=== design 1 ===
Fig. 1: design 1, the clock network
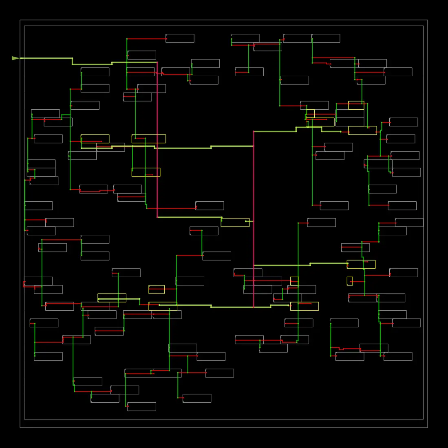
Fig. 2: design 1, routed metal per tile
26 x 26 tiles, from dark blue (low) to red (high), scaled to the fullest tile. Values are wire area over tile area, all layers added.
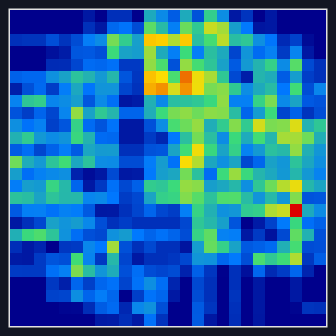
**src/rtl/mips_pkg.sv**
```systemverilog
// Shared types for the MIPS register writeback slice.
// WB_PARTIAL_LOAD_EN enables LWL/LWR handling.
package mips_pkg;

  typedef enum logic [2:0] {
    LB  = 3'd0,
    LBU = 3'd1,
    LH  = 3'd2,
    LHU = 3'd3,
    LW  = 3'd4,
    LWL = 3'd5,
    LWR = 3'd6
  } load_type_t;

  typedef enum logic [1:0] {
    IDLE,
    WAIT_MEM,
    WRITE
  } wb_state_t;

  localparam logic [4:0] REG_ZERO = 5'd0;

  function automatic logic misaligned(
    input load_type_t t,
    input logic [1:0] off
  );
    logic r;
    case (t)
      LB, LBU:  r = 1'b0;
      LH, LHU:  r = off[0];
      LW:       r = (off != 2'd0);
`ifdef WB_PARTIAL_LOAD_EN
      LWL, LWR: r = 1'b0;
`endif
      default:  r = 1'b1;
    endcase
    return r;
  endfunction

endpackage

```
**src/rtl/mips_load_align.sv**
```systemverilog
// Load lane extraction and LWL/LWR merge (combinational).
// Merge paths exist only with WB_PARTIAL_LOAD_EN defined.
module mips_load_align
  import mips_pkg::*;
(
  input  load_type_t  ltype,
  input  logic [1:0]  off,
  input  logic [31:0] rdata,
  input  logic [31:0] oldval,
  output logic [31:0] data
);

  logic [7:0]  b;
  logic [15:0] h;

  assign b = rdata[{off, 3'b000} +: 8];
  assign h = off[1] ? rdata[31:16] : rdata[15:0];

`ifdef WB_PARTIAL_LOAD_EN
  logic [4:0]  sh_l;
  logic [4:0]  sh_r;
  logic [31:0] lwl;
  logic [31:0] lwr;

  // ~off == 3-off: LWL shifts memory up, LWR shifts it down
  assign sh_l = {~off, 3'b000};
  assign sh_r = {off, 3'b000};
  assign lwl  = (rdata << sh_l)
              | (oldval & ~(32'hFFFF_FFFF << sh_l));
  assign lwr  = (rdata >> sh_r)
              | (oldval & ~(32'hFFFF_FFFF >> sh_r));
`else
  logic unused_old;
  assign unused_old = ^oldval;
`endif

  always_comb begin
    data = '0;
    unique case (1'b1)
      (ltype == LB):  data = {{24{b[7]}}, b};
      (ltype == LBU): data = {24'd0, b};
      (ltype == LH):  data = {{16{h[15]}}, h};
      (ltype == LHU): data = {16'd0, h};
      (ltype == LW):  data = rdata;
`ifdef WB_PARTIAL_LOAD_EN
      (ltype == LWL): data = lwl;
      (ltype == LWR): data = lwr;
`endif
      default:        data = '0;
    endcase
  end

endmodule

```
**src/rtl/mips_reg_writeback.sv**
```systemverilog
// Register-file writeback: load FSM, ALU path, collision skid.
// WB_PARTIAL_LOAD_EN enables LWL/LWR merge loads.
module mips_reg_writeback
  import mips_pkg::*;
#(
  parameter int TIMEOUT_CYCLES = 255
) (
  input  logic        CLK,
  input  logic        rst_n,
  input  logic        alu_valid,
  input  logic [4:0]  alu_dest,
  input  logic [31:0] alu_result,
  input  logic        load_start,
  input  logic [4:0]  load_dest,
  input  logic [2:0]  load_type,
  input  logic [1:0]  load_offset,
  input  logic [31:0] load_oldval,
  input  logic [31:0] mem_readdata,
  input  logic        mem_waitrequest,
  output logic        RegWrite,
  output logic [4:0]  WriteAddress,
  output logic [31:0] DataIn,
  output logic        busy,
  output logic        stall,
  output logic        addr_error,
  output logic        timeout_error
);

  localparam int CW = $clog2(TIMEOUT_CYCLES + 1);
  localparam logic [CW-1:0] CNT_LAST = CW'(TIMEOUT_CYCLES - 1);

  wb_state_t   state;
  wb_state_t   state_nx;
  logic [CW-1:0] cnt;
  logic [4:0]  dest_q;
  load_type_t  type_q;
  logic [1:0]  off_q;
  logic [31:0] old_q;
  logic [31:0] ld_data;
  logic        skid_v;
  logic [4:0]  skid_dest;
  logic [31:0] skid_data;
  load_type_t  ltype_in;
  logic        accept;
  logic        bad;
  logic        go;
  logic        mem_done;
  logic        tmo;
  logic        ld_wr;
  logic        alu_wr;

  assign ltype_in = load_type_t'(load_type);

  always_ff @(posedge CLK or negedge rst_n) begin
    if (!rst_n) state <= IDLE;
    else        state <= state_nx;
  end

  always_comb begin
    state_nx = state;
    unique case (state)
      IDLE:     if (go) state_nx = WAIT_MEM;
      WAIT_MEM: begin
        if (mem_done) state_nx = WRITE;
        else if (tmo) state_nx = IDLE;
      end
      WRITE:    state_nx = IDLE;
      default:  state_nx = IDLE;
    endcase
  end

  always_comb begin
    accept   = load_start && (state == IDLE);
    bad      = accept && misaligned(ltype_in, load_offset);
    go       = accept && !bad;
    mem_done = (state == WAIT_MEM) && !mem_waitrequest;
    tmo      = (state == WAIT_MEM) && mem_waitrequest
             && (cnt == CNT_LAST);
    ld_wr    = mem_done && (dest_q != REG_ZERO);
    alu_wr   = alu_valid && (alu_dest != REG_ZERO);
    busy     = (state != IDLE);
  end

  always_ff @(posedge CLK or negedge rst_n) begin
    if (!rst_n) begin
      cnt           <= '0;
      dest_q        <= '0;
      type_q        <= LB;
      off_q         <= '0;
      addr_error    <= 1'b0;
      timeout_error <= 1'b0;
    end else begin
      addr_error <= bad;
      if (tmo) timeout_error <= 1'b1;
      if (go) begin
        cnt    <= '0;
        dest_q <= load_dest;
        type_q <= ltype_in;
        off_q  <= load_offset;
      end else if ((state == WAIT_MEM) && mem_waitrequest) begin
        cnt <= cnt + CW'(1);
      end
    end
  end

`ifdef WB_PARTIAL_LOAD_EN
  always_ff @(posedge CLK or negedge rst_n) begin
    if (!rst_n)  old_q <= '0;
    else if (go) old_q <= load_oldval;
  end
`else
  logic unused_oldval;
  assign unused_oldval = ^load_oldval;
  assign old_q = '0;
`endif

  mips_load_align u_align (
    .ltype  (type_q),
    .off    (off_q),
    .rdata  (mem_readdata),
    .oldval (old_q),
    .data   (ld_data)
  );

  // Load wins a collision; the ALU entry waits one cycle in the skid
  always_ff @(posedge CLK or negedge rst_n) begin
    if (!rst_n) begin
      RegWrite     <= 1'b0;
      WriteAddress <= '0;
      DataIn       <= '0;
      stall        <= 1'b0;
      skid_v       <= 1'b0;
      skid_dest    <= '0;
      skid_data    <= '0;
    end else begin
      stall <= ld_wr && alu_wr;
      if (ld_wr) begin
        RegWrite     <= 1'b1;
        WriteAddress <= dest_q;
        DataIn       <= ld_data;
        if (alu_wr) begin
          skid_v    <= 1'b1;
          skid_dest <= alu_dest;
          skid_data <= alu_result;
        end
      end else if (skid_v) begin
        RegWrite     <= 1'b1;
        WriteAddress <= skid_dest;
        DataIn       <= skid_data;
        skid_v       <= 1'b0;
      end else if (alu_wr) begin
        RegWrite     <= 1'b1;
        WriteAddress <= alu_dest;
        DataIn       <= alu_result;
      end else begin
        RegWrite <= 1'b0;
      end
    end
  end

endmodule

```
**config.mk**
```make
export PLATFORM = sky130hd
export DESIGN_NAME = mips_reg_writeback
export DESIGN_NICKNAME = d
export VERILOG_FILES = /design/src/rtl/mips_pkg.sv /design/src/rtl/mips_load_align.sv /design/src/rtl/mips_reg_writeback.sv
export SDC_FILE = /design/constraint.sdc
export NUM_CORES = 1
export LEC_CHECK = 0
export ABC_CLOCK_PERIOD_IN_PS = 2350
export CAP_MARGIN = 20
export CORE_UTILIZATION = 30
export DETAILED_ROUTE_END_ITERATION = 10
export DONT_BUFFER_PORTS = 1
export GPL_TIMING_DRIVEN = 0
export HOLD_SLACK_MARGIN = 0.05
export PLACE_DENSITY = 0.42
export SYNTH_ARGS = -nofsm -noshare
export SYNTH_HDL_FRONTEND = slang
export SYNTH_SLANG_ARGS = --single-unit
```
**constraint.sdc**
```tcl
create_clock -name CLK -period 2.35 [get_ports CLK]
set_input_delay 0.47 -clock CLK [delete_from_list [all_inputs] [get_ports CLK]]
set_output_delay 0.47 -clock CLK [all_outputs]
set_load 0.05 [all_outputs]
```
==> flow_metrics.env <==
# physical design summary
export IMPL_outcome="finished with violations"
export IMPL_violations="negative hold slack"
export IMPL_track_usage=0.185
export IMPL_fp_nets=587
export IMPL_lay_top_count="dfrtp_1"
export IMPL_power_top_group="registers"
export IMPL_finalClockPeriodUsage=0.946
export IMPL_top_area_frac=0.485
export IMPL_syn_area_um2=5100
export IMPL_combAreaFraction=0.430
export IMPL_nNonClkBuffers=33
export IMPL_rows=47
export IMPL_worstSetupPathType="flip-flop to flip-flop"
export IMPL_p_comb_uw=1570
export IMPL_synth_top_cell_by_count="dfrtp_1"
export IMPL_total_power_uw=6380
export IMPL_hold_viol_final=99
export IMPL_wl_per_cell_um=22.0
export IMPL_worst_slew_pin_slew_ns=0.759
export IMPL_pg_clk_uw=1540
export IMPL_combinationalPowerShare=0.247
export IMPL_fp_util=0.308
export IMPL_whs_ns=-0.188
export IMPL_worstPathArrival_ns=2.51
export IMPL_logic_gate_count=334
export IMPL_dominant_cells="flip-flops and latches"
export IMPL_max_cap_violations=0
## Picture notes: Fig. 1
flop count: 99
clock latency on the worst-skew pair: 0.35 ns
# clk buffers: 11

## Picture notes: Fig. 2
mean over tiles	0.14
fullest tile	0.55
emptiest ninth of the die	lower right
nearly empty tiles	13%


=== design 2 ===
File: config.mk
export PLATFORM = sky130hd
export DESIGN_NAME = spi_burst_ctrl
export DESIGN_NICKNAME = d
export VERILOG_FILES = /design/src/rtl/spi_burst_ctrl.sv
export SDC_FILE = /design/constraint.sdc
export NUM_CORES = 1
export LEC_CHECK = 0
export CAP_MARGIN = 10
export CORE_MARGIN = 5
export CORE_UTILIZATION = 67
export CTS_BUF_LIST = sky130_fd_sc_hd__clkbuf_2 sky130_fd_sc_hd__clkbuf_4 sky130_fd_sc_hd__clkbuf_8
export DETAILED_ROUTE_END_ITERATION = 8
export GPL_TIMING_DRIVEN = 0
export PLACE_DENSITY = 0.84
export SKIP_LAST_GASP = 1
export SLEW_MARGIN = 20
export SYNTH_ARGS = -nofsm -noshare
export SYNTH_HDL_FRONTEND = slang
export SYNTH_SLANG_ARGS = --single-unit
export TNS_END_PERCENT = 10
File: constraint.sdc
create_clock -name clk -period 10.2 [get_ports clk]
set_clock_uncertainty 0.15 [all_clocks]
set_input_delay 1.02 -clock clk [delete_from_list [all_inputs] [get_ports clk]]
set_output_delay 1.02 -clock clk [all_outputs]
set_load 0.01 [all_outputs]
File: src/rtl/spi_burst_ctrl.sv
// spi_burst_ctrl: clocked front-end around an asynchronous SPI master.
// Buffers TX/RX words, sequences wr/rd strobes and credits RX space.
module spi_burst_ctrl #(
    parameter int WORD_LEN   = 8,
    parameter int DEPTH_LOG2 = 4,
    parameter int HOLDOFF    = 4
) (
    input  logic                  clk,
    input  logic                  rst,
    input  logic [WORD_LEN-1:0]   tx_data,
    input  logic                  tx_push,
    output logic                  tx_full,
    output logic [DEPTH_LOG2:0]   tx_level,
    output logic [WORD_LEN-1:0]   rx_data,
    input  logic                  rx_pop,
    output logic                  rx_empty,
    output logic [DEPTH_LOG2:0]   rx_level,
    output logic                  busy,
    output logic                  tx_ovf,
    input  logic                  clr_err,
    output logic [WORD_LEN-1:0]   m_data_in,
    output logic                  m_wr,
    input  logic                  m_buffempty,
    output logic                  m_rd,
    input  logic [WORD_LEN-1:0]   m_data_out,
    input  logic                  m_charreceived
);
    localparam int DEPTH = 1 << DEPTH_LOG2;
    localparam int LW    = DEPTH_LOG2 + 1;
    localparam int AW    = DEPTH_LOG2;

    localparam logic [3:0]    HOLD_M1  = 4'(HOLDOFF - 1);
    localparam logic [LW-1:0] FULL_LVL = LW'(DEPTH);

    typedef enum logic [1:0] {
        TX_IDLE,
        TX_SETUP,
        TX_STROBE,
        TX_GAP
    } tx_st_e;

    typedef enum logic [1:0] {
        RX_IDLE,
        RX_ASSERT,
        RX_CAPTURE,
        RX_RELEASE
    } rx_st_e;

    logic                bs_meta_q;
    logic                bs_q;
    logic                cs_meta_q;
    logic                cs_q;

    logic [WORD_LEN-1:0] tx_mem_q [DEPTH];
    logic [WORD_LEN-1:0] rx_mem_q [DEPTH];

    logic [LW-1:0]       tx_wptr_q;
    logic [LW-1:0]       tx_wptr_d;
    logic [LW-1:0]       tx_rptr_q;
    logic [LW-1:0]       tx_rptr_d;
    logic [LW-1:0]       rx_wptr_q;
    logic [LW-1:0]       rx_wptr_d;
    logic [LW-1:0]       rx_rptr_q;
    logic [LW-1:0]       rx_rptr_d;

    logic                tx_wr_en;
    logic                tx_rd_en;
    logic                rx_wr_en;
    logic                rx_rd_en;
    logic                tx_empty;
    logic                rx_full;

    logic                tx_ovf_q;
    logic                tx_ovf_d;

    logic [1:0]          out_q;
    logic [1:0]          out_d;
    logic                out_inc;
    logic                out_dec;
    logic [LW:0]         credit_sum;
    logic                tx_go;

    tx_st_e              tx_st_q;
    tx_st_e              tx_st_d;
    rx_st_e              rx_st_q;
    rx_st_e              rx_st_d;
    logic [3:0]          tx_cnt_q;
    logic [3:0]          tx_cnt_d;
    logic [3:0]          rx_cnt_q;
    logic [3:0]          rx_cnt_d;

    logic [WORD_LEN-1:0] m_data_in_q;
    logic [WORD_LEN-1:0] m_data_in_d;
    logic                m_wr_q;
    logic                m_wr_d;
    logic                m_rd_q;
    logic                m_rd_d;
    logic                rx_capture;

    // Occupancy flags derived from the extra-bit pointers.
    always_comb begin
        tx_level = tx_wptr_q - tx_rptr_q;
        rx_level = rx_wptr_q - rx_rptr_q;
        tx_full  = (tx_level == FULL_LVL);
        tx_empty = (tx_level == '0);
        rx_full  = (rx_level == FULL_LVL);
        rx_empty = (rx_level == '0);
        rx_data  = rx_empty ? '0 : rx_mem_q[rx_rptr_q[AW-1:0]];
    end

    // Issue only when the master can take a word and RX has a slot for
    // every word already handed to the master plus this one.
    always_comb begin
        credit_sum = {1'b0, rx_level} + {{(LW-1){1'b0}}, out_q};
        tx_go      = (tx_st_q == TX_IDLE) && !tx_empty && bs_q
                     && (out_q < 2'd2)
                     && (credit_sum < {1'b0, FULL_LVL});
    end

    // FIFO pointer, error flag and in-flight word bookkeeping.
    always_comb begin
        tx_wr_en  = tx_push && !tx_full;
        tx_rd_en  = tx_go;
        rx_wr_en  = rx_capture && !rx_full;
        rx_rd_en  = rx_pop && !rx_empty;
        tx_wptr_d = tx_wptr_q + LW'(tx_wr_en);
        tx_rptr_d = tx_rptr_q + LW'(tx_rd_en);
        rx_wptr_d = rx_wptr_q + LW'(rx_wr_en);
        rx_rptr_d = rx_rptr_q + LW'(rx_rd_en);

        tx_ovf_d = tx_ovf_q;
        if (clr_err) begin
            tx_ovf_d = 1'b0;
        end
        if (tx_push && tx_full) begin
            tx_ovf_d = 1'b1;
        end

        out_inc = (tx_st_q == TX_STROBE);
        out_dec = rx_capture;
        out_d   = out_q;
        if (out_inc && !out_dec) begin
            out_d = out_q + 2'd1;
        end else if (!out_inc && out_dec) begin
            out_d = out_q - 2'd1;
        end
    end

    // TX next-state: setup, one strobe cycle, then a holdoff gap.
    always_comb begin
        tx_st_d  = tx_st_q;
        tx_cnt_d = tx_cnt_q;
        unique case (tx_st_q)
            TX_IDLE: begin
                if (tx_go) begin
                    tx_st_d = TX_SETUP;
                end
            end
            TX_SETUP: begin
                tx_st_d = TX_STROBE;
            end
            TX_STROBE: begin
                tx_st_d  = TX_GAP;
                tx_cnt_d = HOLD_M1;
            end
            TX_GAP: begin
                if (tx_cnt_q == '0) begin
                    tx_st_d = TX_IDLE;
                end else begin
                    tx_cnt_d = tx_cnt_q - 4'd1;
                end
            end
            default: begin
                tx_st_d = TX_IDLE;
            end
        endcase
    end

    // RX next-state: hold rd two cycles, capture, release for holdoff.
    always_comb begin
        rx_st_d  = rx_st_q;
        rx_cnt_d = rx_cnt_q;
        unique case (rx_st_q)
            RX_IDLE: begin
                if (cs_q) begin
                    rx_st_d  = RX_ASSERT;
                    rx_cnt_d = 4'd1;
                end
            end
            RX_ASSERT: begin
                if (rx_cnt_q == '0) begin
                    rx_st_d = RX_CAPTURE;
                end else begin
                    rx_cnt_d = rx_cnt_q - 4'd1;
                end
            end
            RX_CAPTURE: begin
                rx_st_d  = RX_RELEASE;
                rx_cnt_d = HOLD_M1;
            end
            RX_RELEASE: begin
                if (rx_cnt_q == '0) begin
                    rx_st_d = RX_IDLE;
                end else begin
                    rx_cnt_d = rx_cnt_q - 4'd1;
                end
            end
            default: begin
                rx_st_d = RX_IDLE;
            end
        endcase
    end

    // Strobe outputs are registered from next state so they never glitch.
    always_comb begin
        m_data_in_d = m_data_in_q;
        if (tx_go) begin
            m_data_in_d = tx_mem_q[tx_rptr_q[AW-1:0]];
        end
        m_wr_d     = (tx_st_d == TX_STROBE);
        m_rd_d     = (rx_st_d == RX_ASSERT) || (rx_st_d == RX_CAPTURE);
        rx_capture = (rx_st_q == RX_CAPTURE);
    end

    // Status outputs.
    always_comb begin
        m_data_in = m_data_in_q;
        m_wr      = m_wr_q;
        m_rd      = m_rd_q;
        tx_ovf    = tx_ovf_q;
        busy      = !tx_empty || (out_q != 2'd0)
                    || (tx_st_q != TX_IDLE) || (rx_st_q != RX_IDLE);
    end

    // FIFO storage; contents are don't-care until written.
    always_ff @(posedge clk) begin
        if (tx_wr_en) begin
            tx_mem_q[tx_wptr_q[AW-1:0]] <= tx_data;
        end
        if (rx_wr_en) begin
            rx_mem_q[rx_wptr_q[AW-1:0]] <= m_data_out;
        end
    end

    // State, pointers, synchronizers and registered master outputs.
    always_ff @(posedge clk or negedge rst) begin
        if (!rst) begin
            bs_meta_q   <= 1'b0;
            bs_q        <= 1'b0;
            cs_meta_q   <= 1'b0;
            cs_q        <= 1'b0;
            tx_wptr_q   <= '0;
            tx_rptr_q   <= '0;
            rx_wptr_q   <= '0;
            rx_rptr_q   <= '0;
            tx_ovf_q    <= 1'b0;
            out_q       <= 2'd0;
            tx_st_q     <= TX_IDLE;
            rx_st_q     <= RX_IDLE;
            tx_cnt_q    <= '0;
            rx_cnt_q    <= '0;
            m_data_in_q <= '0;
            m_wr_q      <= 1'b0;
            m_rd_q      <= 1'b0;
        end else begin
            bs_meta_q   <= m_buffempty;
            bs_q        <= bs_meta_q;
            cs_meta_q   <= m_charreceived;
            cs_q        <= cs_meta_q;
            tx_wptr_q   <= tx_wptr_d;
            tx_rptr_q   <= tx_rptr_d;
            rx_wptr_q   <= rx_wptr_d;
            rx_rptr_q   <= rx_rptr_d;
            tx_ovf_q    <= tx_ovf_d;
            out_q       <= out_d;
            tx_st_q     <= tx_st_d;
            rx_st_q     <= rx_st_d;
            tx_cnt_q    <= tx_cnt_d;
            rx_cnt_q    <= rx_cnt_d;
            m_data_in_q <= m_data_in_d;
            m_wr_q      <= m_wr_d;
            m_rd_q      <= m_rd_d;
        end
    end

endmodule

Fig. 3: design 2, M4 wires
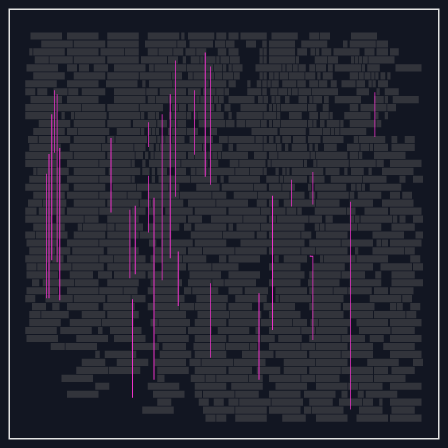
wire length on this layer	980 um
nets with wire on the layer	21
share of all routed wire	3.8%
main direction	vertical

Fig. 4: design 2, clock network drawn from the DEF
Bar = 50 um.
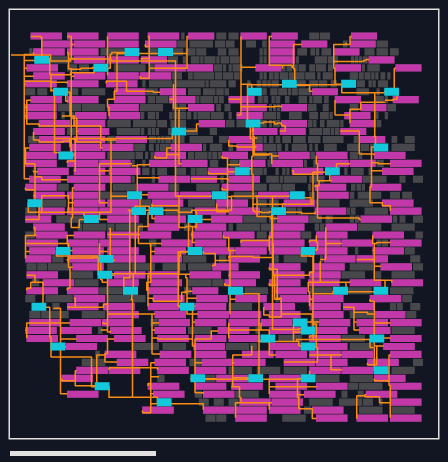
[clock wires] orange | length: 3430 um
[clock-net drivers] cyan | count: 47
[flip-flops] magenta | count: 305
flops lie	spread over the die
routed clock nets	48

==> flow_metrics.env <==
# physical design summary
export IMPL_outcome="finished clean"
export IMPL_synthFlopType="edfxtp_1"
export IMPL_rows=49
export IMPL_worst_slew_pin_slew_ns=1.14
export IMPL_grt_pass1_wl_mm=40.4
export IMPL_cp_depth=10
export IMPL_synth_async_reset_ratio=0.161
export IMPL_power_switching_uw=1270
export IMPL_placedInstanceArea_um2=13400
export IMPL_top_layer_used="met4"
export IMPL_rsz0062_at_grt="no"
export IMPL_lay_top_count="edfxtp_1"
export IMPL_crit_path_max_fanout=10
export IMPL_cpMostUsedCell="clkbuf_1"
export IMPL_fin_util=0.793
export IMPL_synthTopCellsByCount="edfxtp_1 (256), mux4_2 (71), dfrtp_1 (49)"
export IMPL_drtAntennaViolNets=0
export IMPL_r2r_setup_slack_ns=5.68
export IMPL_drv_slew=0
export IMPL_antenna_found_initial=0
export IMPL_inverters=27
export IMPL_via_count=6467
export IMPL_hold_path_endpoint="bs_q$_DFF_PN0_"
export IMPL_pwr_share_clk=0.249
export IMPL_synth_distinct_cells=48
export IMPL_fp_nets=686
export IMPL_cts_sinks=305

=== design 3 ===
File: config.mk
export PLATFORM = sky130hd
export DESIGN_NAME = snes_joy_serializer
export DESIGN_NICKNAME = d
export VERILOG_FILES = /design/src/rtl/snes_joy_serializer.sv
export SDC_FILE = /design/constraint.sdc
export NUM_CORES = 1
export LEC_CHECK = 0
export CORE_MARGIN = 3
export CORE_UTILIZATION = 40
export CTS_BUF_LIST = sky130_fd_sc_hd__clkbuf_16
export CTS_CLUSTER_SIZE = 10
export DETAILED_ROUTE_END_ITERATION = 6
export PLACE_DENSITY = 0.62
export SLEW_MARGIN = 40
export SYNTH_ARGS = -nofsm -noshare
export SYNTH_HDL_FRONTEND = slang
export SYNTH_SLANG_ARGS = --single-unit
File: constraint.sdc
create_clock -name clk -period 8 [get_ports clk]
set_input_delay 1.6 -clock clk [delete_from_list [all_inputs] [get_ports clk]]
set_output_delay 1.6 -clock clk [all_outputs]
set_load 0.01 [all_outputs]
File: src/rtl/snes_joy_serializer.sv
// Multi-port SNES joypad serializer: synchronises and debounces raw buttons,
// applies per-button turbo, and shifts each port out to the core LSB first.
module snes_joy_serializer #(
   parameter int C_ports         = 2,
   parameter int C_bits          = 16,
   parameter int C_debounce_bits = 16,
   parameter int C_turbo_bits    = 21
) (
   input  logic                       clk,
   input  logic                       reset,
   input  logic [C_ports*C_bits-1:0]  buttons_n,
   input  logic [C_ports*C_bits-1:0]  turbo_mask,
   input  logic                       joy_strb,
   input  logic [C_ports-1:0]         joy_clk,
   output logic [C_ports*2-1:0]       joy_di,
   output logic [C_ports*C_bits-1:0]  state_n
);

   localparam int N = C_ports * C_bits;
   localparam logic [C_turbo_bits-1:0] TURBO_ONE = 1;

   logic [N-1:0]            sync1_q, sync2_q;
   logic [N-1:0]            hist0_q, hist1_q;
   logic [N-1:0]            deb_q, deb_d;
   logic [N-1:0]            eff_n;
   logic [N-1:0]            state_q;
   logic [N-1:0]            sr_q, sr_d;
   logic [C_ports-1:0]      joy_clk_last_q;
   logic [C_turbo_bits-1:0] turbo_q;
   logic                    tick;
   logic                    phase;

   generate
      if (C_debounce_bits == 0) begin : g_no_prescale
         assign tick = 1'b1;
      end else begin : g_prescale
         localparam logic [C_debounce_bits-1:0] PRE_ONE = 1;
         logic [C_debounce_bits-1:0] pre_q;
         always_ff @(posedge clk or posedge reset) begin
            if (reset) pre_q <= '0;
            else       pre_q <= pre_q + PRE_ONE;
         end
         assign tick = (pre_q == '0);
      end
   endgenerate

   // A bit changes only after three consecutive ticks agree on the new level.
   always_comb begin
      deb_d = (sync2_q & hist0_q & hist1_q) | (deb_q & (sync2_q | hist0_q | hist1_q));
   end

   assign phase = turbo_q[C_turbo_bits-1];
   assign eff_n = deb_q | (turbo_mask & {N{phase}});

   always_comb begin
      sr_d = sr_q;
      for (int p = 0; p < C_ports; p++) begin
         if (joy_strb)
            sr_d[p*C_bits +: C_bits] = eff_n[p*C_bits +: C_bits];
         else if (joy_clk[p] && !joy_clk_last_q[p])
            sr_d[p*C_bits +: C_bits] = {1'b0, sr_q[p*C_bits+1 +: C_bits-1]};
      end
   end

   always_ff @(posedge clk or posedge reset) begin
      if (reset) begin
         sync1_q        <= '1;
         sync2_q        <= '1;
         hist0_q        <= '1;
         hist1_q        <= '1;
         deb_q          <= '1;
         state_q        <= '1;
         sr_q           <= '1;
         joy_clk_last_q <= '1;
         turbo_q        <= '0;
      end else begin
         sync1_q        <= buttons_n;
         sync2_q        <= sync1_q;
         if (tick) begin
            hist0_q <= sync2_q;
            hist1_q <= hist0_q;
            deb_q   <= deb_d;
         end
         state_q        <= eff_n;
         sr_q           <= sr_d;
         joy_clk_last_q <= joy_clk;
         turbo_q        <= turbo_q + TURBO_ONE;
      end
   end

   always_comb begin
      joy_di = '1;
      for (int p = 0; p < C_ports; p++)
         joy_di[p*2 +: 2] = {1'b1, sr_q[p*C_bits]};
   end

   assign state_n = state_q;

endmodule

Fig. 5: design 3, routed metal per tile
33 x 33 tiles, from dark blue (low) to red (high), scaled to the fullest tile. Values are wire area over tile area, all layers added.
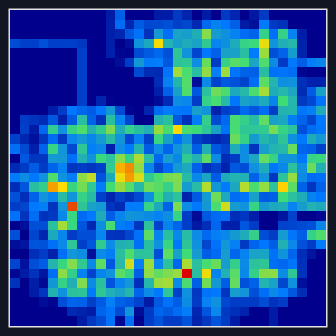
densest ninth of the die	center
nearly empty tiles	19%
fullest tile	0.46
emptiest ninth of the die	upper left
mean over tiles	0.11
tiles over half the peak	9.4%

==> flow_metrics.env <==
# physical design summary
export IMPL_cp_end_kind="output pin"
export IMPL_outcome="finished clean"
export IMPL_wl_met2_mm=8.17
export IMPL_ys_cells=855
export IMPL_avgSynthCellArea_um2=11.7
export IMPL_whs_ns=0.338
export IMPL_dpl_worst_slack_ns=4.61
export IMPL_clkSlewWorstSetupHoldPaths_ns=0.06
export IMPL_ir_worst_vdd_mv=0.131
export IMPL_leakagePower_uw=0.00526
export IMPL_clk_share=0.0664
export IMPL_fmax_mhz=310
export IMPL_ys_chip_area_um2=10000
export IMPL_core_area_um2=24500
export IMPL_pin_count=105
export IMPL_grt_pass1_wl_mm=31.2
export IMPL_chipArea_um2=26900
export IMPL_power_switching_uw=536
export IMPL_top_area_frac=0.594
export IMPL_finish_instance_area_um2=12200

=== design 4 ===
Fig. 6: design 4, clock network drawn from the DEF
Bar = 20 um.
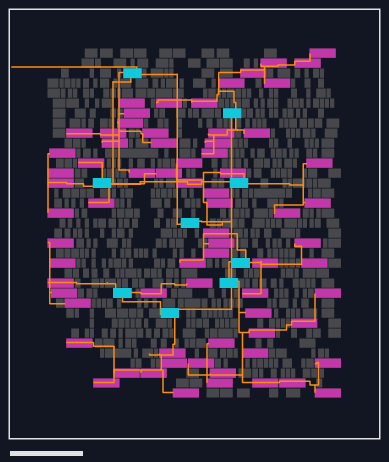
Fig. 7: design 4, the clock network
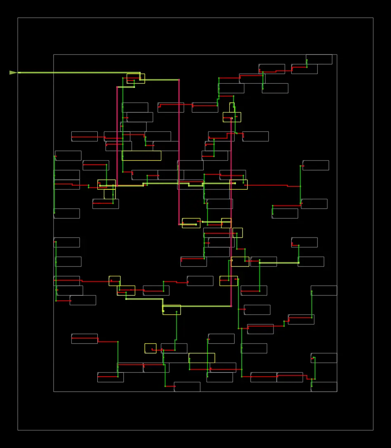
## config.mk

```make
export PLATFORM = sky130hd
export DESIGN_NAME = pulse_burst_gen
export DESIGN_NICKNAME = d
export VERILOG_FILES = /design/src/rtl/pulse_burst_gen_pkg.sv /design/src/rtl/pulse_burst_gen_div_tick.sv /design/src/rtl/pulse_burst_gen.sv
export SDC_FILE = /design/constraint.sdc
export NUM_CORES = 1
export LEC_CHECK = 0
export ABC_AREA = 1
export CAP_MARGIN = 20
export CORE_ASPECT_RATIO = 1.2
export CORE_MARGIN = 10
export CORE_UTILIZATION = 56
export CTS_CLUSTER_SIZE = 25
export DETAILED_ROUTE_END_ITERATION = 8
export GPL_TIMING_DRIVEN = 0
export HOLD_SLACK_MARGIN = 0.12
export PLACE_DENSITY = 0.81
export SLEW_MARGIN = 40
export SYNTH_ARGS = -nofsm -noshare
export SYNTH_HDL_FRONTEND = slang
export SYNTH_SLANG_ARGS = --single-unit
```

## constraint.sdc

```tcl
create_clock -name sys_clk -period 2.8 [get_ports sys_clk]
set_clock_uncertainty 0.05 [all_clocks]
set_input_delay 0.28 -clock sys_clk [delete_from_list [all_inputs] [get_ports sys_clk]]
set_output_delay 0.28 -clock sys_clk [all_outputs]
set_load 0.02 [all_outputs]
```

## src/rtl/pulse_burst_gen_pkg.sv

```systemverilog
// Shared definitions for the pulse burst generator: FSM state encoding and
// the half-period the divider holds out of reset.
package pulse_burst_gen_pkg;

    typedef enum logic [0:0] {
        ST_IDLE = 1'b0,
        ST_RUN  = 1'b1
    } state_e;

    localparam int unsigned DEFAULT_HALF_PERIOD = 32'd10;

    // A programmed half-period of 0 behaves as 1, so the terminal count is H-1 floored at 0.
    function automatic logic [31:0] half_to_term(input logic [31:0] half_period);
        half_to_term = (half_period == 32'd0) ? 32'd0 : (half_period - 32'd1);
    endfunction

endpackage

```

## src/rtl/pulse_burst_gen_div_tick.sv

```systemverilog
// Half-period divider: latches the terminal count on load and emits a
// one-cycle tick on the enabled cycle where the count reaches it.
module div_tick
    import pulse_burst_gen_pkg::*;
#(
    parameter int DIV_W = 16
) (
    input  logic             clk,
    input  logic             rst,
    input  logic             load,
    input  logic [DIV_W-1:0] half_period,
    input  logic             clr,
    input  logic             en,
    output logic             tick
);

    logic [DIV_W-1:0] term_q;
    logic [DIV_W-1:0] term_d;
    logic [DIV_W-1:0] cnt_q;
    logic [DIV_W-1:0] cnt_d;

    assign tick = en && (cnt_q == term_q);

    // Next-state for the terminal count and the running count; load beats clear beats enable.
    always_comb begin
        term_d = term_q;
        cnt_d  = cnt_q;
        if (load) begin
            term_d = DIV_W'(half_to_term(32'(half_period)));
            cnt_d  = {DIV_W{1'b0}};
        end else if (clr) begin
            cnt_d  = {DIV_W{1'b0}};
        end else if (en) begin
            if (tick) begin
                cnt_d = {DIV_W{1'b0}};
            end else begin
                cnt_d = cnt_q + DIV_W'(1'b1);
            end
        end else begin
            cnt_d = cnt_q;
        end
    end

    // Divider registers with synchronous reset.
    always_ff @(posedge clk) begin
        if (rst) begin
            term_q <= DIV_W'(half_to_term(32'(DEFAULT_HALF_PERIOD)));
            cnt_q  <= {DIV_W{1'b0}};
        end else begin
            term_q <= term_d;
            cnt_q  <= cnt_d;
        end
    end

endmodule

```

## src/rtl/pulse_burst_gen.sv

```systemverilog
// Programmable square-wave pulse train generator with burst/continuous modes,
// start/stop/busy/done handshake and a freeze while the PLL is unlocked.
module pulse_burst_gen
    import pulse_burst_gen_pkg::*;
#(
    parameter int DIV_W = 16,
    parameter int CNT_W = 16
) (
    input  logic             sys_clk,
    input  logic             sys_rst,
    input  logic             locked,
    input  logic             start,
    input  logic             stop,
    input  logic [DIV_W-1:0] cfg_half_period,
    input  logic [CNT_W-1:0] cfg_num_pulses,
    input  logic             cfg_continuous,
    output logic             clk_out,
    output logic             pulse_stb,
    output logic [CNT_W-1:0] pulse_cnt,
    output logic             busy,
    output logic             done
);

    state_e           state_q, state_d;
    logic             clk_out_q, clk_out_d;
    logic             pulse_stb_q, pulse_stb_d;
    logic [CNT_W-1:0] pulse_cnt_q, pulse_cnt_d;
    logic             busy_q, busy_d;
    logic             done_q, done_d;
    logic             stop_pend_q, stop_pend_d;
    logic [CNT_W-1:0] num_q, num_d;
    logic             cont_q, cont_d;

    logic             div_load;
    logic             div_clr;
    logic             div_en;
    logic             div_tick_s;
    logic             stop_now;
    logic [CNT_W-1:0] cnt_inc;

    div_tick #(
        .DIV_W (DIV_W)
    ) u_div_tick (
        .clk         (sys_clk),
        .rst         (sys_rst),
        .load        (div_load),
        .half_period (cfg_half_period),
        .clr         (div_clr),
        .en          (div_en),
        .tick        (div_tick_s)
    );

    assign cnt_inc  = pulse_cnt_q + CNT_W'(1'b1);
    assign stop_now = stop || stop_pend_q;

    // FSM, output toggle, pulse counter and handshake next-state.
    always_comb begin
        state_d     = state_q;
        clk_out_d   = clk_out_q;
        pulse_stb_d = 1'b0;
        pulse_cnt_d = pulse_cnt_q;
        busy_d      = busy_q;
        done_d      = 1'b0;
        stop_pend_d = stop_pend_q;
        num_d       = num_q;
        cont_d      = cont_q;
        div_load    = 1'b0;
        div_clr     = 1'b0;
        div_en      = 1'b0;
        if (!locked) begin
            pulse_stb_d = 1'b0;
            done_d      = 1'b0;
        end else begin
            case (state_q)
                ST_IDLE: begin
                    if (start) begin
                        num_d       = cfg_num_pulses;
                        cont_d      = cfg_continuous;
                        pulse_cnt_d = {CNT_W{1'b0}};
                        stop_pend_d = 1'b0;
                        clk_out_d   = 1'b0;
                        div_load    = 1'b1;
                        if (!cfg_continuous && (cfg_num_pulses == {CNT_W{1'b0}})) begin
                            done_d = 1'b1;
                        end else begin
                            state_d = ST_RUN;
                            busy_d  = 1'b1;
                        end
                    end else begin
                        state_d = ST_IDLE;
                    end
                end
                ST_RUN: begin
                    div_en = 1'b1;
                    if (!clk_out_q) begin
                        // A stop seen while low ends the run before any rise, so no runt pulse.
                        if (stop_now) begin
                            state_d     = ST_IDLE;
                            busy_d      = 1'b0;
                            done_d      = 1'b1;
                            stop_pend_d = 1'b0;
                            div_clr     = 1'b1;
                        end else if (div_tick_s) begin
                            clk_out_d   = 1'b1;
                            pulse_stb_d = 1'b1;
                        end else begin
                            clk_out_d   = 1'b0;
                        end
                    end else begin
                        if (stop) begin
                            stop_pend_d = 1'b1;
                        end else begin
                            stop_pend_d = stop_pend_q;
                        end
                        if (div_tick_s) begin
                            clk_out_d   = 1'b0;
                            pulse_cnt_d = cnt_inc;
                            if (stop_now || (!cont_q && (cnt_inc == num_q))) begin
                                state_d     = ST_IDLE;
                                busy_d      = 1'b0;
                                done_d      = 1'b1;
                                stop_pend_d = 1'b0;
                                div_clr     = 1'b1;
                            end else begin
                                state_d = ST_RUN;
                            end
                        end else begin
                            clk_out_d = 1'b1;
                        end
                    end
                end
                default: begin
                    state_d     = ST_IDLE;
                    clk_out_d   = 1'b0;
                    busy_d      = 1'b0;
                    stop_pend_d = 1'b0;
                    div_clr     = 1'b1;
                end
            endcase
        end
    end

    // State and output registers; reset has priority over everything else.
    always_ff @(posedge sys_clk) begin
        if (sys_rst) begin
            state_q     <= ST_IDLE;
            clk_out_q   <= 1'b0;
            pulse_stb_q <= 1'b0;
            pulse_cnt_q <= {CNT_W{1'b0}};
            busy_q      <= 1'b0;
            done_q      <= 1'b0;
            stop_pend_q <= 1'b0;
            num_q       <= {CNT_W{1'b0}};
            cont_q      <= 1'b0;
        end else begin
            state_q     <= state_d;
            clk_out_q   <= clk_out_d;
            pulse_stb_q <= pulse_stb_d;
            pulse_cnt_q <= pulse_cnt_d;
            busy_q      <= busy_d;
            done_q      <= done_d;
            stop_pend_q <= stop_pend_d;
            num_q       <= num_d;
            cont_q      <= cont_d;
        end
    end

    assign clk_out   = clk_out_q;
    assign pulse_stb = pulse_stb_q;
    assign pulse_cnt = pulse_cnt_q;
    assign busy      = busy_q;
    assign done      = done_q;

endmodule

```

==> flow_metrics.env <==
# physical design summary
export IMPL_grt_pass1_wl_mm=20.2
export IMPL_topCellsByArea="dfxtp_1 (33%), nand2_1 (14%), inv_1 (7.9%), nand3_1 (7.1%), nor2_1 (6.1%)"
export IMPL_worst_slew_pin_slew_ns=0.701
export IMPL_clk_latency_ns=0.36
export IMPL_whs_ns=0.416
export IMPL_power_top_group="registers"
export IMPL_ys_seq_share=0.327
export IMPL_use_met1=0.210
export IMPL_stdcell_count=837
export IMPL_antenna_found_initial=0
export IMPL_setup_viol=0
export IMPL_yosys_area_share_aoi=0.116
export IMPL_regArea_um2=1420
export IMPL_port_buffers=57
export IMPL_relSlewSlack=0.533
export IMPL_synthTopCellsByCount="nand2_1 (157), inv_1 (91), dfxtp_1 (71)"
export IMPL_overflow=0
export IMPL_cts_tree="yes"
export IMPL_synth_flops=71
export IMPL_critical_path_top_delay_family="simple AND/OR/NAND/NOR gates"
export IMPL_dpl_worst_slack_ns=0.0324
export IMPL_logic_area_um2=2490
export IMPL_holdPathStages=2
export IMPL_pwr_share_clk=0.369
export IMPL_cts_resized=0
export IMPL_synth_area_mux_share=0
export IMPL_finalWeightedCongestion=0.931
export IMPL_warnings=26
export IMPL_placedInstanceArea_um2=5030
export IMPL_track_usage=0.211
export IMPL_outcome="finished clean"
export IMPL_cts_made_buffers=9
export IMPL_via_count=4613
export IMPL_initialDrtViolationCount=264
export IMPL_worstSetupPathType="flip-flop to flip-flop"
export IMPL_cts_root_buf="clkbuf_8"
export IMPL_synth_async_reset_ratio=0
export IMPL_tns_ns=0
export IMPL_taps=92
export IMPL_grt_pass1_vias=4543
Notes on Fig. 6 above:
[clock wires] orange | length: 952 um
[flip-flops] magenta | count: 71
[clock-net drivers] cyan | count: 9
flops lie	spread over the die
routed clock nets	10

Notes on Fig. 7 above:
clock sink count: 71
Clock group: 834 uW


=== design 5 ===
Fig. 8: design 5, routed metal per tile
13 x 13 tiles, from dark blue (low) to red (high), scaled to the fullest tile. Values are wire area over tile area, all layers added.
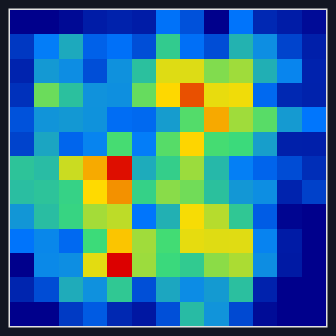
[src/rtl/hazard_sched.sv]
// hazard_sched
//   Issue scheduler for the decode stage. Keeps a DEPTH-entry shift register
//   of in-flight records {w, a} (stage 1 = EX ... stage DEPTH = WB). It holds
//   back the ID instruction while any source it reads is still waiting for a
//   write to reach the register file.
//
// Handshake: id_valid offers the ID instruction. issue is the acceptance
//   strobe. The instruction moves into stage 1 on the rising edge where
//   id_valid & issue are both high, and on no other edge. issue is never high
//   while stall, hold or flush is high.
//
// Ports
//   clk, rst            clock; synchronous active-low reset
//   id_valid            ID holds a valid instruction
//   id_rs, id_rt        source register numbers
//   id_rs_use/rt_use    the corresponding source is actually read
//   id_wr, id_wa        instruction writes register id_wa
//   hold                downstream freeze; nothing advances
//   flush               kill ID and stages 1..FLUSH_DEPTH
//   issue, stall        combinational issue / hazard outputs
//   wb_valid, wb_addr   stage-DEPTH record (expected writeback)
//   stall_cnt           saturating count of hazard-stall cycles
module hazard_sched #(
  parameter int DEPTH       = 3,
  parameter int WB_BYPASS   = 1,
  parameter int FLUSH_DEPTH = 0
) (
  input  logic        clk,
  input  logic        rst,
  input  logic        id_valid,
  input  logic [4:0]  id_rs,
  input  logic [4:0]  id_rt,
  input  logic        id_rs_use,
  input  logic        id_rt_use,
  input  logic        id_wr,
  input  logic [4:0]  id_wa,
  input  logic        hold,
  input  logic        flush,
  output logic        issue,
  output logic        stall,
  output logic        wb_valid,
  output logic [4:0]  wb_addr,
  output logic [15:0] stall_cnt
);

  // Stages above LIVE are already readable from the register file.
  localparam int LIVE = DEPTH - WB_BYPASS;

  logic [DEPTH:1]      ent_w;
  logic [DEPTH:1][4:0] ent_a;
  logic [DEPTH:1]      fl_w;
  logic [DEPTH:1][4:0] fl_a;
  logic [DEPTH:1]      nxt_w;
  logic [DEPTH:1][4:0] nxt_a;
  logic [15:0]         cnt;
  logic                rs_hit;
  logic                rt_hit;

  always_comb begin
    rs_hit = 1'b0;
    rt_hit = 1'b0;
    for (int k = 1; k <= DEPTH; k++) begin
      if (k <= LIVE && ent_w[k]) begin
        if (ent_a[k] == id_rs) rs_hit = 1'b1;
        if (ent_a[k] == id_rt) rt_hit = 1'b1;
      end
    end
    // r0 is hardwired, so reading it never depends on anything in flight.
    if (id_rs == 5'd0) rs_hit = 1'b0;
    if (id_rt == 5'd0) rt_hit = 1'b0;
  end

  assign stall = id_valid & ((id_rs_use & rs_hit) | (id_rt_use & rt_hit));
  assign issue = id_valid & ~stall & ~hold & ~flush;

  // Flush acts on the pre-shift entries; the shift then moves the bubbles on.
  always_comb begin
    fl_w = ent_w;
    fl_a = ent_a;
    for (int k = 1; k <= DEPTH; k++) begin
      if (flush && k <= FLUSH_DEPTH) begin
        fl_w[k] = 1'b0;
        fl_a[k] = 5'd0;
      end
    end
    nxt_w = fl_w;
    nxt_a = fl_a;
    if (!hold) begin
      nxt_w[1] = issue & id_wr & (id_wa != 5'd0);
      nxt_a[1] = issue ? id_wa : 5'd0;
      for (int k = 2; k <= DEPTH; k++) begin
        nxt_w[k] = fl_w[k-1];
        nxt_a[k] = fl_a[k-1];
      end
    end
  end

  always_ff @(posedge clk) begin
    if (!rst) begin
      ent_w <= '0;
      ent_a <= '0;
    end else begin
      ent_w <= nxt_w;
      ent_a <= nxt_a;
    end
  end

  // Only cycles where the hazard itself blocks issue are counted.
  always_ff @(posedge clk) begin
    if (!rst) begin
      cnt <= 16'd0;
    end else if (stall && !hold && !flush && cnt != 16'hFFFF) begin
      cnt <= cnt + 16'd1;
    end
  end

  assign wb_valid  = ent_w[DEPTH];
  assign wb_addr   = ent_a[DEPTH];
  assign stall_cnt = cnt;

endmodule

[config.mk]
export PLATFORM = sky130hd
export DESIGN_NAME = hazard_sched
export DESIGN_NICKNAME = d
export VERILOG_FILES = /design/src/rtl/hazard_sched.sv
export SDC_FILE = /design/constraint.sdc
export NUM_CORES = 1
export LEC_CHECK = 0
export ABC_CLOCK_PERIOD_IN_PS = 2500
export CAP_MARGIN = 30
export CORE_UTILIZATION = 48
export DETAILED_ROUTE_END_ITERATION = 12
export GPL_TIMING_DRIVEN = 0
export PLACE_DENSITY = 0.79
export SLEW_MARGIN = 20
export SYNTH_ARGS = -nofsm -noshare
export SYNTH_HDL_FRONTEND = slang
export SYNTH_SLANG_ARGS = --single-unit
[constraint.sdc]
create_clock -name clk -period 2.5 [get_ports clk]
set_input_delay 0.375 -clock clk [delete_from_list [all_inputs] [get_ports clk]]
set_output_delay 0.375 -clock clk [all_outputs]
set_load 0.1 [all_outputs]
==> flow_metrics.env <==
# physical design summary
export IMPL_viasPerCell=5.46
export IMPL_cp_slowest_cell="or4_1"
export IMPL_ys_cells=204
export IMPL_grt_util_met3=0.0507
export IMPL_crit_path_max_fanout=3
export IMPL_clockBufferDepth=2
export IMPL_yosys_area_share_aoi=0.119
export IMPL_relSlewSlack=0.341
export IMPL_stdcell_count=304
export IMPL_synthToLayoutAreaGrowth_pct=36.3
export IMPL_dominant_cells="logic gates"
export IMPL_die_width_um=63.5
export IMPL_logic_area_um2=1030
export IMPL_sequentialPower_uw=551
export IMPL_outcome="finished clean"
export IMPL_finalClockPeriodUsage=0.974
export IMPL_firstDrtPassIters=4
export IMPL_hold_path_class="flip-flop to flip-flop"
export IMPL_drive_gt1_frac=0.120
export IMPL_warnings=26
export IMPL_p_int_uw=904
export IMPL_pwr_share_clk=0.424
export IMPL_synth_top_cell_by_area="dfxtp_1"
export IMPL_min_period_ns=2.44
export IMPL_logic_gate_count=150
export IMPL_layout_nonclk_buf_frac=0.236
export IMPL_fin_util=0.713
About Fig. 8:
mean over tiles	0.17
tiles over half the peak	24%
densest ninth of the die	center
nearly empty tiles	8.3%
fullest tile	0.49


=== design 6 ===
Fig. 9: design 6, where the registers sit
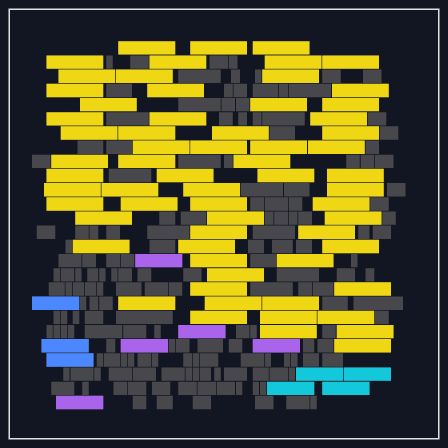
Fig. 10: design 6, cells colored by class
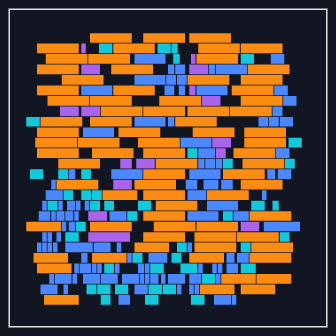
Fig. 11: design 6, clock network drawn from the DEF
Bar = 20 um.
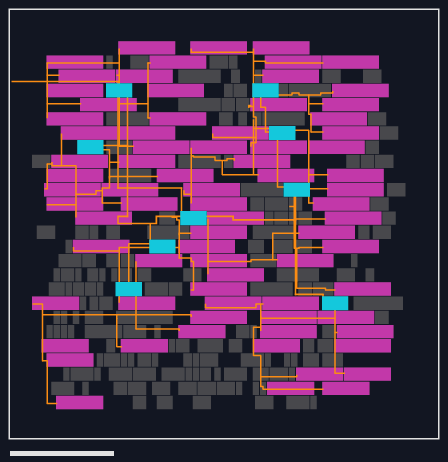
## src/rtl/byte2nib_pkg.sv

```systemverilog
// byte2nib_pkg: shared widths and nibble selection helper for the byte-to-nibble FIFO
package byte2nib_pkg;
  localparam int NIB_W = 4;
  localparam int BYTE_W = 8;
  // sel=0 picks the high nibble, sel=1 the low nibble
  function automatic logic [NIB_W-1:0] nib_sel(input logic [BYTE_W-1:0] b, input logic sel);
    return sel ? b[NIB_W-1:0] : b[BYTE_W-1:NIB_W];
  endfunction
endpackage

```

## src/rtl/byte2nib_ram.sv

```systemverilog
// byte2nib_ram: DEPTH_BYTES x 8 storage, synchronous write port, asynchronous read port
module byte2nib_ram
  import byte2nib_pkg::*;
#(
  parameter int DEPTH_BYTES = 8,
  localparam int AW = $clog2(DEPTH_BYTES)
) (
  input  logic              clk,
  input  logic              we,
  input  logic [AW-1:0]     waddr,
  input  logic [BYTE_W-1:0] wdata,
  input  logic [AW-1:0]     raddr,
  output logic [BYTE_W-1:0] rdata
);
  logic [BYTE_W-1:0] mem [DEPTH_BYTES];
  // storage is deliberately not reset; pointers alone define what is valid
  always_ff @(posedge clk)
    if (we) mem[waddr] <= wdata;
  assign rdata = mem[raddr];
endmodule

```

## src/rtl/byte2nib_fifo.sv

```systemverilog
// byte2nib_fifo: byte-in, nibble-out fall-through FIFO; define BYTE2NIB_LSB_FIRST_EN to emit the low nibble first
module byte2nib_fifo
  import byte2nib_pkg::*;
#(
  parameter int DEPTH_BYTES = 8,
  localparam int AW = $clog2(DEPTH_BYTES),
  localparam int CW = AW + 2
) (
  input  logic              clk,
  input  logic              rst,
  input  logic              in_v,
  output logic              in_en,
  input  logic [BYTE_W-1:0] data_in,
  output logic              out_v,
  input  logic              out_en,
  output logic [NIB_W-1:0]  data_out,
  output logic [CW-1:0]     level
);
  localparam logic [CW-1:0] WR_MAX = CW'(2 * DEPTH_BYTES - 2);
  logic [AW-1:0] wr_ptr;
  logic [AW:0] rd_ptr;
  logic [CW-1:0] count;
  logic [BYTE_W-1:0] rdata;
  logic wr, rd, sel;
  // a free byte slot needs two free nibbles, so one pending odd nibble blocks writes
  assign in_en = count <= WR_MAX;
  assign out_v = count != '0;
  assign wr = in_v & in_en;
  assign rd = out_v & out_en;
  assign level = count;
`ifdef BYTE2NIB_LSB_FIRST_EN
  assign sel = ~rd_ptr[0];
`else
  assign sel = rd_ptr[0];
`endif
  assign data_out = out_v ? nib_sel(rdata, sel) : '0;
  byte2nib_ram #(.DEPTH_BYTES(DEPTH_BYTES)) u_ram (
    .clk  (clk),
    .we   (wr),
    .waddr(wr_ptr),
    .wdata(data_in),
    .raddr(rd_ptr[AW:1]),
    .rdata(rdata)
  );
  // pointers wrap naturally at their widths; count adds two per byte in, subtracts one per nibble out
  always_ff @(posedge clk or posedge rst)
    if (rst) begin
      wr_ptr <= '0;
      rd_ptr <= '0;
      count <= '0;
    end else begin
      if (wr) wr_ptr <= wr_ptr + 1'b1;
      if (rd) rd_ptr <= rd_ptr + 1'b1;
      count <= count + {{(CW-2){1'b0}}, wr, 1'b0} - {{(CW-1){1'b0}}, rd};
    end
endmodule
```

## config.mk

```make
export PLATFORM = sky130hd
export DESIGN_NAME = byte2nib_fifo
export DESIGN_NICKNAME = d
export VERILOG_FILES = /design/src/rtl/byte2nib_pkg.sv /design/src/rtl/byte2nib_ram.sv /design/src/rtl/byte2nib_fifo.sv
export SDC_FILE = /design/constraint.sdc
export NUM_CORES = 1
export LEC_CHECK = 0
export ABC_CLOCK_PERIOD_IN_PS = 3100
export CAP_MARGIN = 20
export CORE_MARGIN = 4
export CORE_UTILIZATION = 58
export DETAILED_ROUTE_END_ITERATION = 16
export PLACE_DENSITY = 0.79
export SYNTH_ARGS = -nofsm -noshare
export SYNTH_HDL_FRONTEND = slang
export SYNTH_SLANG_ARGS = --single-unit
```

## constraint.sdc

```tcl
create_clock -name clk -period 3.1 [get_ports clk]
set_input_delay 0.93 -clock clk [delete_from_list [all_inputs] [get_ports clk]]
set_output_delay 0.93 -clock clk [all_outputs]
set_load 0.02 [all_outputs]
```

==> flow_metrics.env <==
# physical design summary
export IMPL_firstDrtPassIters=4
export IMPL_hold_path_class="flip-flop to flip-flop"
export IMPL_warnings=29
export IMPL_synth_cells=189
export IMPL_combAreaFraction=0.231
export IMPL_p_comb_uw=1480
export IMPL_synthToLayoutAreaGrowth_pct=19.9
export IMPL_total_power_uw=3620
export IMPL_wirelength_mm=5.86
export IMPL_clkSlewWorstSetupHoldPaths_ns=0.07
export IMPL_drtAntennaViolNets=0
export IMPL_pin_count=23
export IMPL_design_seq_count=76
export IMPL_pg_clk_uw=737
export IMPL_viasPerCell=5.66
export IMPL_yosys_area_share_aoi=0.0287
export IMPL_endpoint="data_out[0]"
export IMPL_xor_area_frac=0.0165
export IMPL_placedInstanceArea_um2=3610
export IMPL_sh_seq_area=0.582
export IMPL_cts_max_level=3
export IMPL_power_density_nw_per_um2=950
export IMPL_p_int_uw=2400
export IMPL_taps=70
export IMPL_grt_max_degree=14
export IMPL_r2r_cells=12
export IMPL_cts_resized=21
export IMPL_largest_reg_flops=64
export IMPL_leakagePower_uw=0.00143
export IMPL_sequentialPower_uw=1410
export IMPL_outcome="finished clean"
export IMPL_via_count=1765
export IMPL_synthTopLogicFamily="multiplexers"
export IMPL_fmax_mhz=332
export IMPL_r2r_setup_slack_ns=0.52
export IMPL_top_register="u_ram.mem"
export IMPL_final_net_count=260
export IMPL_clk_share=0.0515
export IMPL_yosysWarnings=0
export IMPL_worst_slew_pin_slew_ns=0.479
export IMPL_use_met1=0.265
About Fig. 9:
netlist name	color	sequential cells
level	purple	5
rd_ptr	cyan	4
wr_ptr	blue	3
u_ram.mem	yellow	64

About Fig. 10:
class	color	cells	share of their area
clock drivers and dummy loads	purple	16	5.3%
remaining buffers and delay cells	cyan	44	10%
sequential cells	orange	76	60%
remaining logic cells	blue	106	25%

About Fig. 11:
[flip-flops] magenta | count: 76
[clock wires] orange | length: 809 um
[clock-net drivers] cyan | count: 9
routed clock nets	10
flops lie	spread over the die


=== design 7 ===
`src/rtl/gps_ack_peak_sel.sv`:
```
// rtl/gps_ack_peak_sel.sv - per-channel peak picker behind the gps_ack2 acquisition correlator
// Captures 8 channel results per corr_complete, drains one channel per cycle into a peak table.
module gps_ack_peak_sel #(
  parameter int          NCH    = 8,
  parameter logic [14:0] THRESH = 15'd1200
) (
  input  logic        clk,
  input  logic        rst,
  input  logic        ack_start,
  input  logic        corr_complete,
  input  logic        search_complete,
  input  logic [5:0]  sat0, sat1, sat2, sat3, sat4, sat5, sat6, sat7,
  input  logic [13:0] integrator_i0, integrator_i1, integrator_i2, integrator_i3,
  input  logic [13:0] integrator_i4, integrator_i5, integrator_i6, integrator_i7,
  input  logic [13:0] integrator_q0, integrator_q1, integrator_q2, integrator_q3,
  input  logic [13:0] integrator_q4, integrator_q5, integrator_q6, integrator_q7,
  input  logic [9:0]  code_phase,
  input  logic [4:0]  code_nco_frac,
  input  logic [15:0] doppler_omega,
  input  logic [2:0]  rd_sel,
  output logic        busy,
  output logic        result_valid,
  output logic        overrun,
  output logic [7:0]  det_mask,
  output logic [5:0]  rd_sat,
  output logic [14:0] rd_mag,
  output logic [9:0]  rd_code_phase,
  output logic [4:0]  rd_code_frac,
  output logic [15:0] rd_doppler
);

  typedef enum logic [1:0] {IDLE, DRAIN, FINAL} state_t;
  state_t state, state_nxt;

  logic [2:0]  ch;
  logic        pending;

  logic [5:0]  in_sat [NCH];
  logic [13:0] in_i   [NCH];
  logic [13:0] in_q   [NCH];

  logic [5:0]  cap_sat [NCH];
  logic [13:0] cap_i   [NCH];
  logic [13:0] cap_q   [NCH];
  logic [9:0]  cap_phase;
  logic [4:0]  cap_frac;
  logic [15:0] cap_dop;

  logic [14:0] tab_mag   [NCH];
  logic [9:0]  tab_phase [NCH];
  logic [4:0]  tab_frac  [NCH];
  logic [15:0] tab_dop   [NCH];
  logic [5:0]  tab_sat   [NCH];

  logic [13:0] abs_i, abs_q;
  logic [14:0] cur_mag;
  logic        capture;

  assign in_sat = '{sat0, sat1, sat2, sat3, sat4, sat5, sat6, sat7};
  assign in_i   = '{integrator_i0, integrator_i1, integrator_i2, integrator_i3,
                    integrator_i4, integrator_i5, integrator_i6, integrator_i7};
  assign in_q   = '{integrator_q0, integrator_q1, integrator_q2, integrator_q3,
                    integrator_q4, integrator_q5, integrator_q6, integrator_q7};

  // Negating -8192 in 14 bits yields 14'h2000, which reads as +8192 unsigned.
  always_comb begin
    abs_i   = cap_i[ch][13] ? (~cap_i[ch] + 14'd1) : cap_i[ch];
    abs_q   = cap_q[ch][13] ? (~cap_q[ch] + 14'd1) : cap_q[ch];
    cur_mag = {1'b0, abs_i} + {1'b0, abs_q};
  end

  assign capture = (state == IDLE) && corr_complete && !ack_start;
  assign busy    = (state == DRAIN);

  always_comb begin
    state_nxt = state;
    case (state)
      IDLE:    if (corr_complete) state_nxt = DRAIN;
               else if (search_complete) state_nxt = FINAL;
      DRAIN:   if (ch == 3'd7) state_nxt = (pending || search_complete) ? FINAL : IDLE;
      FINAL:   state_nxt = IDLE;
      default: state_nxt = IDLE;
    endcase
    if (ack_start) state_nxt = IDLE;
  end

  always_ff @(posedge clk) begin
    if (rst) state <= IDLE;
    else     state <= state_nxt;
  end

  always_ff @(posedge clk) begin
    if (capture) begin
      cap_sat   <= in_sat;
      cap_i     <= in_i;
      cap_q     <= in_q;
      cap_phase <= code_phase;
      cap_frac  <= code_nco_frac;
      cap_dop   <= doppler_omega;
    end
  end

  always_ff @(posedge clk) begin
    if (rst || ack_start) begin
      ch           <= 3'd0;
      pending      <= 1'b0;
      result_valid <= 1'b0;
      overrun      <= 1'b0;
      det_mask     <= 8'd0;
      for (int k = 0; k < NCH; k++) begin
        tab_mag[k]   <= '0;
        tab_phase[k] <= '0;
        tab_frac[k]  <= '0;
        tab_dop[k]   <= '0;
        tab_sat[k]   <= '0;
      end
    end else begin
      if (corr_complete && state != IDLE) overrun <= 1'b1;
      case (state)
        IDLE: begin
          ch      <= 3'd0;
          pending <= corr_complete & search_complete;
        end
        DRAIN: begin
          ch      <= ch + 3'd1;
          pending <= pending | search_complete;
          // Strict compare: ties keep the earlier peak.
          if (cur_mag > tab_mag[ch]) begin
            tab_mag[ch]   <= cur_mag;
            tab_phase[ch] <= cap_phase;
            tab_frac[ch]  <= cap_frac;
            tab_dop[ch]   <= cap_dop;
            tab_sat[ch]   <= cap_sat[ch];
          end
        end
        FINAL: begin
          pending      <= 1'b0;
          result_valid <= 1'b1;
          for (int k = 0; k < NCH; k++) det_mask[k] <= (tab_mag[k] >= THRESH);
        end
        default: pending <= 1'b0;
      endcase
    end
  end

  assign rd_sat        = tab_sat[rd_sel];
  assign rd_mag        = tab_mag[rd_sel];
  assign rd_code_phase = tab_phase[rd_sel];
  assign rd_code_frac  = tab_frac[rd_sel];
  assign rd_doppler    = tab_dop[rd_sel];

endmodule
```
`config.mk`:
```
export PLATFORM = sky130hd
export DESIGN_NAME = gps_ack_peak_sel
export DESIGN_NICKNAME = d
export VERILOG_FILES = /design/src/rtl/gps_ack_peak_sel.sv
export SDC_FILE = /design/constraint.sdc
export NUM_CORES = 1
export LEC_CHECK = 0
export CORE_AREA = 2 2 248 250
export DETAILED_ROUTE_END_ITERATION = 10
export DIE_AREA = 0 0 250 252
export GPL_TIMING_DRIVEN = 1
export PLACE_DENSITY = 0.81
export SLEW_MARGIN = 10
export SYNTH_ARGS = -nofsm -noshare
export SYNTH_HDL_FRONTEND = slang
export SYNTH_SLANG_ARGS = --single-unit
```
`constraint.sdc`:
```
create_clock -name clk -period 64.3 [get_ports clk]
set_input_delay 12.86 -clock clk [delete_from_list [all_inputs] [get_ports clk]]
set_output_delay 12.86 -clock clk [all_outputs]
set_load 0.02 [all_outputs]
```
Fig. 12: design 7, the clock network
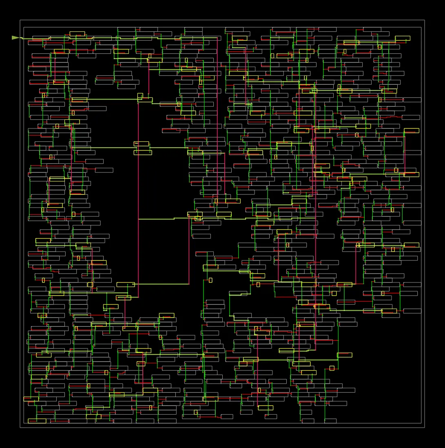
# clk buffers: 99
cts bufs inserted: 76
Max Clock Skew: 0.0277 ns

==> flow_metrics.env <==
# physical design summary
export IMPL_outcome="finished clean"
export IMPL_fmax_mhz=34.8
export IMPL_logic_gate_count=1145
export IMPL_fp_util=0.548
export IMPL_cp_depth=5
export IMPL_cp_end_kind="output pin"
export IMPL_reg_top3="tab_dop: 128 flops, tab_mag: 120 flops"
export IMPL_avgSynthCellArea_um2=16.2
export IMPL_min_period_ns=28.70
export IMPL_dp_hpwl_mm=53.0
export IMPL_crit_path_max_fanout=57
export IMPL_top_area_frac=0.655
export IMPL_clk_share=0.0603
export IMPL_finish_instance_area_um2=40000
export IMPL_ys_chip_area_um2=33000
export IMPL_fp_nets=2378
export IMPL_cts_tree="yes"
export IMPL_grt_max_degree=87
export IMPL_dp_cells=3107
export IMPL_final_net_count=2748
export IMPL_use_met1=0.330
export IMPL_worstHoldStart="overrun$_SDFFE_PP0P_"
export IMPL_max_cap_violations=0
export IMPL_synthFlopType="edfxtp_1"
export IMPL_synth_flops=738
export IMPL_start_kind="input pin"
export IMPL_yosys_area_share_aoi=0.0368
export IMPL_p_int_uw=844
export IMPL_chipArea_um2=63000
export IMPL_wl_per_cell_um=26.0

=== design 8 ===
==> src/rtl/operand_entry_fsm_if.sv <==
// Keypad-to-adder bundle for the operand entry stage: key events and the adder
// done flag in, operands, adder start and display/status feeds out.
interface operand_entry_fsm_if #(
    parameter int WIDTH = 12
);
    // key_valid is a one-cycle strobe carrying one key_code per high cycle;
    // enable is a one-cycle start strobe to the adder, and sum_state is the
    // adder's reply, sampled only while waiting for it.
    logic             key_valid;
    logic [3:0]       key_code;
    logic             sum_state;
    logic [WIDTH-1:0] number1;
    logic [WIDTH-1:0] number2;
    logic             enable;
    logic [WIDTH-1:0] entry_value;
    logic [1:0]       digit_count;
    logic [2:0]       phase;
    logic             result_valid;

    modport master (
        output key_valid, key_code, sum_state,
        input  number1, number2, enable, entry_value, digit_count, phase, result_valid
    );

    modport slave (
        input  key_valid, key_code, sum_state,
        output number1, number2, enable, entry_value, digit_count, phase, result_valid
    );
endinterface

==> src/rtl/operand_entry_fsm.sv <==
// Keypad operand entry: accumulates decimal digits MSD-first into two operands,
// starts the adder with a one-cycle enable and holds the result view until the next key.
module operand_entry_fsm #(
    parameter int         WIDTH      = 12,
    parameter int         MAX_DIGITS = 3,
    parameter logic [3:0] KEY_ENTER  = 4'hA,
    parameter logic [3:0] KEY_CLEAR  = 4'hC
) (
    input  logic              clk,
    input  logic              reset,
    operand_entry_fsm_if.slave bus
);

    typedef enum logic [2:0] {
        READ_A   = 3'd0,
        READ_B   = 3'd1,
        ADD      = 3'd2,
        WAIT_SUM = 3'd3,
        SHOW     = 3'd4
    } state_e;

    localparam logic [1:0] MAX_CNT = 2'(MAX_DIGITS);

    state_e           state_q, state_d;
    logic [WIDTH-1:0] num1_q, num1_d;
    logic [WIDTH-1:0] num2_q, num2_d;
    logic [1:0]       cnt_q, cnt_d;

    logic             is_digit;
    logic             is_enter;
    logic             is_clear;
    logic             has_room;
    logic [WIDTH-1:0] digit_w;

    assign digit_w  = WIDTH'(bus.key_code);
    assign is_digit = bus.key_valid && (bus.key_code <= 4'd9);
    assign is_enter = bus.key_valid && (bus.key_code == KEY_ENTER);
    assign is_clear = bus.key_valid && (bus.key_code == KEY_CLEAR);
    assign has_room = (cnt_q < MAX_CNT);

    always_ff @(posedge clk or posedge reset) begin
        if (reset) begin
            state_q <= READ_A;
            num1_q  <= '0;
            num2_q  <= '0;
            cnt_q   <= '0;
        end else begin
            state_q <= state_d;
            num1_q  <= num1_d;
            num2_q  <= num2_d;
            cnt_q   <= cnt_d;
        end
    end

    always_comb begin
        state_d = state_q;
        num1_d  = num1_q;
        num2_d  = num2_q;
        cnt_d   = cnt_q;

        // CLEAR wins over everything, including a sum_state arriving the same cycle.
        if (is_clear) begin
            state_d = READ_A;
            num1_d  = '0;
            num2_d  = '0;
            cnt_d   = '0;
        end else begin
            case (state_q)
                READ_A: begin
                    if (is_digit && has_room) begin
                        num1_d = (num1_q << 3) + (num1_q << 1) + digit_w;
                        cnt_d  = cnt_q + 2'd1;
                    end else if (is_enter && (cnt_q != 2'd0)) begin
                        state_d = READ_B;
                        cnt_d   = '0;
                    end
                end
                READ_B: begin
                    if (is_digit && has_room) begin
                        num2_d = (num2_q << 3) + (num2_q << 1) + digit_w;
                        cnt_d  = cnt_q + 2'd1;
                    end else if (is_enter && (cnt_q != 2'd0)) begin
                        state_d = ADD;
                    end
                end
                ADD: begin
                    state_d = WAIT_SUM;
                end
                WAIT_SUM: begin
                    if (bus.sum_state) begin
                        state_d = SHOW;
                    end
                end
                SHOW: begin
                    // A digit here starts a fresh calculation with that digit as A's MSD.
                    if (is_digit) begin
                        state_d = READ_A;
                        num1_d  = digit_w;
                        num2_d  = '0;
                        cnt_d   = 2'd1;
                    end
                end
                default: begin
                    state_d = READ_A;
                end
            endcase
        end
    end

    assign bus.number1      = num1_q;
    assign bus.number2      = num2_q;
    assign bus.enable       = (state_q == ADD);
    assign bus.result_valid = (state_q == SHOW);
    assign bus.entry_value  = (state_q == READ_A) ? num1_q : num2_q;
    assign bus.digit_count  = cnt_q;
    assign bus.phase        = state_q;

endmodule
==> src/flat_wrapper.sv <==
// flat-port wrapper written by rule: the top's interface ports become plain ports
module operand_entry_fsm_flat 
#(
    parameter int         WIDTH      = 12,
    parameter int         MAX_DIGITS = 3,
    parameter logic [3:0] KEY_ENTER  = 4'hA,
    parameter logic [3:0] KEY_CLEAR  = 4'hC
)
  (clk, reset, bus_key_valid, bus_key_code, bus_sum_state, bus_number1, bus_number2, bus_enable, bus_entry_value, bus_digit_count, bus_phase, bus_result_valid);
  operand_entry_fsm_if #(.WIDTH(WIDTH)) bus_i ();
  input  logic clk;
  input  logic reset;
  input wire logic [$bits(bus_i.key_valid)-1:0] bus_key_valid;
  input wire logic [$bits(bus_i.key_code)-1:0] bus_key_code;
  input wire logic [$bits(bus_i.sum_state)-1:0] bus_sum_state;
  output wire logic [$bits(bus_i.number1)-1:0] bus_number1;
  output wire logic [$bits(bus_i.number2)-1:0] bus_number2;
  output wire logic [$bits(bus_i.enable)-1:0] bus_enable;
  output wire logic [$bits(bus_i.entry_value)-1:0] bus_entry_value;
  output wire logic [$bits(bus_i.digit_count)-1:0] bus_digit_count;
  output wire logic [$bits(bus_i.phase)-1:0] bus_phase;
  output wire logic [$bits(bus_i.result_valid)-1:0] bus_result_valid;
  assign bus_i.key_valid = bus_key_valid;
  assign bus_i.key_code = bus_key_code;
  assign bus_i.sum_state = bus_sum_state;
  assign bus_number1 = bus_i.number1;
  assign bus_number2 = bus_i.number2;
  assign bus_enable = bus_i.enable;
  assign bus_entry_value = bus_i.entry_value;
  assign bus_digit_count = bus_i.digit_count;
  assign bus_phase = bus_i.phase;
  assign bus_result_valid = bus_i.result_valid;
  operand_entry_fsm #(.WIDTH(WIDTH), .MAX_DIGITS(MAX_DIGITS), .KEY_ENTER(KEY_ENTER), .KEY_CLEAR(KEY_CLEAR)) u_core (.clk(clk), .reset(reset), .bus(bus_i));
endmodule
==> config.mk <==
export PLATFORM = sky130hd
export DESIGN_NAME = operand_entry_fsm_flat
export DESIGN_NICKNAME = d
export VERILOG_FILES = /design/src/rtl/operand_entry_fsm_if.sv /design/src/rtl/operand_entry_fsm.sv /design/src/flat_wrapper.sv
export SDC_FILE = /design/constraint.sdc
export NUM_CORES = 1
export LEC_CHECK = 0
export CAP_MARGIN = 20
export CORE_AREA = 8 8 95 97
export CTS_BUF_LIST = sky130_fd_sc_hd__clkbuf_16
export CTS_CLUSTER_SIZE = 16
export DETAILED_ROUTE_END_ITERATION = 10
export DIE_AREA = 0 0 103 105
export PLACE_DENSITY = 0.68
export SKIP_LAST_GASP = 1
export SYNTH_ARGS = -nofsm -noshare
export SYNTH_HDL_FRONTEND = slang
export SYNTH_SLANG_ARGS = --single-unit
==> constraint.sdc <==
create_clock -name clk -period 2.6 [get_ports clk]
set_input_delay 0.39 -clock clk [delete_from_list [all_inputs] [get_ports clk]]
set_output_delay 0.39 -clock clk [all_outputs]
set_load 0.01 [all_outputs]
Fig. 13: design 8, the clock network
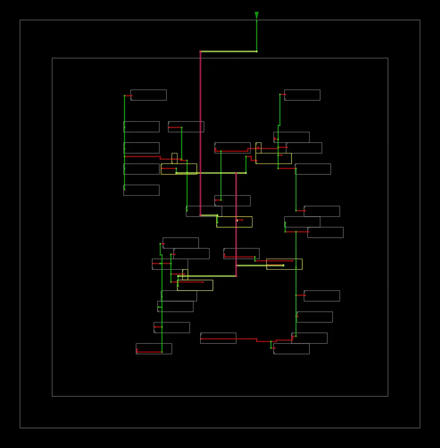
flop count: 29
clock sink count: 29
clock latency on the worst-skew pair: 0.27 ns
cts bufs inserted: 5
Clock group: 533 uW

Fig. 14: design 8, routed metal per tile
21 x 21 tiles, from dark blue (low) to red (high), scaled to the fullest tile. Values are wire area over tile area, all layers added.
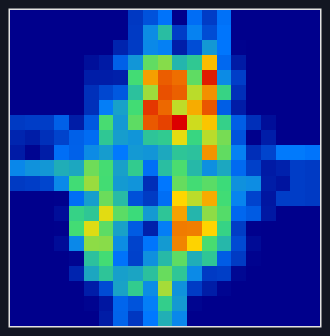
emptiest ninth of the die	upper left
mean over tiles	0.097
densest ninth of the die	center
nearly empty tiles	40%
fullest tile	0.47
tiles over half the peak	15%

==> flow_metrics.env <==
# physical design summary
export IMPL_outcome="finished clean"
export IMPL_avgSynthCellArea_um2=9.62
export IMPL_wirelength_mm=6.78
export IMPL_p_int_uw=2720
export IMPL_rsz0062_at_grt="yes"
export IMPL_max_cap_violations=0
export IMPL_cp_required_ns=2.21
export IMPL_fin_util=0.460
export IMPL_wl_met2_mm=3.44
export IMPL_synth_cells=268
export IMPL_drtAntennaViolNets=0
export IMPL_ys_cells=268
export IMPL_drc=0
export IMPL_port_buffers=50
export IMPL_synthToLayoutAreaGrowth_pct=34.5

=== design 9 ===
$ cat config.mk
export PLATFORM = sky130hd
export DESIGN_NAME = switch_egress_buffer_flat
export DESIGN_NICKNAME = d
export VERILOG_FILES = /design/src/rtl/switch_egress_buffer_pkg.sv /design/src/rtl/switch_egress_buffer_if.sv /design/src/rtl/switch_egress_buffer_fifo.sv /design/src/rtl/switch_egress_buffer.sv /design/src/flat_wrapper.sv
export SDC_FILE = /design/constraint.sdc
export NUM_CORES = 1
export LEC_CHECK = 0
export CAP_MARGIN = 30
export CELL_PAD_IN_SITES_DETAIL_PLACEMENT = 0
export CELL_PAD_IN_SITES_GLOBAL_PLACEMENT = 1
export CORE_MARGIN = 10
export CORE_UTILIZATION = 25
export CTS_CLUSTER_SIZE = 10
export DETAILED_ROUTE_END_ITERATION = 10
export PLACE_DENSITY = 0.55
export SYNTH_ARGS = -nofsm -noshare
export SYNTH_HDL_FRONTEND = slang
export SYNTH_SLANG_ARGS = --single-unit
$ cat constraint.sdc
create_clock -name clk -period 5.94 [get_ports clk]
set_clock_uncertainty 0.1 [all_clocks]
set_input_delay 1.485 -clock clk [delete_from_list [all_inputs] [get_ports clk]]
set_output_delay 1.485 -clock clk [all_outputs]
set_load 0.005 [all_outputs]
$ cat src/rtl/switch_egress_buffer_pkg.sv
// Shared types and widths for the switch egress buffer.
// Optional statistics counters are enabled by defining EGRESS_STATS_EN.
package switch_egress_buffer_pkg;

  localparam int unsigned DATA_WIDTH = 8;
  localparam int unsigned ADDR_WIDTH = 4;
  localparam int unsigned PKT_WIDTH  = DATA_WIDTH + 2 * ADDR_WIDTH;
  localparam int unsigned STAT_WIDTH = 16;

  typedef struct packed {
    logic [DATA_WIDTH-1:0] data;
    logic [ADDR_WIDTH-1:0] target;
    logic [ADDR_WIDTH-1:0] source;
  } packet_t;

  typedef enum logic {
    S_IDLE,
    S_VALID
  } egress_state_t;

  // One-hot target code owned by a given switch port.
  function automatic logic [ADDR_WIDTH-1:0] port_onehot(input int unsigned id);
    return ADDR_WIDTH'(1) << id;
  endfunction

  // Saturating increment for statistics counters.
  function automatic logic [STAT_WIDTH-1:0] sat_inc(input logic [STAT_WIDTH-1:0] v);
    return (v == {STAT_WIDTH{1'b1}}) ? v : v + STAT_WIDTH'(1);
  endfunction

endpackage

$ cat src/rtl/switch_egress_buffer_if.sv
// Switch-side capture bus and sink-side valid/ready bus of the egress buffer.
interface switch_egress_buffer_if;
  import switch_egress_buffer_pkg::*;

  logic                  sw_valid;
  logic [ADDR_WIDTH-1:0] sw_source;
  logic [ADDR_WIDTH-1:0] sw_target;
  logic [DATA_WIDTH-1:0] sw_data;
  logic                  out_valid;
  logic                  out_ready;
  packet_t               out_pkt;

  modport master (
    output sw_valid, sw_source, sw_target, sw_data, out_ready,
    input  out_valid, out_pkt
  );

  modport slave (
    input  sw_valid, sw_source, sw_target, sw_data, out_ready,
    output out_valid, out_pkt
  );

endinterface

$ cat src/rtl/switch_egress_buffer_fifo.sv
// Packet FIFO storage with pointers, occupancy count and registered full/empty flags.
module switch_egress_buffer_fifo
  import switch_egress_buffer_pkg::*;
#(
  parameter int unsigned DEPTH = 4
) (
  input  logic    clk,
  input  logic    rst,
  input  logic    push,
  input  logic    pop,
  input  packet_t wr_data,
  output packet_t head_c,
  output logic    full,
  output logic    empty
);

  localparam int unsigned PW = $clog2(DEPTH);
  localparam int unsigned CW = PW + 1;

  packet_t         mem [DEPTH];
  logic [PW-1:0]   wr_ptr;
  logic [PW-1:0]   rd_ptr;
  logic [CW-1:0]   count;
  logic [CW-1:0]   count_d;

  // Next occupancy; simultaneous push and pop leave it unchanged.
  always_comb begin
    count_d = count;
    case ({push, pop})
      2'b10:   count_d = count + CW'(1);
      2'b01:   count_d = count - CW'(1);
      default: count_d = count;
    endcase
  end

  // Pointers wrap naturally since DEPTH is a power of two.
  always_ff @(posedge clk or posedge rst) begin
    if (rst) begin
      wr_ptr <= '0;
      rd_ptr <= '0;
      count  <= '0;
      full   <= 1'b0;
      empty  <= 1'b1;
    end else begin
      if (push) wr_ptr <= wr_ptr + PW'(1);
      if (pop)  rd_ptr <= rd_ptr + PW'(1);
      count <= count_d;
      full  <= (count_d == CW'(DEPTH));
      empty <= (count_d == '0);
    end
  end

  // Storage array, not reset: contents are only visible through valid pointers.
  always_ff @(posedge clk) begin
    if (push) mem[wr_ptr] <= wr_data;
  end

  assign head_c = mem[rd_ptr];

endmodule

$ cat src/rtl/switch_egress_buffer.sv
// Per-port egress stage: captures switch output, checks routing, buffers and drains
// packets to the sink over valid/ready. Define EGRESS_STATS_EN to add saturating
// pkt/drop/misroute counters.
module switch_egress_buffer
  import switch_egress_buffer_pkg::*;
#(
  parameter int unsigned PORT_ID = 0,
  parameter int unsigned DEPTH   = 4
) (
  input  logic                  clk,
  input  logic                  rst,
  switch_egress_buffer_if.slave bus,
  output logic                  fifo_full,
  output logic                  fifo_empty,
  output logic                  drop_pulse,
  output logic                  misroute_pulse
`ifdef EGRESS_STATS_EN
  ,
  output logic [STAT_WIDTH-1:0] pkt_cnt,
  output logic [STAT_WIDTH-1:0] drop_cnt,
  output logic [STAT_WIDTH-1:0] misroute_cnt
`endif
);

  localparam logic [ADDR_WIDTH-1:0] OWN_TARGET = port_onehot(PORT_ID);

  egress_state_t state_q;
  egress_state_t state_d;
  packet_t       pkt_in;
  packet_t       head_c;
  logic          misroute_c;
  logic          overflow_c;
  logic          pop_c;
  logic          push_c;

  assign pkt_in = '{data: bus.sw_data, target: bus.sw_target, source: bus.sw_source};

  // Routing check and FIFO push/pop decisions; the switch is never backpressured.
  always_comb begin
    misroute_c = bus.sw_valid && (bus.sw_target != OWN_TARGET);
    pop_c      = !fifo_empty && (!bus.out_valid || bus.out_ready);
    push_c     = bus.sw_valid && !misroute_c && (!fifo_full || pop_c);
    overflow_c = bus.sw_valid && !misroute_c && fifo_full && !pop_c;
  end

  switch_egress_buffer_fifo #(
    .DEPTH (DEPTH)
  ) u_egress_fifo (
    .clk     (clk),
    .rst     (rst),
    .push    (push_c),
    .pop     (pop_c),
    .wr_data (pkt_in),
    .head_c  (head_c),
    .full    (fifo_full),
    .empty   (fifo_empty)
  );

  // Output FSM next state: a pop always leaves a packet presented.
  always_comb begin
    state_d = state_q;
    case (state_q)
      S_IDLE:  if (pop_c) state_d = S_VALID;
      S_VALID: if (bus.out_ready && !pop_c) state_d = S_IDLE;
    endcase
  end

  // State, output register and event pulses.
  always_ff @(posedge clk or posedge rst) begin
    if (rst) begin
      state_q        <= S_IDLE;
      bus.out_valid  <= 1'b0;
      bus.out_pkt    <= '0;
      drop_pulse     <= 1'b0;
      misroute_pulse <= 1'b0;
    end else begin
      state_q        <= state_d;
      bus.out_valid  <= (state_d == S_VALID);
      if (pop_c) bus.out_pkt <= head_c;
      drop_pulse     <= misroute_c || overflow_c;
      misroute_pulse <= misroute_c;
    end
  end

`ifdef EGRESS_STATS_EN
  // Saturating statistics counters.
  always_ff @(posedge clk or posedge rst) begin
    if (rst) begin
      pkt_cnt      <= '0;
      drop_cnt     <= '0;
      misroute_cnt <= '0;
    end else begin
      if (bus.out_valid && bus.out_ready) pkt_cnt <= sat_inc(pkt_cnt);
      if (drop_pulse)                     drop_cnt <= sat_inc(drop_cnt);
      if (misroute_pulse)                 misroute_cnt <= sat_inc(misroute_cnt);
    end
  end
`endif

endmodule
$ cat src/flat_wrapper.sv
// flat-port wrapper written by rule: the top's interface ports become plain ports
module switch_egress_buffer_flat import switch_egress_buffer_pkg::*;
#(
  parameter int unsigned PORT_ID = 0,
  parameter int unsigned DEPTH   = 4
)
  (clk, rst, fifo_full, fifo_empty, drop_pulse, misroute_pulse, bus_sw_valid, bus_sw_source, bus_sw_target, bus_sw_data, bus_out_ready, bus_out_valid, bus_out_pkt);
  switch_egress_buffer_if bus_i ();
  input  logic clk;
  input  logic rst;
  output logic fifo_full;
  output logic fifo_empty;
  output logic drop_pulse;
  output logic misroute_pulse;
  input wire logic [$bits(bus_i.sw_valid)-1:0] bus_sw_valid;
  input wire logic [$bits(bus_i.sw_source)-1:0] bus_sw_source;
  input wire logic [$bits(bus_i.sw_target)-1:0] bus_sw_target;
  input wire logic [$bits(bus_i.sw_data)-1:0] bus_sw_data;
  input wire logic [$bits(bus_i.out_ready)-1:0] bus_out_ready;
  output wire logic [$bits(bus_i.out_valid)-1:0] bus_out_valid;
  output wire logic [$bits(bus_i.out_pkt)-1:0] bus_out_pkt;
  assign bus_i.sw_valid = bus_sw_valid;
  assign bus_i.sw_source = bus_sw_source;
  assign bus_i.sw_target = bus_sw_target;
  assign bus_i.sw_data = bus_sw_data;
  assign bus_i.out_ready = bus_out_ready;
  assign bus_out_valid = bus_i.out_valid;
  assign bus_out_pkt = bus_i.out_pkt;
  switch_egress_buffer #(.PORT_ID(PORT_ID), .DEPTH(DEPTH)) u_core (.clk(clk), .rst(rst), .bus(bus_i), .fifo_full(fifo_full), .fifo_empty(fifo_empty), .drop_pulse(drop_pulse), .misroute_pulse(misroute_pulse));
endmodule
Fig. 15: design 9, the clock network
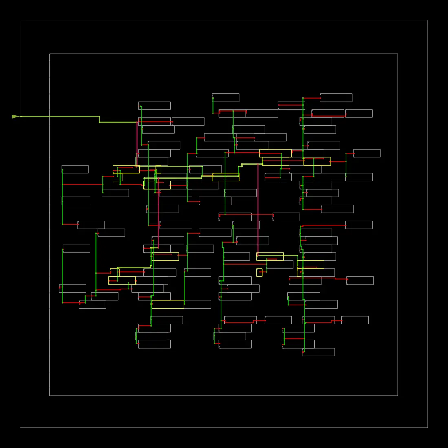
cts bufs inserted: 9
flop count: 92
Clock group: 604 uW
clock sink count: 92
clock latency on the worst-skew pair: 0.33 ns

Fig. 16: design 9, cells colored by class
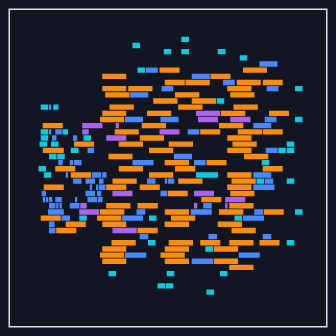
class	color	cells	share of their area
remaining logic cells	blue	71	21%
sequential cells	orange	92	61%
clock drivers and dummy loads	purple	16	7.4%
remaining buffers and delay cells	cyan	43	10%

==> flow_metrics.env <==
# physical design summary
export IMPL_outcome="finished clean"
export IMPL_sequentialPower_uw=883
export IMPL_fin_util=0.323
export IMPL_worstHoldStart="u_core.u_egress_fifo.empty$_DFF_PP1_"
export IMPL_worst_slew_pin_slew_ns=0.949
export IMPL_synth_distinct_cells=26
export IMPL_ys_seq_share=0.736
export IMPL_r2r_cells=11
export IMPL_grt_pass1_wl_mm=10.5
export IMPL_ys_chip_area_um2=3570
export IMPL_grt_pass1_vias=1813
export IMPL_viasPerCell=3.98
export IMPL_synth_edff_count=64
export IMPL_r2r_setup_slack_ns=3.20
export IMPL_hold_path_endpoint="u_core.bus.out_valid$_DFF_PP0_"
export IMPL_xor_area_frac=0.0147
export IMPL_topCellsByArea="edfxtp_1 (54%), dfrtp_1 (19%), mux4_1 (5.9%), mux4_2 (5.1%), mux2_4 (3.4%)"
export IMPL_yosys_area_share_aoi=0.00561
export IMPL_regArea_um2=2620
export IMPL_yosys_area_share_simple=0.0256
Fig. 17: design 9, routed metal per tile
28 x 28 tiles, from dark blue (low) to red (high), scaled to the fullest tile. Values are wire area over tile area, all layers added.
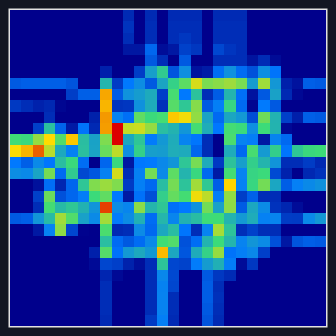
nearly empty tiles	40%
tiles over half the peak	10%
fullest tile	0.30


=== design 10 ===
Fig. 18: design 10, routed metal per tile
15 x 15 tiles, from dark blue (low) to red (high), scaled to the fullest tile. Values are wire area over tile area, all layers added.
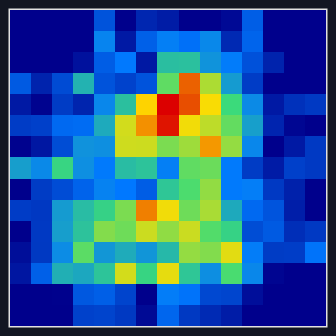
Fig. 19: design 10, cells colored by class
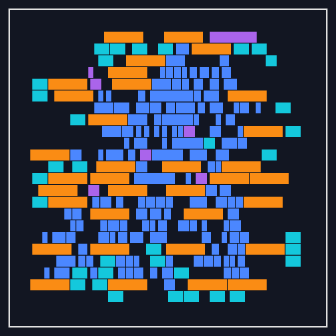
Fig. 20: design 10, the clock network
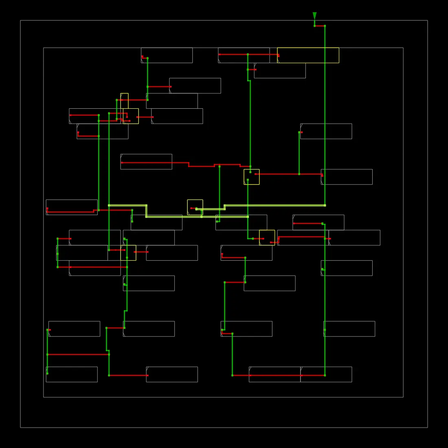
$ cat src/rtl/thermo_enc_pipe.sv
// Two-stage thermometer-to-binary encoder with bubble detection, per-sample
// selectable bubble handling (strict / ones-count / majority) and a saturating error counter.
module thermo_enc_pipe #(
    parameter  int THERM_W   = 6,
    parameter  int ERR_CNT_W = 16,
    localparam int BIN_W     = $clog2(THERM_W + 1)
) (
    input  logic                 clk,
    input  logic                 rst_n,
    input  logic                 din_valid,
    input  logic [THERM_W-1:0]   din,
    input  logic [1:0]           mode,
    input  logic                 err_cnt_clr,
    output logic                 dout_valid,
    output logic [BIN_W-1:0]     dout,
    output logic                 overrange,
    output logic                 bubble_err,
    output logic [ERR_CNT_W-1:0] err_cnt
);

    localparam logic [ERR_CNT_W-1:0] ERR_MAX = {ERR_CNT_W{1'b1}};

    function automatic logic [BIN_W-1:0] popcount(input logic [THERM_W-1:0] v);
        logic [BIN_W-1:0] cnt;
        cnt = {BIN_W{1'b0}};
        for (int i = 0; i < THERM_W; i++) begin
            cnt = cnt + BIN_W'(v[i]);
        end
        return cnt;
    endfunction

    // A legal code 2^k-1 has no set bit in common with itself plus one.
    function automatic logic is_thermo(input logic [THERM_W-1:0] v);
        logic [THERM_W-1:0] inc;
        inc = v + {{(THERM_W-1){1'b0}}, 1'b1};
        return ((v & inc) == {THERM_W{1'b0}});
    endfunction

    // Three-tap majority smoothing with an implied 1 below bit 0 and 0 above the top bit.
    function automatic logic [BIN_W-1:0] maj_encode(input logic [THERM_W-1:0] v);
        logic [THERM_W+1:0] t;
        logic [BIN_W-1:0]   pos;
        t   = {1'b0, v, 1'b1};
        pos = {BIN_W{1'b0}};
        for (int i = 0; i < THERM_W; i++) begin
            if ((t[i] & t[i+1]) | (t[i] & t[i+2]) | (t[i+1] & t[i+2])) begin
                pos = BIN_W'(i + 1);
            end else begin
                pos = pos;
            end
        end
        return pos;
    endfunction

    logic                 s1_valid_q;
    logic [THERM_W-1:0]   s1_din_q;
    logic [1:0]           s1_mode_q;
    logic                 dout_valid_q;
    logic [BIN_W-1:0]     dout_q;
    logic                 overrange_q;
    logic                 bubble_err_q;
    logic [ERR_CNT_W-1:0] err_cnt_q;
    logic [BIN_W-1:0]     last_good_q;

    logic                 legal_s;
    logic [BIN_W-1:0]     ones_s;
    logic [BIN_W-1:0]     enc_d;
    logic                 ovr_d;
    logic                 bub_d;
    logic [ERR_CNT_W-1:0] err_cnt_d;

    // Stage 1: capture the raw sample and its mode every cycle.
    always_ff @(posedge clk or negedge rst_n) begin
        if (!rst_n) begin
            s1_valid_q <= 1'b0;
            s1_din_q   <= {THERM_W{1'b0}};
            s1_mode_q  <= 2'd0;
        end else begin
            s1_valid_q <= din_valid;
            s1_din_q   <= din;
            s1_mode_q  <= mode;
        end
    end

    // Encode the stage-1 sample according to its captured mode.
    always_comb begin
        legal_s = is_thermo(s1_din_q);
        ones_s  = popcount(s1_din_q);
        enc_d   = ones_s;
        if (legal_s) begin
            enc_d = ones_s;
        end else begin
            case (s1_mode_q)
                2'd1:    enc_d = ones_s;
                2'd2:    enc_d = maj_encode(s1_din_q);
                default: enc_d = last_good_q;
            endcase
        end
        bub_d = ~legal_s;
        ovr_d = (s1_din_q == {THERM_W{1'b1}});
    end

    // Error counter next state: clear wins over a saturating increment.
    always_comb begin
        err_cnt_d = err_cnt_q;
        if (err_cnt_clr) begin
            err_cnt_d = {ERR_CNT_W{1'b0}};
        end else if (s1_valid_q && !legal_s && (err_cnt_q != ERR_MAX)) begin
            err_cnt_d = err_cnt_q + ERR_CNT_W'(1'b1);
        end else begin
            err_cnt_d = err_cnt_q;
        end
    end

    // Stage 2: result registers hold their value across idle cycles.
    always_ff @(posedge clk or negedge rst_n) begin
        if (!rst_n) begin
            dout_valid_q <= 1'b0;
            dout_q       <= {BIN_W{1'b0}};
            overrange_q  <= 1'b0;
            bubble_err_q <= 1'b0;
            last_good_q  <= {BIN_W{1'b0}};
            err_cnt_q    <= {ERR_CNT_W{1'b0}};
        end else begin
            dout_valid_q <= s1_valid_q;
            err_cnt_q    <= err_cnt_d;
            if (s1_valid_q) begin
                dout_q       <= enc_d;
                overrange_q  <= ovr_d;
                bubble_err_q <= bub_d;
            end
            if (s1_valid_q && legal_s) begin
                last_good_q <= ones_s;
            end
        end
    end

    assign dout_valid = dout_valid_q;
    assign dout       = dout_q;
    assign overrange  = overrange_q;
    assign bubble_err = bubble_err_q;
    assign err_cnt    = err_cnt_q;

endmodule
$ cat config.mk
export PLATFORM = sky130hd
export DESIGN_NAME = thermo_enc_pipe
export DESIGN_NICKNAME = d
export VERILOG_FILES = /design/src/rtl/thermo_enc_pipe.sv
export SDC_FILE = /design/constraint.sdc
export NUM_CORES = 1
export LEC_CHECK = 0
export CORE_MARGIN = 4
export CORE_UTILIZATION = 45
export CTS_BUF_LIST = sky130_fd_sc_hd__clkbuf_4
export DETAILED_ROUTE_END_ITERATION = 12
export PLACE_DENSITY = 0.79
export SYNTH_ARGS = -nofsm -noshare
export SYNTH_HDL_FRONTEND = slang
export SYNTH_SLANG_ARGS = --single-unit
export TNS_END_PERCENT = 50
$ cat constraint.sdc
create_clock -name clk -period 5.1 [get_ports clk]
set_clock_uncertainty 0.2 [all_clocks]
set_input_delay 0.51 -clock clk [delete_from_list [all_inputs] [get_ports clk]]
set_output_delay 0.51 -clock clk [all_outputs]
set_load 0.005 [all_outputs]
==> flow_metrics.env <==
# physical design summary
export IMPL_outcome="finished clean"
export IMPL_cp_required_ns=5.12
export IMPL_grt_pass1_wl_mm=6.60
export IMPL_synth_cells=186
export IMPL_finalClockPeriodUsage=0.673
export IMPL_synthToLayoutAreaGrowth_pct=20.9
export IMPL_drive_gt1_frac=0.0783
export IMPL_initialDrtViolationCount=90
export IMPL_logic_gate_count=126
export IMPL_dp_cells=260
export IMPL_final_net_count=239
export IMPL_power_density_nw_per_um2=261
export IMPL_synthTopCellsByCount="dfrtp_1 (34), a21oi_1 (18), inv_1 (14)"
export IMPL_yosysWarnings=0
export IMPL_yosys_area_share_aoi=0.199
export IMPL_crit_path_max_fanout=7
export IMPL_synth_top_cell_by_area="dfrtp_1"
export IMPL_worst_slew_pin_slew_ns=0.654
export IMPL_tns_ns=0
export IMPL_critPathBufInv=2
export IMPL_worstPathCellList="inv_1 > fa_1 > fa_1 > inv_1 > ha_1 > fa_1 > a221oi_1 > a2111oi_0 > a311o_1"
export IMPL_drv_slew=0
export IMPL_cp_slowest_cell="dfrtp_1"
export IMPL_taps=50
export IMPL_cts_resized=0
About Fig. 18:
nearly empty tiles	23%
tiles over half the peak	18%
densest ninth of the die	center
emptiest ninth of the die	upper left
fullest tile	0.46

About Fig. 19:
class	color	cells	share of their area
remaining buffers and delay cells	cyan	35	15%
clock drivers and dummy loads	purple	7	3.2%
remaining logic cells	blue	141	43%
sequential cells	orange	34	38%

About Fig. 20:
flop count: 34
Clock group: 187 uW
cts bufs inserted: 5
clock latency on the worst-skew pair: 0.32 ns


=== design 11 ===
Fig. 21: design 11, cells colored by class
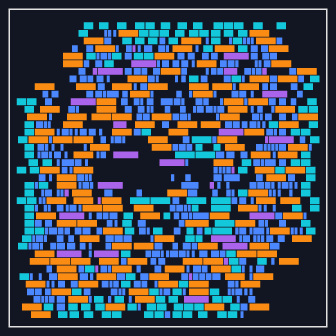
Fig. 22: design 11, M4 wires
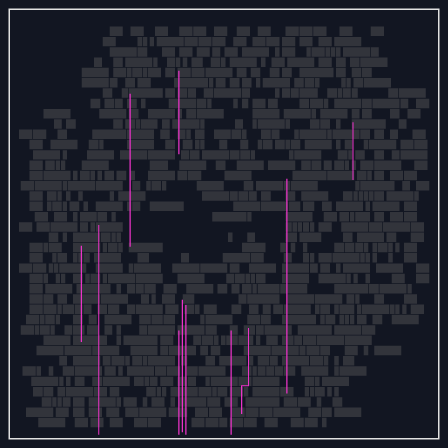
<file path="src/rtl/fp_mul_operand_unpack_if.sv">
// Operand-pair handshake bundle for the FP multiplier unpack stage.
// The master drives operands and out_ready; the slave (the unpack block)
// returns in_ready and the unpacked fields and flags.
interface fp_mul_operand_unpack_if #(
    parameter int unsigned EXP_W  = 8,
    parameter int unsigned FRAC_W = 23
);

    localparam int unsigned OpW = EXP_W + FRAC_W + 1;

    logic              in_valid;
    logic              in_ready;
    logic [OpW-1:0]    op_a;
    logic [OpW-1:0]    op_b;
    logic              out_valid;
    logic              out_ready;
    logic              sign_out;
    logic [EXP_W-1:0]  exp_a;
    logic [EXP_W-1:0]  exp_b;
    logic [FRAC_W:0]   man_a;
    logic [FRAC_W:0]   man_b;
    logic              initial_zero_flag;
    logic              initial_inf_flag;
    logic              initial_nan_flag;
    logic              denorm_flushed;

    modport master (
        output in_valid,
        output op_a,
        output op_b,
        output out_ready,
        input  in_ready,
        input  out_valid,
        input  sign_out,
        input  exp_a,
        input  exp_b,
        input  man_a,
        input  man_b,
        input  initial_zero_flag,
        input  initial_inf_flag,
        input  initial_nan_flag,
        input  denorm_flushed
    );

    modport slave (
        input  in_valid,
        input  op_a,
        input  op_b,
        input  out_ready,
        output in_ready,
        output out_valid,
        output sign_out,
        output exp_a,
        output exp_b,
        output man_a,
        output man_b,
        output initial_zero_flag,
        output initial_inf_flag,
        output initial_nan_flag,
        output denorm_flushed
    );

endinterface

</file>
<file path="src/rtl/fp_mul_operand_unpack.sv">
// Operand unpack and pair classification ahead of the mantissa multiplier.
// Stage 1 captures the raw operand pair; stage 2 holds the unpacked fields
// and the zero/inf/NaN/denormal flags. Both stages stall under backpressure
// through a purely combinational ready chain, so full rate needs no bubbles.
module fp_mul_operand_unpack #(
    parameter int unsigned EXP_W  = 8,
    parameter int unsigned FRAC_W = 23
) (
    input logic                      CLK,
    input logic                      RST,
    fp_mul_operand_unpack_if.slave   bus_io
);

    localparam int unsigned OpW = EXP_W + FRAC_W + 1;

    // Per-operand classification result.
    typedef struct packed {
        logic            zero;
        logic            den;
        logic            inf;
        logic            nan;
        logic [FRAC_W:0] man;
    } op_class_t;

    // Denormals count as zero (flush), but are also reported via den.
    function automatic op_class_t classify(input logic [EXP_W-1:0]  e,
                                           input logic [FRAC_W-1:0] f);
        op_class_t c;
        logic      e_zero;
        logic      e_max;
        logic      f_zero;
        e_zero = (e == '0);
        e_max  = (e == {EXP_W{1'b1}});
        f_zero = (f == '0);
        c.zero = e_zero;
        c.den  = e_zero & ~f_zero;
        c.inf  = e_max & f_zero;
        c.nan  = e_max & ~f_zero;
        // Hidden bit only for normal numbers; specials present a 0 mantissa.
        c.man  = (e_zero | e_max) ? '0 : {1'b1, f};
        return c;
    endfunction

    // Pipeline control
    logic s1_valid_q;
    logic s2_valid_q;
    logic s1_adv;
    logic s2_adv;
    logic in_xfer;
    logic s2_load;

    // Stage 1 payload
    logic [OpW-1:0] s1_a_q;
    logic [OpW-1:0] s1_b_q;

    // Stage 2 payload
    logic              s2_sign_q;
    logic [EXP_W-1:0]  s2_exp_a_q;
    logic [EXP_W-1:0]  s2_exp_b_q;
    logic [FRAC_W:0]   s2_man_a_q;
    logic [FRAC_W:0]   s2_man_b_q;
    logic              s2_zero_q;
    logic              s2_inf_q;
    logic              s2_nan_q;
    logic              s2_den_q;

    // Stage 2 next-state (classified view of the stage 1 pair)
    logic              sign_d;
    logic [EXP_W-1:0]  exp_a_d;
    logic [EXP_W-1:0]  exp_b_d;
    logic [FRAC_W:0]   man_a_d;
    logic [FRAC_W:0]   man_b_d;
    logic              zero_d;
    logic              inf_d;
    logic              nan_d;
    logic              den_d;
    op_class_t         cls_a;
    op_class_t         cls_b;

    assign s2_adv          = ~s2_valid_q | bus_io.out_ready;
    assign s1_adv          = ~s1_valid_q | s2_adv;
    assign bus_io.in_ready = s1_adv;
    assign in_xfer         = bus_io.in_valid & s1_adv;
    assign s2_load         = s1_adv & s1_valid_q;

    // Stage 1: capture the raw operand pair on an accepted input.
    always_ff @(posedge CLK) begin
        if (!RST) begin
            s1_valid_q <= 1'b0;
            s1_a_q     <= '0;
            s1_b_q     <= '0;
        end else if (in_xfer) begin
            s1_valid_q <= 1'b1;
            s1_a_q     <= bus_io.op_a;
            s1_b_q     <= bus_io.op_b;
        end else if (s1_adv) begin
            s1_valid_q <= 1'b0;
        end
    end

    // Unpack both operands and derive the mutually exclusive pair flags.
    always_comb begin
        sign_d  = s1_a_q[OpW-1] ^ s1_b_q[OpW-1];
        exp_a_d = s1_a_q[OpW-2 -: EXP_W];
        exp_b_d = s1_b_q[OpW-2 -: EXP_W];
        cls_a   = classify(exp_a_d, s1_a_q[FRAC_W-1:0]);
        cls_b   = classify(exp_b_d, s1_b_q[FRAC_W-1:0]);
        man_a_d = cls_a.man;
        man_b_d = cls_b.man;
        // inf * 0 is invalid and therefore NaN, which masks zero and inf.
        nan_d   = cls_a.nan | cls_b.nan | (cls_a.inf & cls_b.zero) | (cls_a.zero & cls_b.inf);
        inf_d   = (cls_a.inf | cls_b.inf) & ~nan_d;
        zero_d  = (cls_a.zero | cls_b.zero) & ~nan_d;
        den_d   = cls_a.den | cls_b.den;
    end

    // Stage 2: register the classified result; hold it while stalled.
    always_ff @(posedge CLK) begin
        if (!RST) begin
            s2_valid_q <= 1'b0;
            s2_sign_q  <= 1'b0;
            s2_exp_a_q <= '0;
            s2_exp_b_q <= '0;
            s2_man_a_q <= '0;
            s2_man_b_q <= '0;
            s2_zero_q  <= 1'b0;
            s2_inf_q   <= 1'b0;
            s2_nan_q   <= 1'b0;
            s2_den_q   <= 1'b0;
        end else if (s2_load) begin
            s2_valid_q <= 1'b1;
            s2_sign_q  <= sign_d;
            s2_exp_a_q <= exp_a_d;
            s2_exp_b_q <= exp_b_d;
            s2_man_a_q <= man_a_d;
            s2_man_b_q <= man_b_d;
            s2_zero_q  <= zero_d;
            s2_inf_q   <= inf_d;
            s2_nan_q   <= nan_d;
            s2_den_q   <= den_d;
        end else if (s2_adv) begin
            s2_valid_q <= 1'b0;
        end
    end

    assign bus_io.out_valid         = s2_valid_q;
    assign bus_io.sign_out          = s2_sign_q;
    assign bus_io.exp_a             = s2_exp_a_q;
    assign bus_io.exp_b             = s2_exp_b_q;
    assign bus_io.man_a             = s2_man_a_q;
    assign bus_io.man_b             = s2_man_b_q;
    assign bus_io.initial_zero_flag = s2_zero_q;
    assign bus_io.initial_inf_flag  = s2_inf_q;
    assign bus_io.initial_nan_flag  = s2_nan_q;
    assign bus_io.denorm_flushed    = s2_den_q;

endmodule

</file>
<file path="src/flat_wrapper.sv">
// flat-port wrapper written by rule: the top's interface ports become plain ports
module fp_mul_operand_unpack_flat 
#(
    parameter int unsigned EXP_W  = 8,
    parameter int unsigned FRAC_W = 23
)
  (CLK, RST, bus_io_in_valid, bus_io_op_a, bus_io_op_b, bus_io_out_ready, bus_io_in_ready, bus_io_out_valid, bus_io_sign_out, bus_io_exp_a, bus_io_exp_b, bus_io_man_a, bus_io_man_b, bus_io_initial_zero_flag, bus_io_initial_inf_flag, bus_io_initial_nan_flag, bus_io_denorm_flushed);
  fp_mul_operand_unpack_if #(.EXP_W(EXP_W), .FRAC_W(FRAC_W)) bus_io_i ();
  input logic CLK;
  input logic RST;
  input wire logic [$bits(bus_io_i.in_valid)-1:0] bus_io_in_valid;
  input wire logic [$bits(bus_io_i.op_a)-1:0] bus_io_op_a;
  input wire logic [$bits(bus_io_i.op_b)-1:0] bus_io_op_b;
  input wire logic [$bits(bus_io_i.out_ready)-1:0] bus_io_out_ready;
  output wire logic [$bits(bus_io_i.in_ready)-1:0] bus_io_in_ready;
  output wire logic [$bits(bus_io_i.out_valid)-1:0] bus_io_out_valid;
  output wire logic [$bits(bus_io_i.sign_out)-1:0] bus_io_sign_out;
  output wire logic [$bits(bus_io_i.exp_a)-1:0] bus_io_exp_a;
  output wire logic [$bits(bus_io_i.exp_b)-1:0] bus_io_exp_b;
  output wire logic [$bits(bus_io_i.man_a)-1:0] bus_io_man_a;
  output wire logic [$bits(bus_io_i.man_b)-1:0] bus_io_man_b;
  output wire logic [$bits(bus_io_i.initial_zero_flag)-1:0] bus_io_initial_zero_flag;
  output wire logic [$bits(bus_io_i.initial_inf_flag)-1:0] bus_io_initial_inf_flag;
  output wire logic [$bits(bus_io_i.initial_nan_flag)-1:0] bus_io_initial_nan_flag;
  output wire logic [$bits(bus_io_i.denorm_flushed)-1:0] bus_io_denorm_flushed;
  assign bus_io_i.in_valid = bus_io_in_valid;
  assign bus_io_i.op_a = bus_io_op_a;
  assign bus_io_i.op_b = bus_io_op_b;
  assign bus_io_i.out_ready = bus_io_out_ready;
  assign bus_io_in_ready = bus_io_i.in_ready;
  assign bus_io_out_valid = bus_io_i.out_valid;
  assign bus_io_sign_out = bus_io_i.sign_out;
  assign bus_io_exp_a = bus_io_i.exp_a;
  assign bus_io_exp_b = bus_io_i.exp_b;
  assign bus_io_man_a = bus_io_i.man_a;
  assign bus_io_man_b = bus_io_i.man_b;
  assign bus_io_initial_zero_flag = bus_io_i.initial_zero_flag;
  assign bus_io_initial_inf_flag = bus_io_i.initial_inf_flag;
  assign bus_io_initial_nan_flag = bus_io_i.initial_nan_flag;
  assign bus_io_denorm_flushed = bus_io_i.denorm_flushed;
  fp_mul_operand_unpack #(.EXP_W(EXP_W), .FRAC_W(FRAC_W)) u_core (.CLK(CLK), .RST(RST), .bus_io(bus_io_i));
endmodule
</file>
<file path="config.mk">
export PLATFORM = sky130hd
export DESIGN_NAME = fp_mul_operand_unpack_flat
export DESIGN_NICKNAME = d
export VERILOG_FILES = /design/src/rtl/fp_mul_operand_unpack_if.sv /design/src/rtl/fp_mul_operand_unpack.sv /design/src/flat_wrapper.sv
export SDC_FILE = /design/constraint.sdc
export NUM_CORES = 1
export LEC_CHECK = 0
export ABC_CLOCK_PERIOD_IN_PS = 1800
export CAP_MARGIN = 25
export CORE_MARGIN = 2
export CORE_UTILIZATION = 45
export CTS_CLUSTER_SIZE = 10
export DETAILED_ROUTE_END_ITERATION = 10
export PLACE_DENSITY = 0.81
export SYNTH_ARGS = -nofsm -noshare
export SYNTH_HDL_FRONTEND = slang
export SYNTH_SLANG_ARGS = --single-unit
</file>
<file path="constraint.sdc">
create_clock -name CLK -period 1.8 [get_ports CLK]
set_input_delay 0.27 -clock CLK [delete_from_list [all_inputs] [get_ports CLK]]
set_output_delay 0.27 -clock CLK [all_outputs]
set_load 0.01 [all_outputs]
</file>
==> flow_metrics.env <==
# physical design summary
export IMPL_outcome="finished with violations"
export IMPL_violations="design-rule violations"
export IMPL_placedInstanceArea_um2=6970
export IMPL_critPathBufInv=2
export IMPL_combAreaFraction=0.332
export IMPL_synth_area_mux_share=0
export IMPL_die_h_um=113
export IMPL_power_switching_uw=1640
export IMPL_pwr_share_clk=0.428
export IMPL_nClkBuffers=25
export IMPL_antenna_found_initial=0
export IMPL_relSlewSlack=0.642
export IMPL_worstSetupStartpoint="bus_io_out_ready"
export IMPL_ir_worst_vdd_mv=0.531
export IMPL_setup_viol=0
export IMPL_drc=7
export IMPL_fmax_mhz=566
export IMPL_synth_flops=135
export IMPL_topCellsByArea="dfxtp_1 (50%), nand2_1 (12%), a21boi_0 (11%), a32oi_1 (3.8%), o21a_1 (3.4%)"
export IMPL_yosys_area_share_aoi=0.210
export IMPL_logic_gate_count=418
export IMPL_pin_count=139
export IMPL_lay_top_count="nand2_1"
export IMPL_yosys_area_share_simple=0.246
export IMPL_dp_hpwl_mm=9.70
export IMPL_port_buffers=138
export IMPL_power_density_nw_per_um2=930
export IMPL_nNonClkBuffers=154
export IMPL_inverters=2
export IMPL_gr_usage_met2=0.380
export IMPL_power_top_group="registers"
export IMPL_worstSetupPathType="input pin to output pin"
export IMPL_wirelength_mm=13.9
export IMPL_leakagePower_uw=0.00271
export IMPL_p_int_uw=5340
export IMPL_core_area_um2=11500
export IMPL_globalRoute_busiestLayer="met2"
export IMPL_whs_ns=0.265
export IMPL_r2r_end="u_core.bus_io.initial_zero_flag$_SDFFE_PN0P_"
export IMPL_cts_root_buf="clkbuf_16"
export IMPL_syn_area_um2=5350
export IMPL_yosysWarnings=0
Notes on Fig. 21 above:
class	color	cells	share of their area
remaining buffers and delay cells	cyan	154	22%
sequential cells	orange	135	37%
clock drivers and dummy loads	purple	30	6.8%
remaining logic cells	blue	420	34%

Notes on Fig. 22 above:
longest straight run	56.4 um
wire length on this layer	361 um
nets with wire on the layer	8


=== design 12 ===
Fig. 23: design 12, cells colored by class
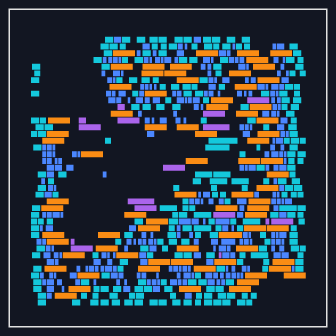
### src/rtl/ram_sp_arbiter_if.sv
// Requester-side bundle for the two-port RAM arbiter: request handshakes and read responses.
interface ram_sp_arbiter_if #(
    parameter int unsigned DATA_WIDTH = 32,
    parameter int unsigned DEPTH      = 16
);
    localparam int unsigned ADDR_WIDTH = $clog2(DEPTH);

    logic                  req0_valid;
    logic                  req0_ready;
    logic                  req0_wen;
    logic [DATA_WIDTH-1:0] req0_bwen;
    logic [ADDR_WIDTH-1:0] req0_addr;
    logic [DATA_WIDTH-1:0] req0_wdata;
    logic                  rsp0_valid;
    logic [DATA_WIDTH-1:0] rsp0_rdata;

    logic                  req1_valid;
    logic                  req1_ready;
    logic                  req1_wen;
    logic [DATA_WIDTH-1:0] req1_bwen;
    logic [ADDR_WIDTH-1:0] req1_addr;
    logic [DATA_WIDTH-1:0] req1_wdata;
    logic                  rsp1_valid;
    logic [DATA_WIDTH-1:0] rsp1_rdata;

    // Requesters drive requests and consume responses.
    modport master (
        output req0_valid, req0_wen, req0_bwen, req0_addr, req0_wdata,
        input  req0_ready, rsp0_valid, rsp0_rdata,
        output req1_valid, req1_wen, req1_bwen, req1_addr, req1_wdata,
        input  req1_ready, rsp1_valid, rsp1_rdata
    );

    // The arbiter accepts requests and returns read data.
    modport slave (
        input  req0_valid, req0_wen, req0_bwen, req0_addr, req0_wdata,
        output req0_ready, rsp0_valid, rsp0_rdata,
        input  req1_valid, req1_wen, req1_bwen, req1_addr, req1_wdata,
        output req1_ready, rsp1_valid, rsp1_rdata
    );
endinterface

### src/rtl/ram_sp_arbiter.sv
// Round-robin arbiter sharing one single-port bit-masked RAM between two requesters.
// Accepted commands are registered onto the RAM pins; reads return two cycles after handshake.
module ram_sp_arbiter #(
    parameter int unsigned DATA_WIDTH = 32,
    parameter int unsigned DEPTH      = 16
) (
    input  logic                             clock,
    input  logic                             reset_n,
    ram_sp_arbiter_if.slave                  bus,
    output logic                             ram_cen,
    output logic                             ram_wen,
    output logic [DATA_WIDTH-1:0]            ram_bwen,
    output logic [DATA_WIDTH-1:0]            ram_din,
    output logic [$clog2(DEPTH)-1:0]         ram_addr,
    input  logic [DATA_WIDTH-1:0]            ram_dout
);
    localparam int unsigned ADDR_WIDTH = $clog2(DEPTH);

    // Registered RAM command
    logic                  cen_q,  cen_d;
    logic                  wen_q,  wen_d;
    logic [DATA_WIDTH-1:0] bwen_q, bwen_d;
    logic [ADDR_WIDTH-1:0] addr_q, addr_d;
    logic [DATA_WIDTH-1:0] din_q,  din_d;

    // Priority pointer: 0 prefers port 0 on contention
    logic                  ptr_q, ptr_d;

    // Read tag riding with the command, then with the RAM read cycle
    logic                  tag_vld_q, tag_vld_d;
    logic                  tag_id_q,  tag_id_d;
    logic                  rsp0_vld_q, rsp0_vld_d;
    logic                  rsp1_vld_q, rsp1_vld_d;

    logic                  ready0_c, ready1_c;
    logic                  hs_c;
    logic                  sel_wen_c;
    logic [DATA_WIDTH-1:0] sel_bwen_c;
    logic [ADDR_WIDTH-1:0] sel_addr_c;
    logic [DATA_WIDTH-1:0] sel_wdata_c;

    // Grant decision: a lone requester wins, contention goes to the pointer; nothing during reset
    always_comb begin
        ready0_c = 1'b0;
        ready1_c = 1'b0;
        if (reset_n) begin
            ready0_c = bus.req0_valid && (!bus.req1_valid || !ptr_q);
            ready1_c = bus.req1_valid && (!bus.req0_valid ||  ptr_q);
        end
    end

    // Winner's command fields; ready1_c set means port 1 won this cycle
    always_comb begin
        hs_c        = (bus.req0_valid && ready0_c) || (bus.req1_valid && ready1_c);
        sel_wen_c   = bus.req0_wen;
        sel_bwen_c  = bus.req0_bwen;
        sel_addr_c  = bus.req0_addr;
        sel_wdata_c = bus.req0_wdata;
        if (ready1_c) begin
            sel_wen_c   = bus.req1_wen;
            sel_bwen_c  = bus.req1_bwen;
            sel_addr_c  = bus.req1_addr;
            sel_wdata_c = bus.req1_wdata;
        end
    end

    // Next-state: load command on handshake, otherwise idle the RAM and hold the data pins
    always_comb begin
        cen_d      = 1'b0;
        wen_d      = wen_q;
        bwen_d     = bwen_q;
        addr_d     = addr_q;
        din_d      = din_q;
        ptr_d      = ptr_q;
        tag_vld_d  = 1'b0;
        tag_id_d   = tag_id_q;
        rsp0_vld_d = tag_vld_q && !tag_id_q;
        rsp1_vld_d = tag_vld_q &&  tag_id_q;
        if (hs_c) begin
            cen_d     = 1'b1;
            wen_d     = sel_wen_c;
            bwen_d    = sel_bwen_c;
            addr_d    = sel_addr_c;
            din_d     = sel_wdata_c;
            ptr_d     = !ready1_c;
            tag_vld_d = !sel_wen_c;
            tag_id_d  = ready1_c;
        end
    end

    // State registers with asynchronous clear
    always_ff @(posedge clock or negedge reset_n) begin
        if (!reset_n) begin
            cen_q      <= 1'b0;
            wen_q      <= 1'b0;
            bwen_q     <= '0;
            addr_q     <= '0;
            din_q      <= '0;
            ptr_q      <= 1'b0;
            tag_vld_q  <= 1'b0;
            tag_id_q   <= 1'b0;
            rsp0_vld_q <= 1'b0;
            rsp1_vld_q <= 1'b0;
        end else begin
            cen_q      <= cen_d;
            wen_q      <= wen_d;
            bwen_q     <= bwen_d;
            addr_q     <= addr_d;
            din_q      <= din_d;
            ptr_q      <= ptr_d;
            tag_vld_q  <= tag_vld_d;
            tag_id_q   <= tag_id_d;
            rsp0_vld_q <= rsp0_vld_d;
            rsp1_vld_q <= rsp1_vld_d;
        end
    end

    assign ram_cen        = cen_q;
    assign ram_wen        = wen_q;
    assign ram_bwen       = bwen_q;
    assign ram_addr       = addr_q;
    assign ram_din        = din_q;

    assign bus.req0_ready = ready0_c;
    assign bus.req1_ready = ready1_c;
    assign bus.rsp0_valid = rsp0_vld_q;
    assign bus.rsp1_valid = rsp1_vld_q;
    assign bus.rsp0_rdata = ram_dout;
    assign bus.rsp1_rdata = ram_dout;

endmodule
### src/flat_wrapper.sv
// flat-port wrapper written by rule: the top's interface ports become plain ports
module ram_sp_arbiter_flat 
#(
    parameter int unsigned DATA_WIDTH = 32,
    parameter int unsigned DEPTH      = 16
)
  (clock, reset_n, ram_cen, ram_wen, ram_bwen, ram_din, ram_addr, ram_dout, bus_req0_valid, bus_req0_wen, bus_req0_bwen, bus_req0_addr, bus_req0_wdata, bus_req0_ready, bus_rsp0_valid, bus_rsp0_rdata, bus_req1_valid, bus_req1_wen, bus_req1_bwen, bus_req1_addr, bus_req1_wdata, bus_req1_ready, bus_rsp1_valid, bus_rsp1_rdata);
  ram_sp_arbiter_if #(.DATA_WIDTH(DATA_WIDTH), .DEPTH(DEPTH)) bus_i ();
  input  logic clock;
  input  logic reset_n;
  output logic ram_cen;
  output logic ram_wen;
  output logic [DATA_WIDTH-1:0] ram_bwen;
  output logic [DATA_WIDTH-1:0] ram_din;
  output logic [$clog2(DEPTH)-1:0] ram_addr;
  input  logic [DATA_WIDTH-1:0] ram_dout;
  input wire logic [$bits(bus_i.req0_valid)-1:0] bus_req0_valid;
  input wire logic [$bits(bus_i.req0_wen)-1:0] bus_req0_wen;
  input wire logic [$bits(bus_i.req0_bwen)-1:0] bus_req0_bwen;
  input wire logic [$bits(bus_i.req0_addr)-1:0] bus_req0_addr;
  input wire logic [$bits(bus_i.req0_wdata)-1:0] bus_req0_wdata;
  output wire logic [$bits(bus_i.req0_ready)-1:0] bus_req0_ready;
  output wire logic [$bits(bus_i.rsp0_valid)-1:0] bus_rsp0_valid;
  output wire logic [$bits(bus_i.rsp0_rdata)-1:0] bus_rsp0_rdata;
  input wire logic [$bits(bus_i.req1_valid)-1:0] bus_req1_valid;
  input wire logic [$bits(bus_i.req1_wen)-1:0] bus_req1_wen;
  input wire logic [$bits(bus_i.req1_bwen)-1:0] bus_req1_bwen;
  input wire logic [$bits(bus_i.req1_addr)-1:0] bus_req1_addr;
  input wire logic [$bits(bus_i.req1_wdata)-1:0] bus_req1_wdata;
  output wire logic [$bits(bus_i.req1_ready)-1:0] bus_req1_ready;
  output wire logic [$bits(bus_i.rsp1_valid)-1:0] bus_rsp1_valid;
  output wire logic [$bits(bus_i.rsp1_rdata)-1:0] bus_rsp1_rdata;
  assign bus_i.req0_valid = bus_req0_valid;
  assign bus_i.req0_wen = bus_req0_wen;
  assign bus_i.req0_bwen = bus_req0_bwen;
  assign bus_i.req0_addr = bus_req0_addr;
  assign bus_i.req0_wdata = bus_req0_wdata;
  assign bus_req0_ready = bus_i.req0_ready;
  assign bus_rsp0_valid = bus_i.rsp0_valid;
  assign bus_rsp0_rdata = bus_i.rsp0_rdata;
  assign bus_i.req1_valid = bus_req1_valid;
  assign bus_i.req1_wen = bus_req1_wen;
  assign bus_i.req1_bwen = bus_req1_bwen;
  assign bus_i.req1_addr = bus_req1_addr;
  assign bus_i.req1_wdata = bus_req1_wdata;
  assign bus_req1_ready = bus_i.req1_ready;
  assign bus_rsp1_valid = bus_i.rsp1_valid;
  assign bus_rsp1_rdata = bus_i.rsp1_rdata;
  ram_sp_arbiter #(.DATA_WIDTH(DATA_WIDTH), .DEPTH(DEPTH)) u_core (.clock(clock), .reset_n(reset_n), .bus(bus_i), .ram_cen(ram_cen), .ram_wen(ram_wen), .ram_bwen(ram_bwen), .ram_din(ram_din), .ram_addr(ram_addr), .ram_dout(ram_dout));
endmodule
### config.mk
export PLATFORM = sky130hd
export DESIGN_NAME = ram_sp_arbiter_flat
export DESIGN_NICKNAME = d
export VERILOG_FILES = /design/src/rtl/ram_sp_arbiter_if.sv /design/src/rtl/ram_sp_arbiter.sv /design/src/flat_wrapper.sv
export SDC_FILE = /design/constraint.sdc
export NUM_CORES = 1
export LEC_CHECK = 0
export CORE_MARGIN = 8
export CORE_UTILIZATION = 35
export CTS_CLUSTER_SIZE = 25
export DETAILED_ROUTE_END_ITERATION = 8
export PLACE_DENSITY = 0.81
export SYNTH_ARGS = -nofsm -noshare
export SYNTH_HDL_FRONTEND = slang
export SYNTH_SLANG_ARGS = --single-unit
### constraint.sdc
create_clock -name clock -period 1.5 [get_ports clock]
set_input_delay 0.15 -clock clock [delete_from_list [all_inputs] [get_ports clock]]
set_output_delay 0.15 -clock clock [all_outputs]
set_load 0.05 [all_outputs]
==> flow_metrics.env <==
# physical design summary
export IMPL_outcome="finished with violations"
export IMPL_violations="negative hold slack"
export IMPL_layout_nonclk_buf_frac=0.363
export IMPL_p_comb_uw=2790
export IMPL_clkSlewWorstSetupHoldPaths_ns=0.07
export IMPL_dominant_cells="non-clock buffers"
export IMPL_antenna_found_initial=1
export IMPL_fp_nets=662
export IMPL_max_cap_violations=0
export IMPL_core_area_um2=12100
export IMPL_taps=168
export IMPL_fin_skew_ns=0.0123
export IMPL_cp_end_kind="output pin"
export IMPL_nClkBuffers=10
export IMPL_drive_gt1_frac=0.204
export IMPL_synth_cells=488
export IMPL_wl_met1_mm=5.94
export IMPL_cts_tree="yes"
export IMPL_start_kind="flip-flop"
export IMPL_yosys_area_share_simple=0.0700
export IMPL_rows=40
export IMPL_relSlewSlack=0.606
export IMPL_avgSynthCellArea_um2=8.93
export IMPL_rsz0062_at_grt="yes"
export IMPL_top_layer_used="met4"
export IMPL_ys_cells=488
export IMPL_min_period_ns=1.45
export IMPL_grt_pass1_vias=4532
export IMPL_synth_flops=75
export IMPL_worstPathCellList="buf_4 > a21oi_4 > buf_12"
export IMPL_grt_max_degree=111
export IMPL_wl_per_cell_um=22.0
export IMPL_final_setup_worst_slack_ns=0.0542
export IMPL_hold_viol_final=55
export IMPL_ys_sh_adder=0
export IMPL_finish_instance_area_um2=6530
export IMPL_port_buffers=215
export IMPL_dp_hpwl_mm=12.5
export IMPL_cts_sinks=75
export IMPL_fmax_mhz=692
export IMPL_clk_share=0.0484
export IMPL_tns_ns=0
export IMPL_whs_ns=-0.104
export IMPL_r2r_cells=5
export IMPL_firstDrtPassIters=5
About Fig. 23:
class	color	cells	share of their area
remaining buffers and delay cells	cyan	246	38%
sequential cells	orange	75	30%
clock drivers and dummy loads	purple	16	5.0%
remaining logic cells	blue	289	28%



## Gallery

The clock network.
picture 1
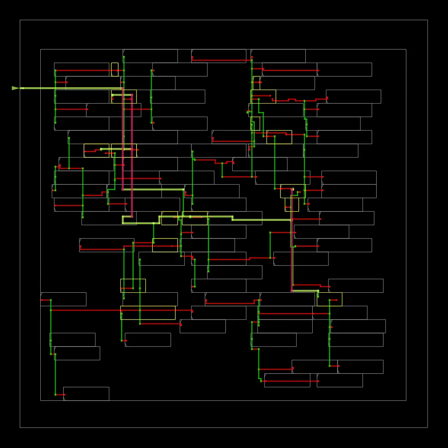
picture 2
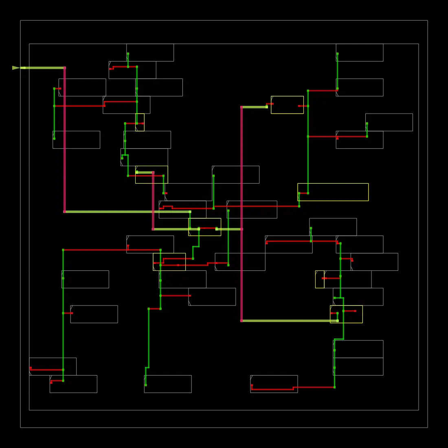
picture 3
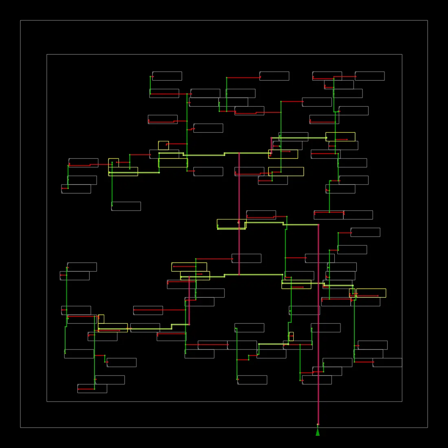
picture 4
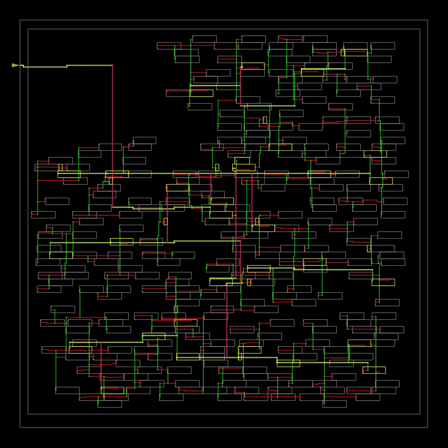
picture 5
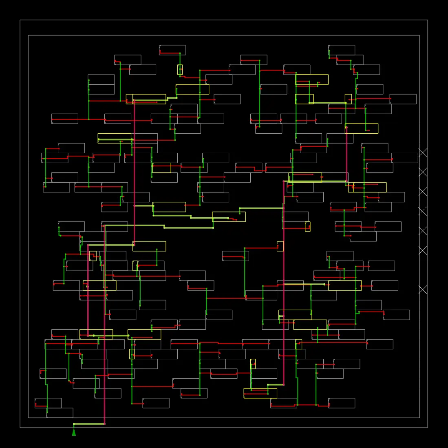
picture 6
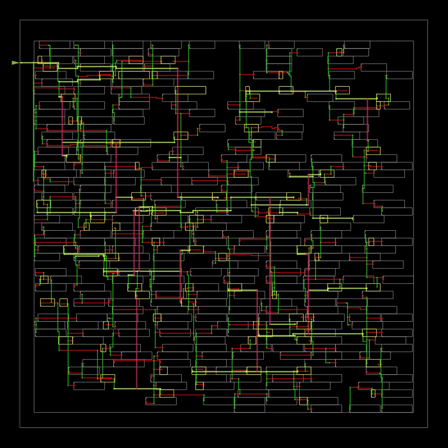
Design 12 is picture 3.
Design 11 is picture 5.
Design 5 is picture 2.
Design 2 is picture 6.
Design 6 is picture 1.
Design 3 is picture 4.


## Gallery

Where the registers sit.
Plate I
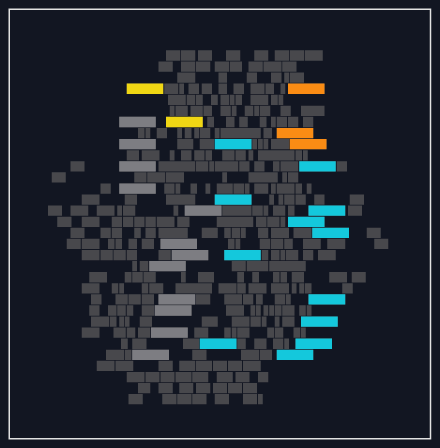
Plate II
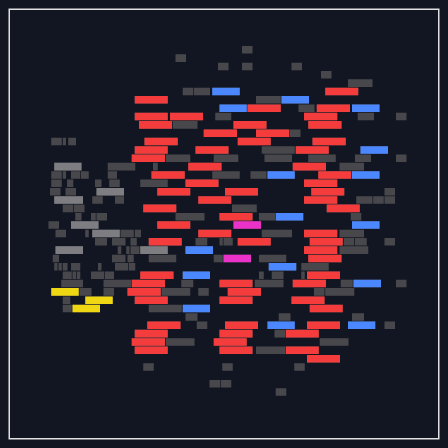
Plate III
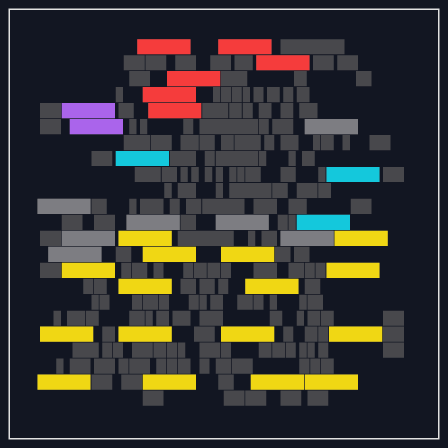
Plate IV
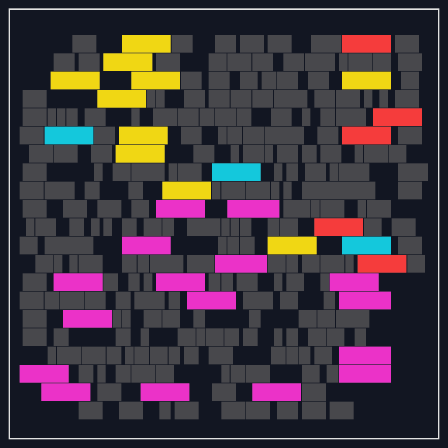
Plate III is design 10.
Plate IV is design 5.
Plate I is design 8.
Plate II is design 9.
Of these, most sequential cells: Plate II

Power and IR drop assume default switching activity.
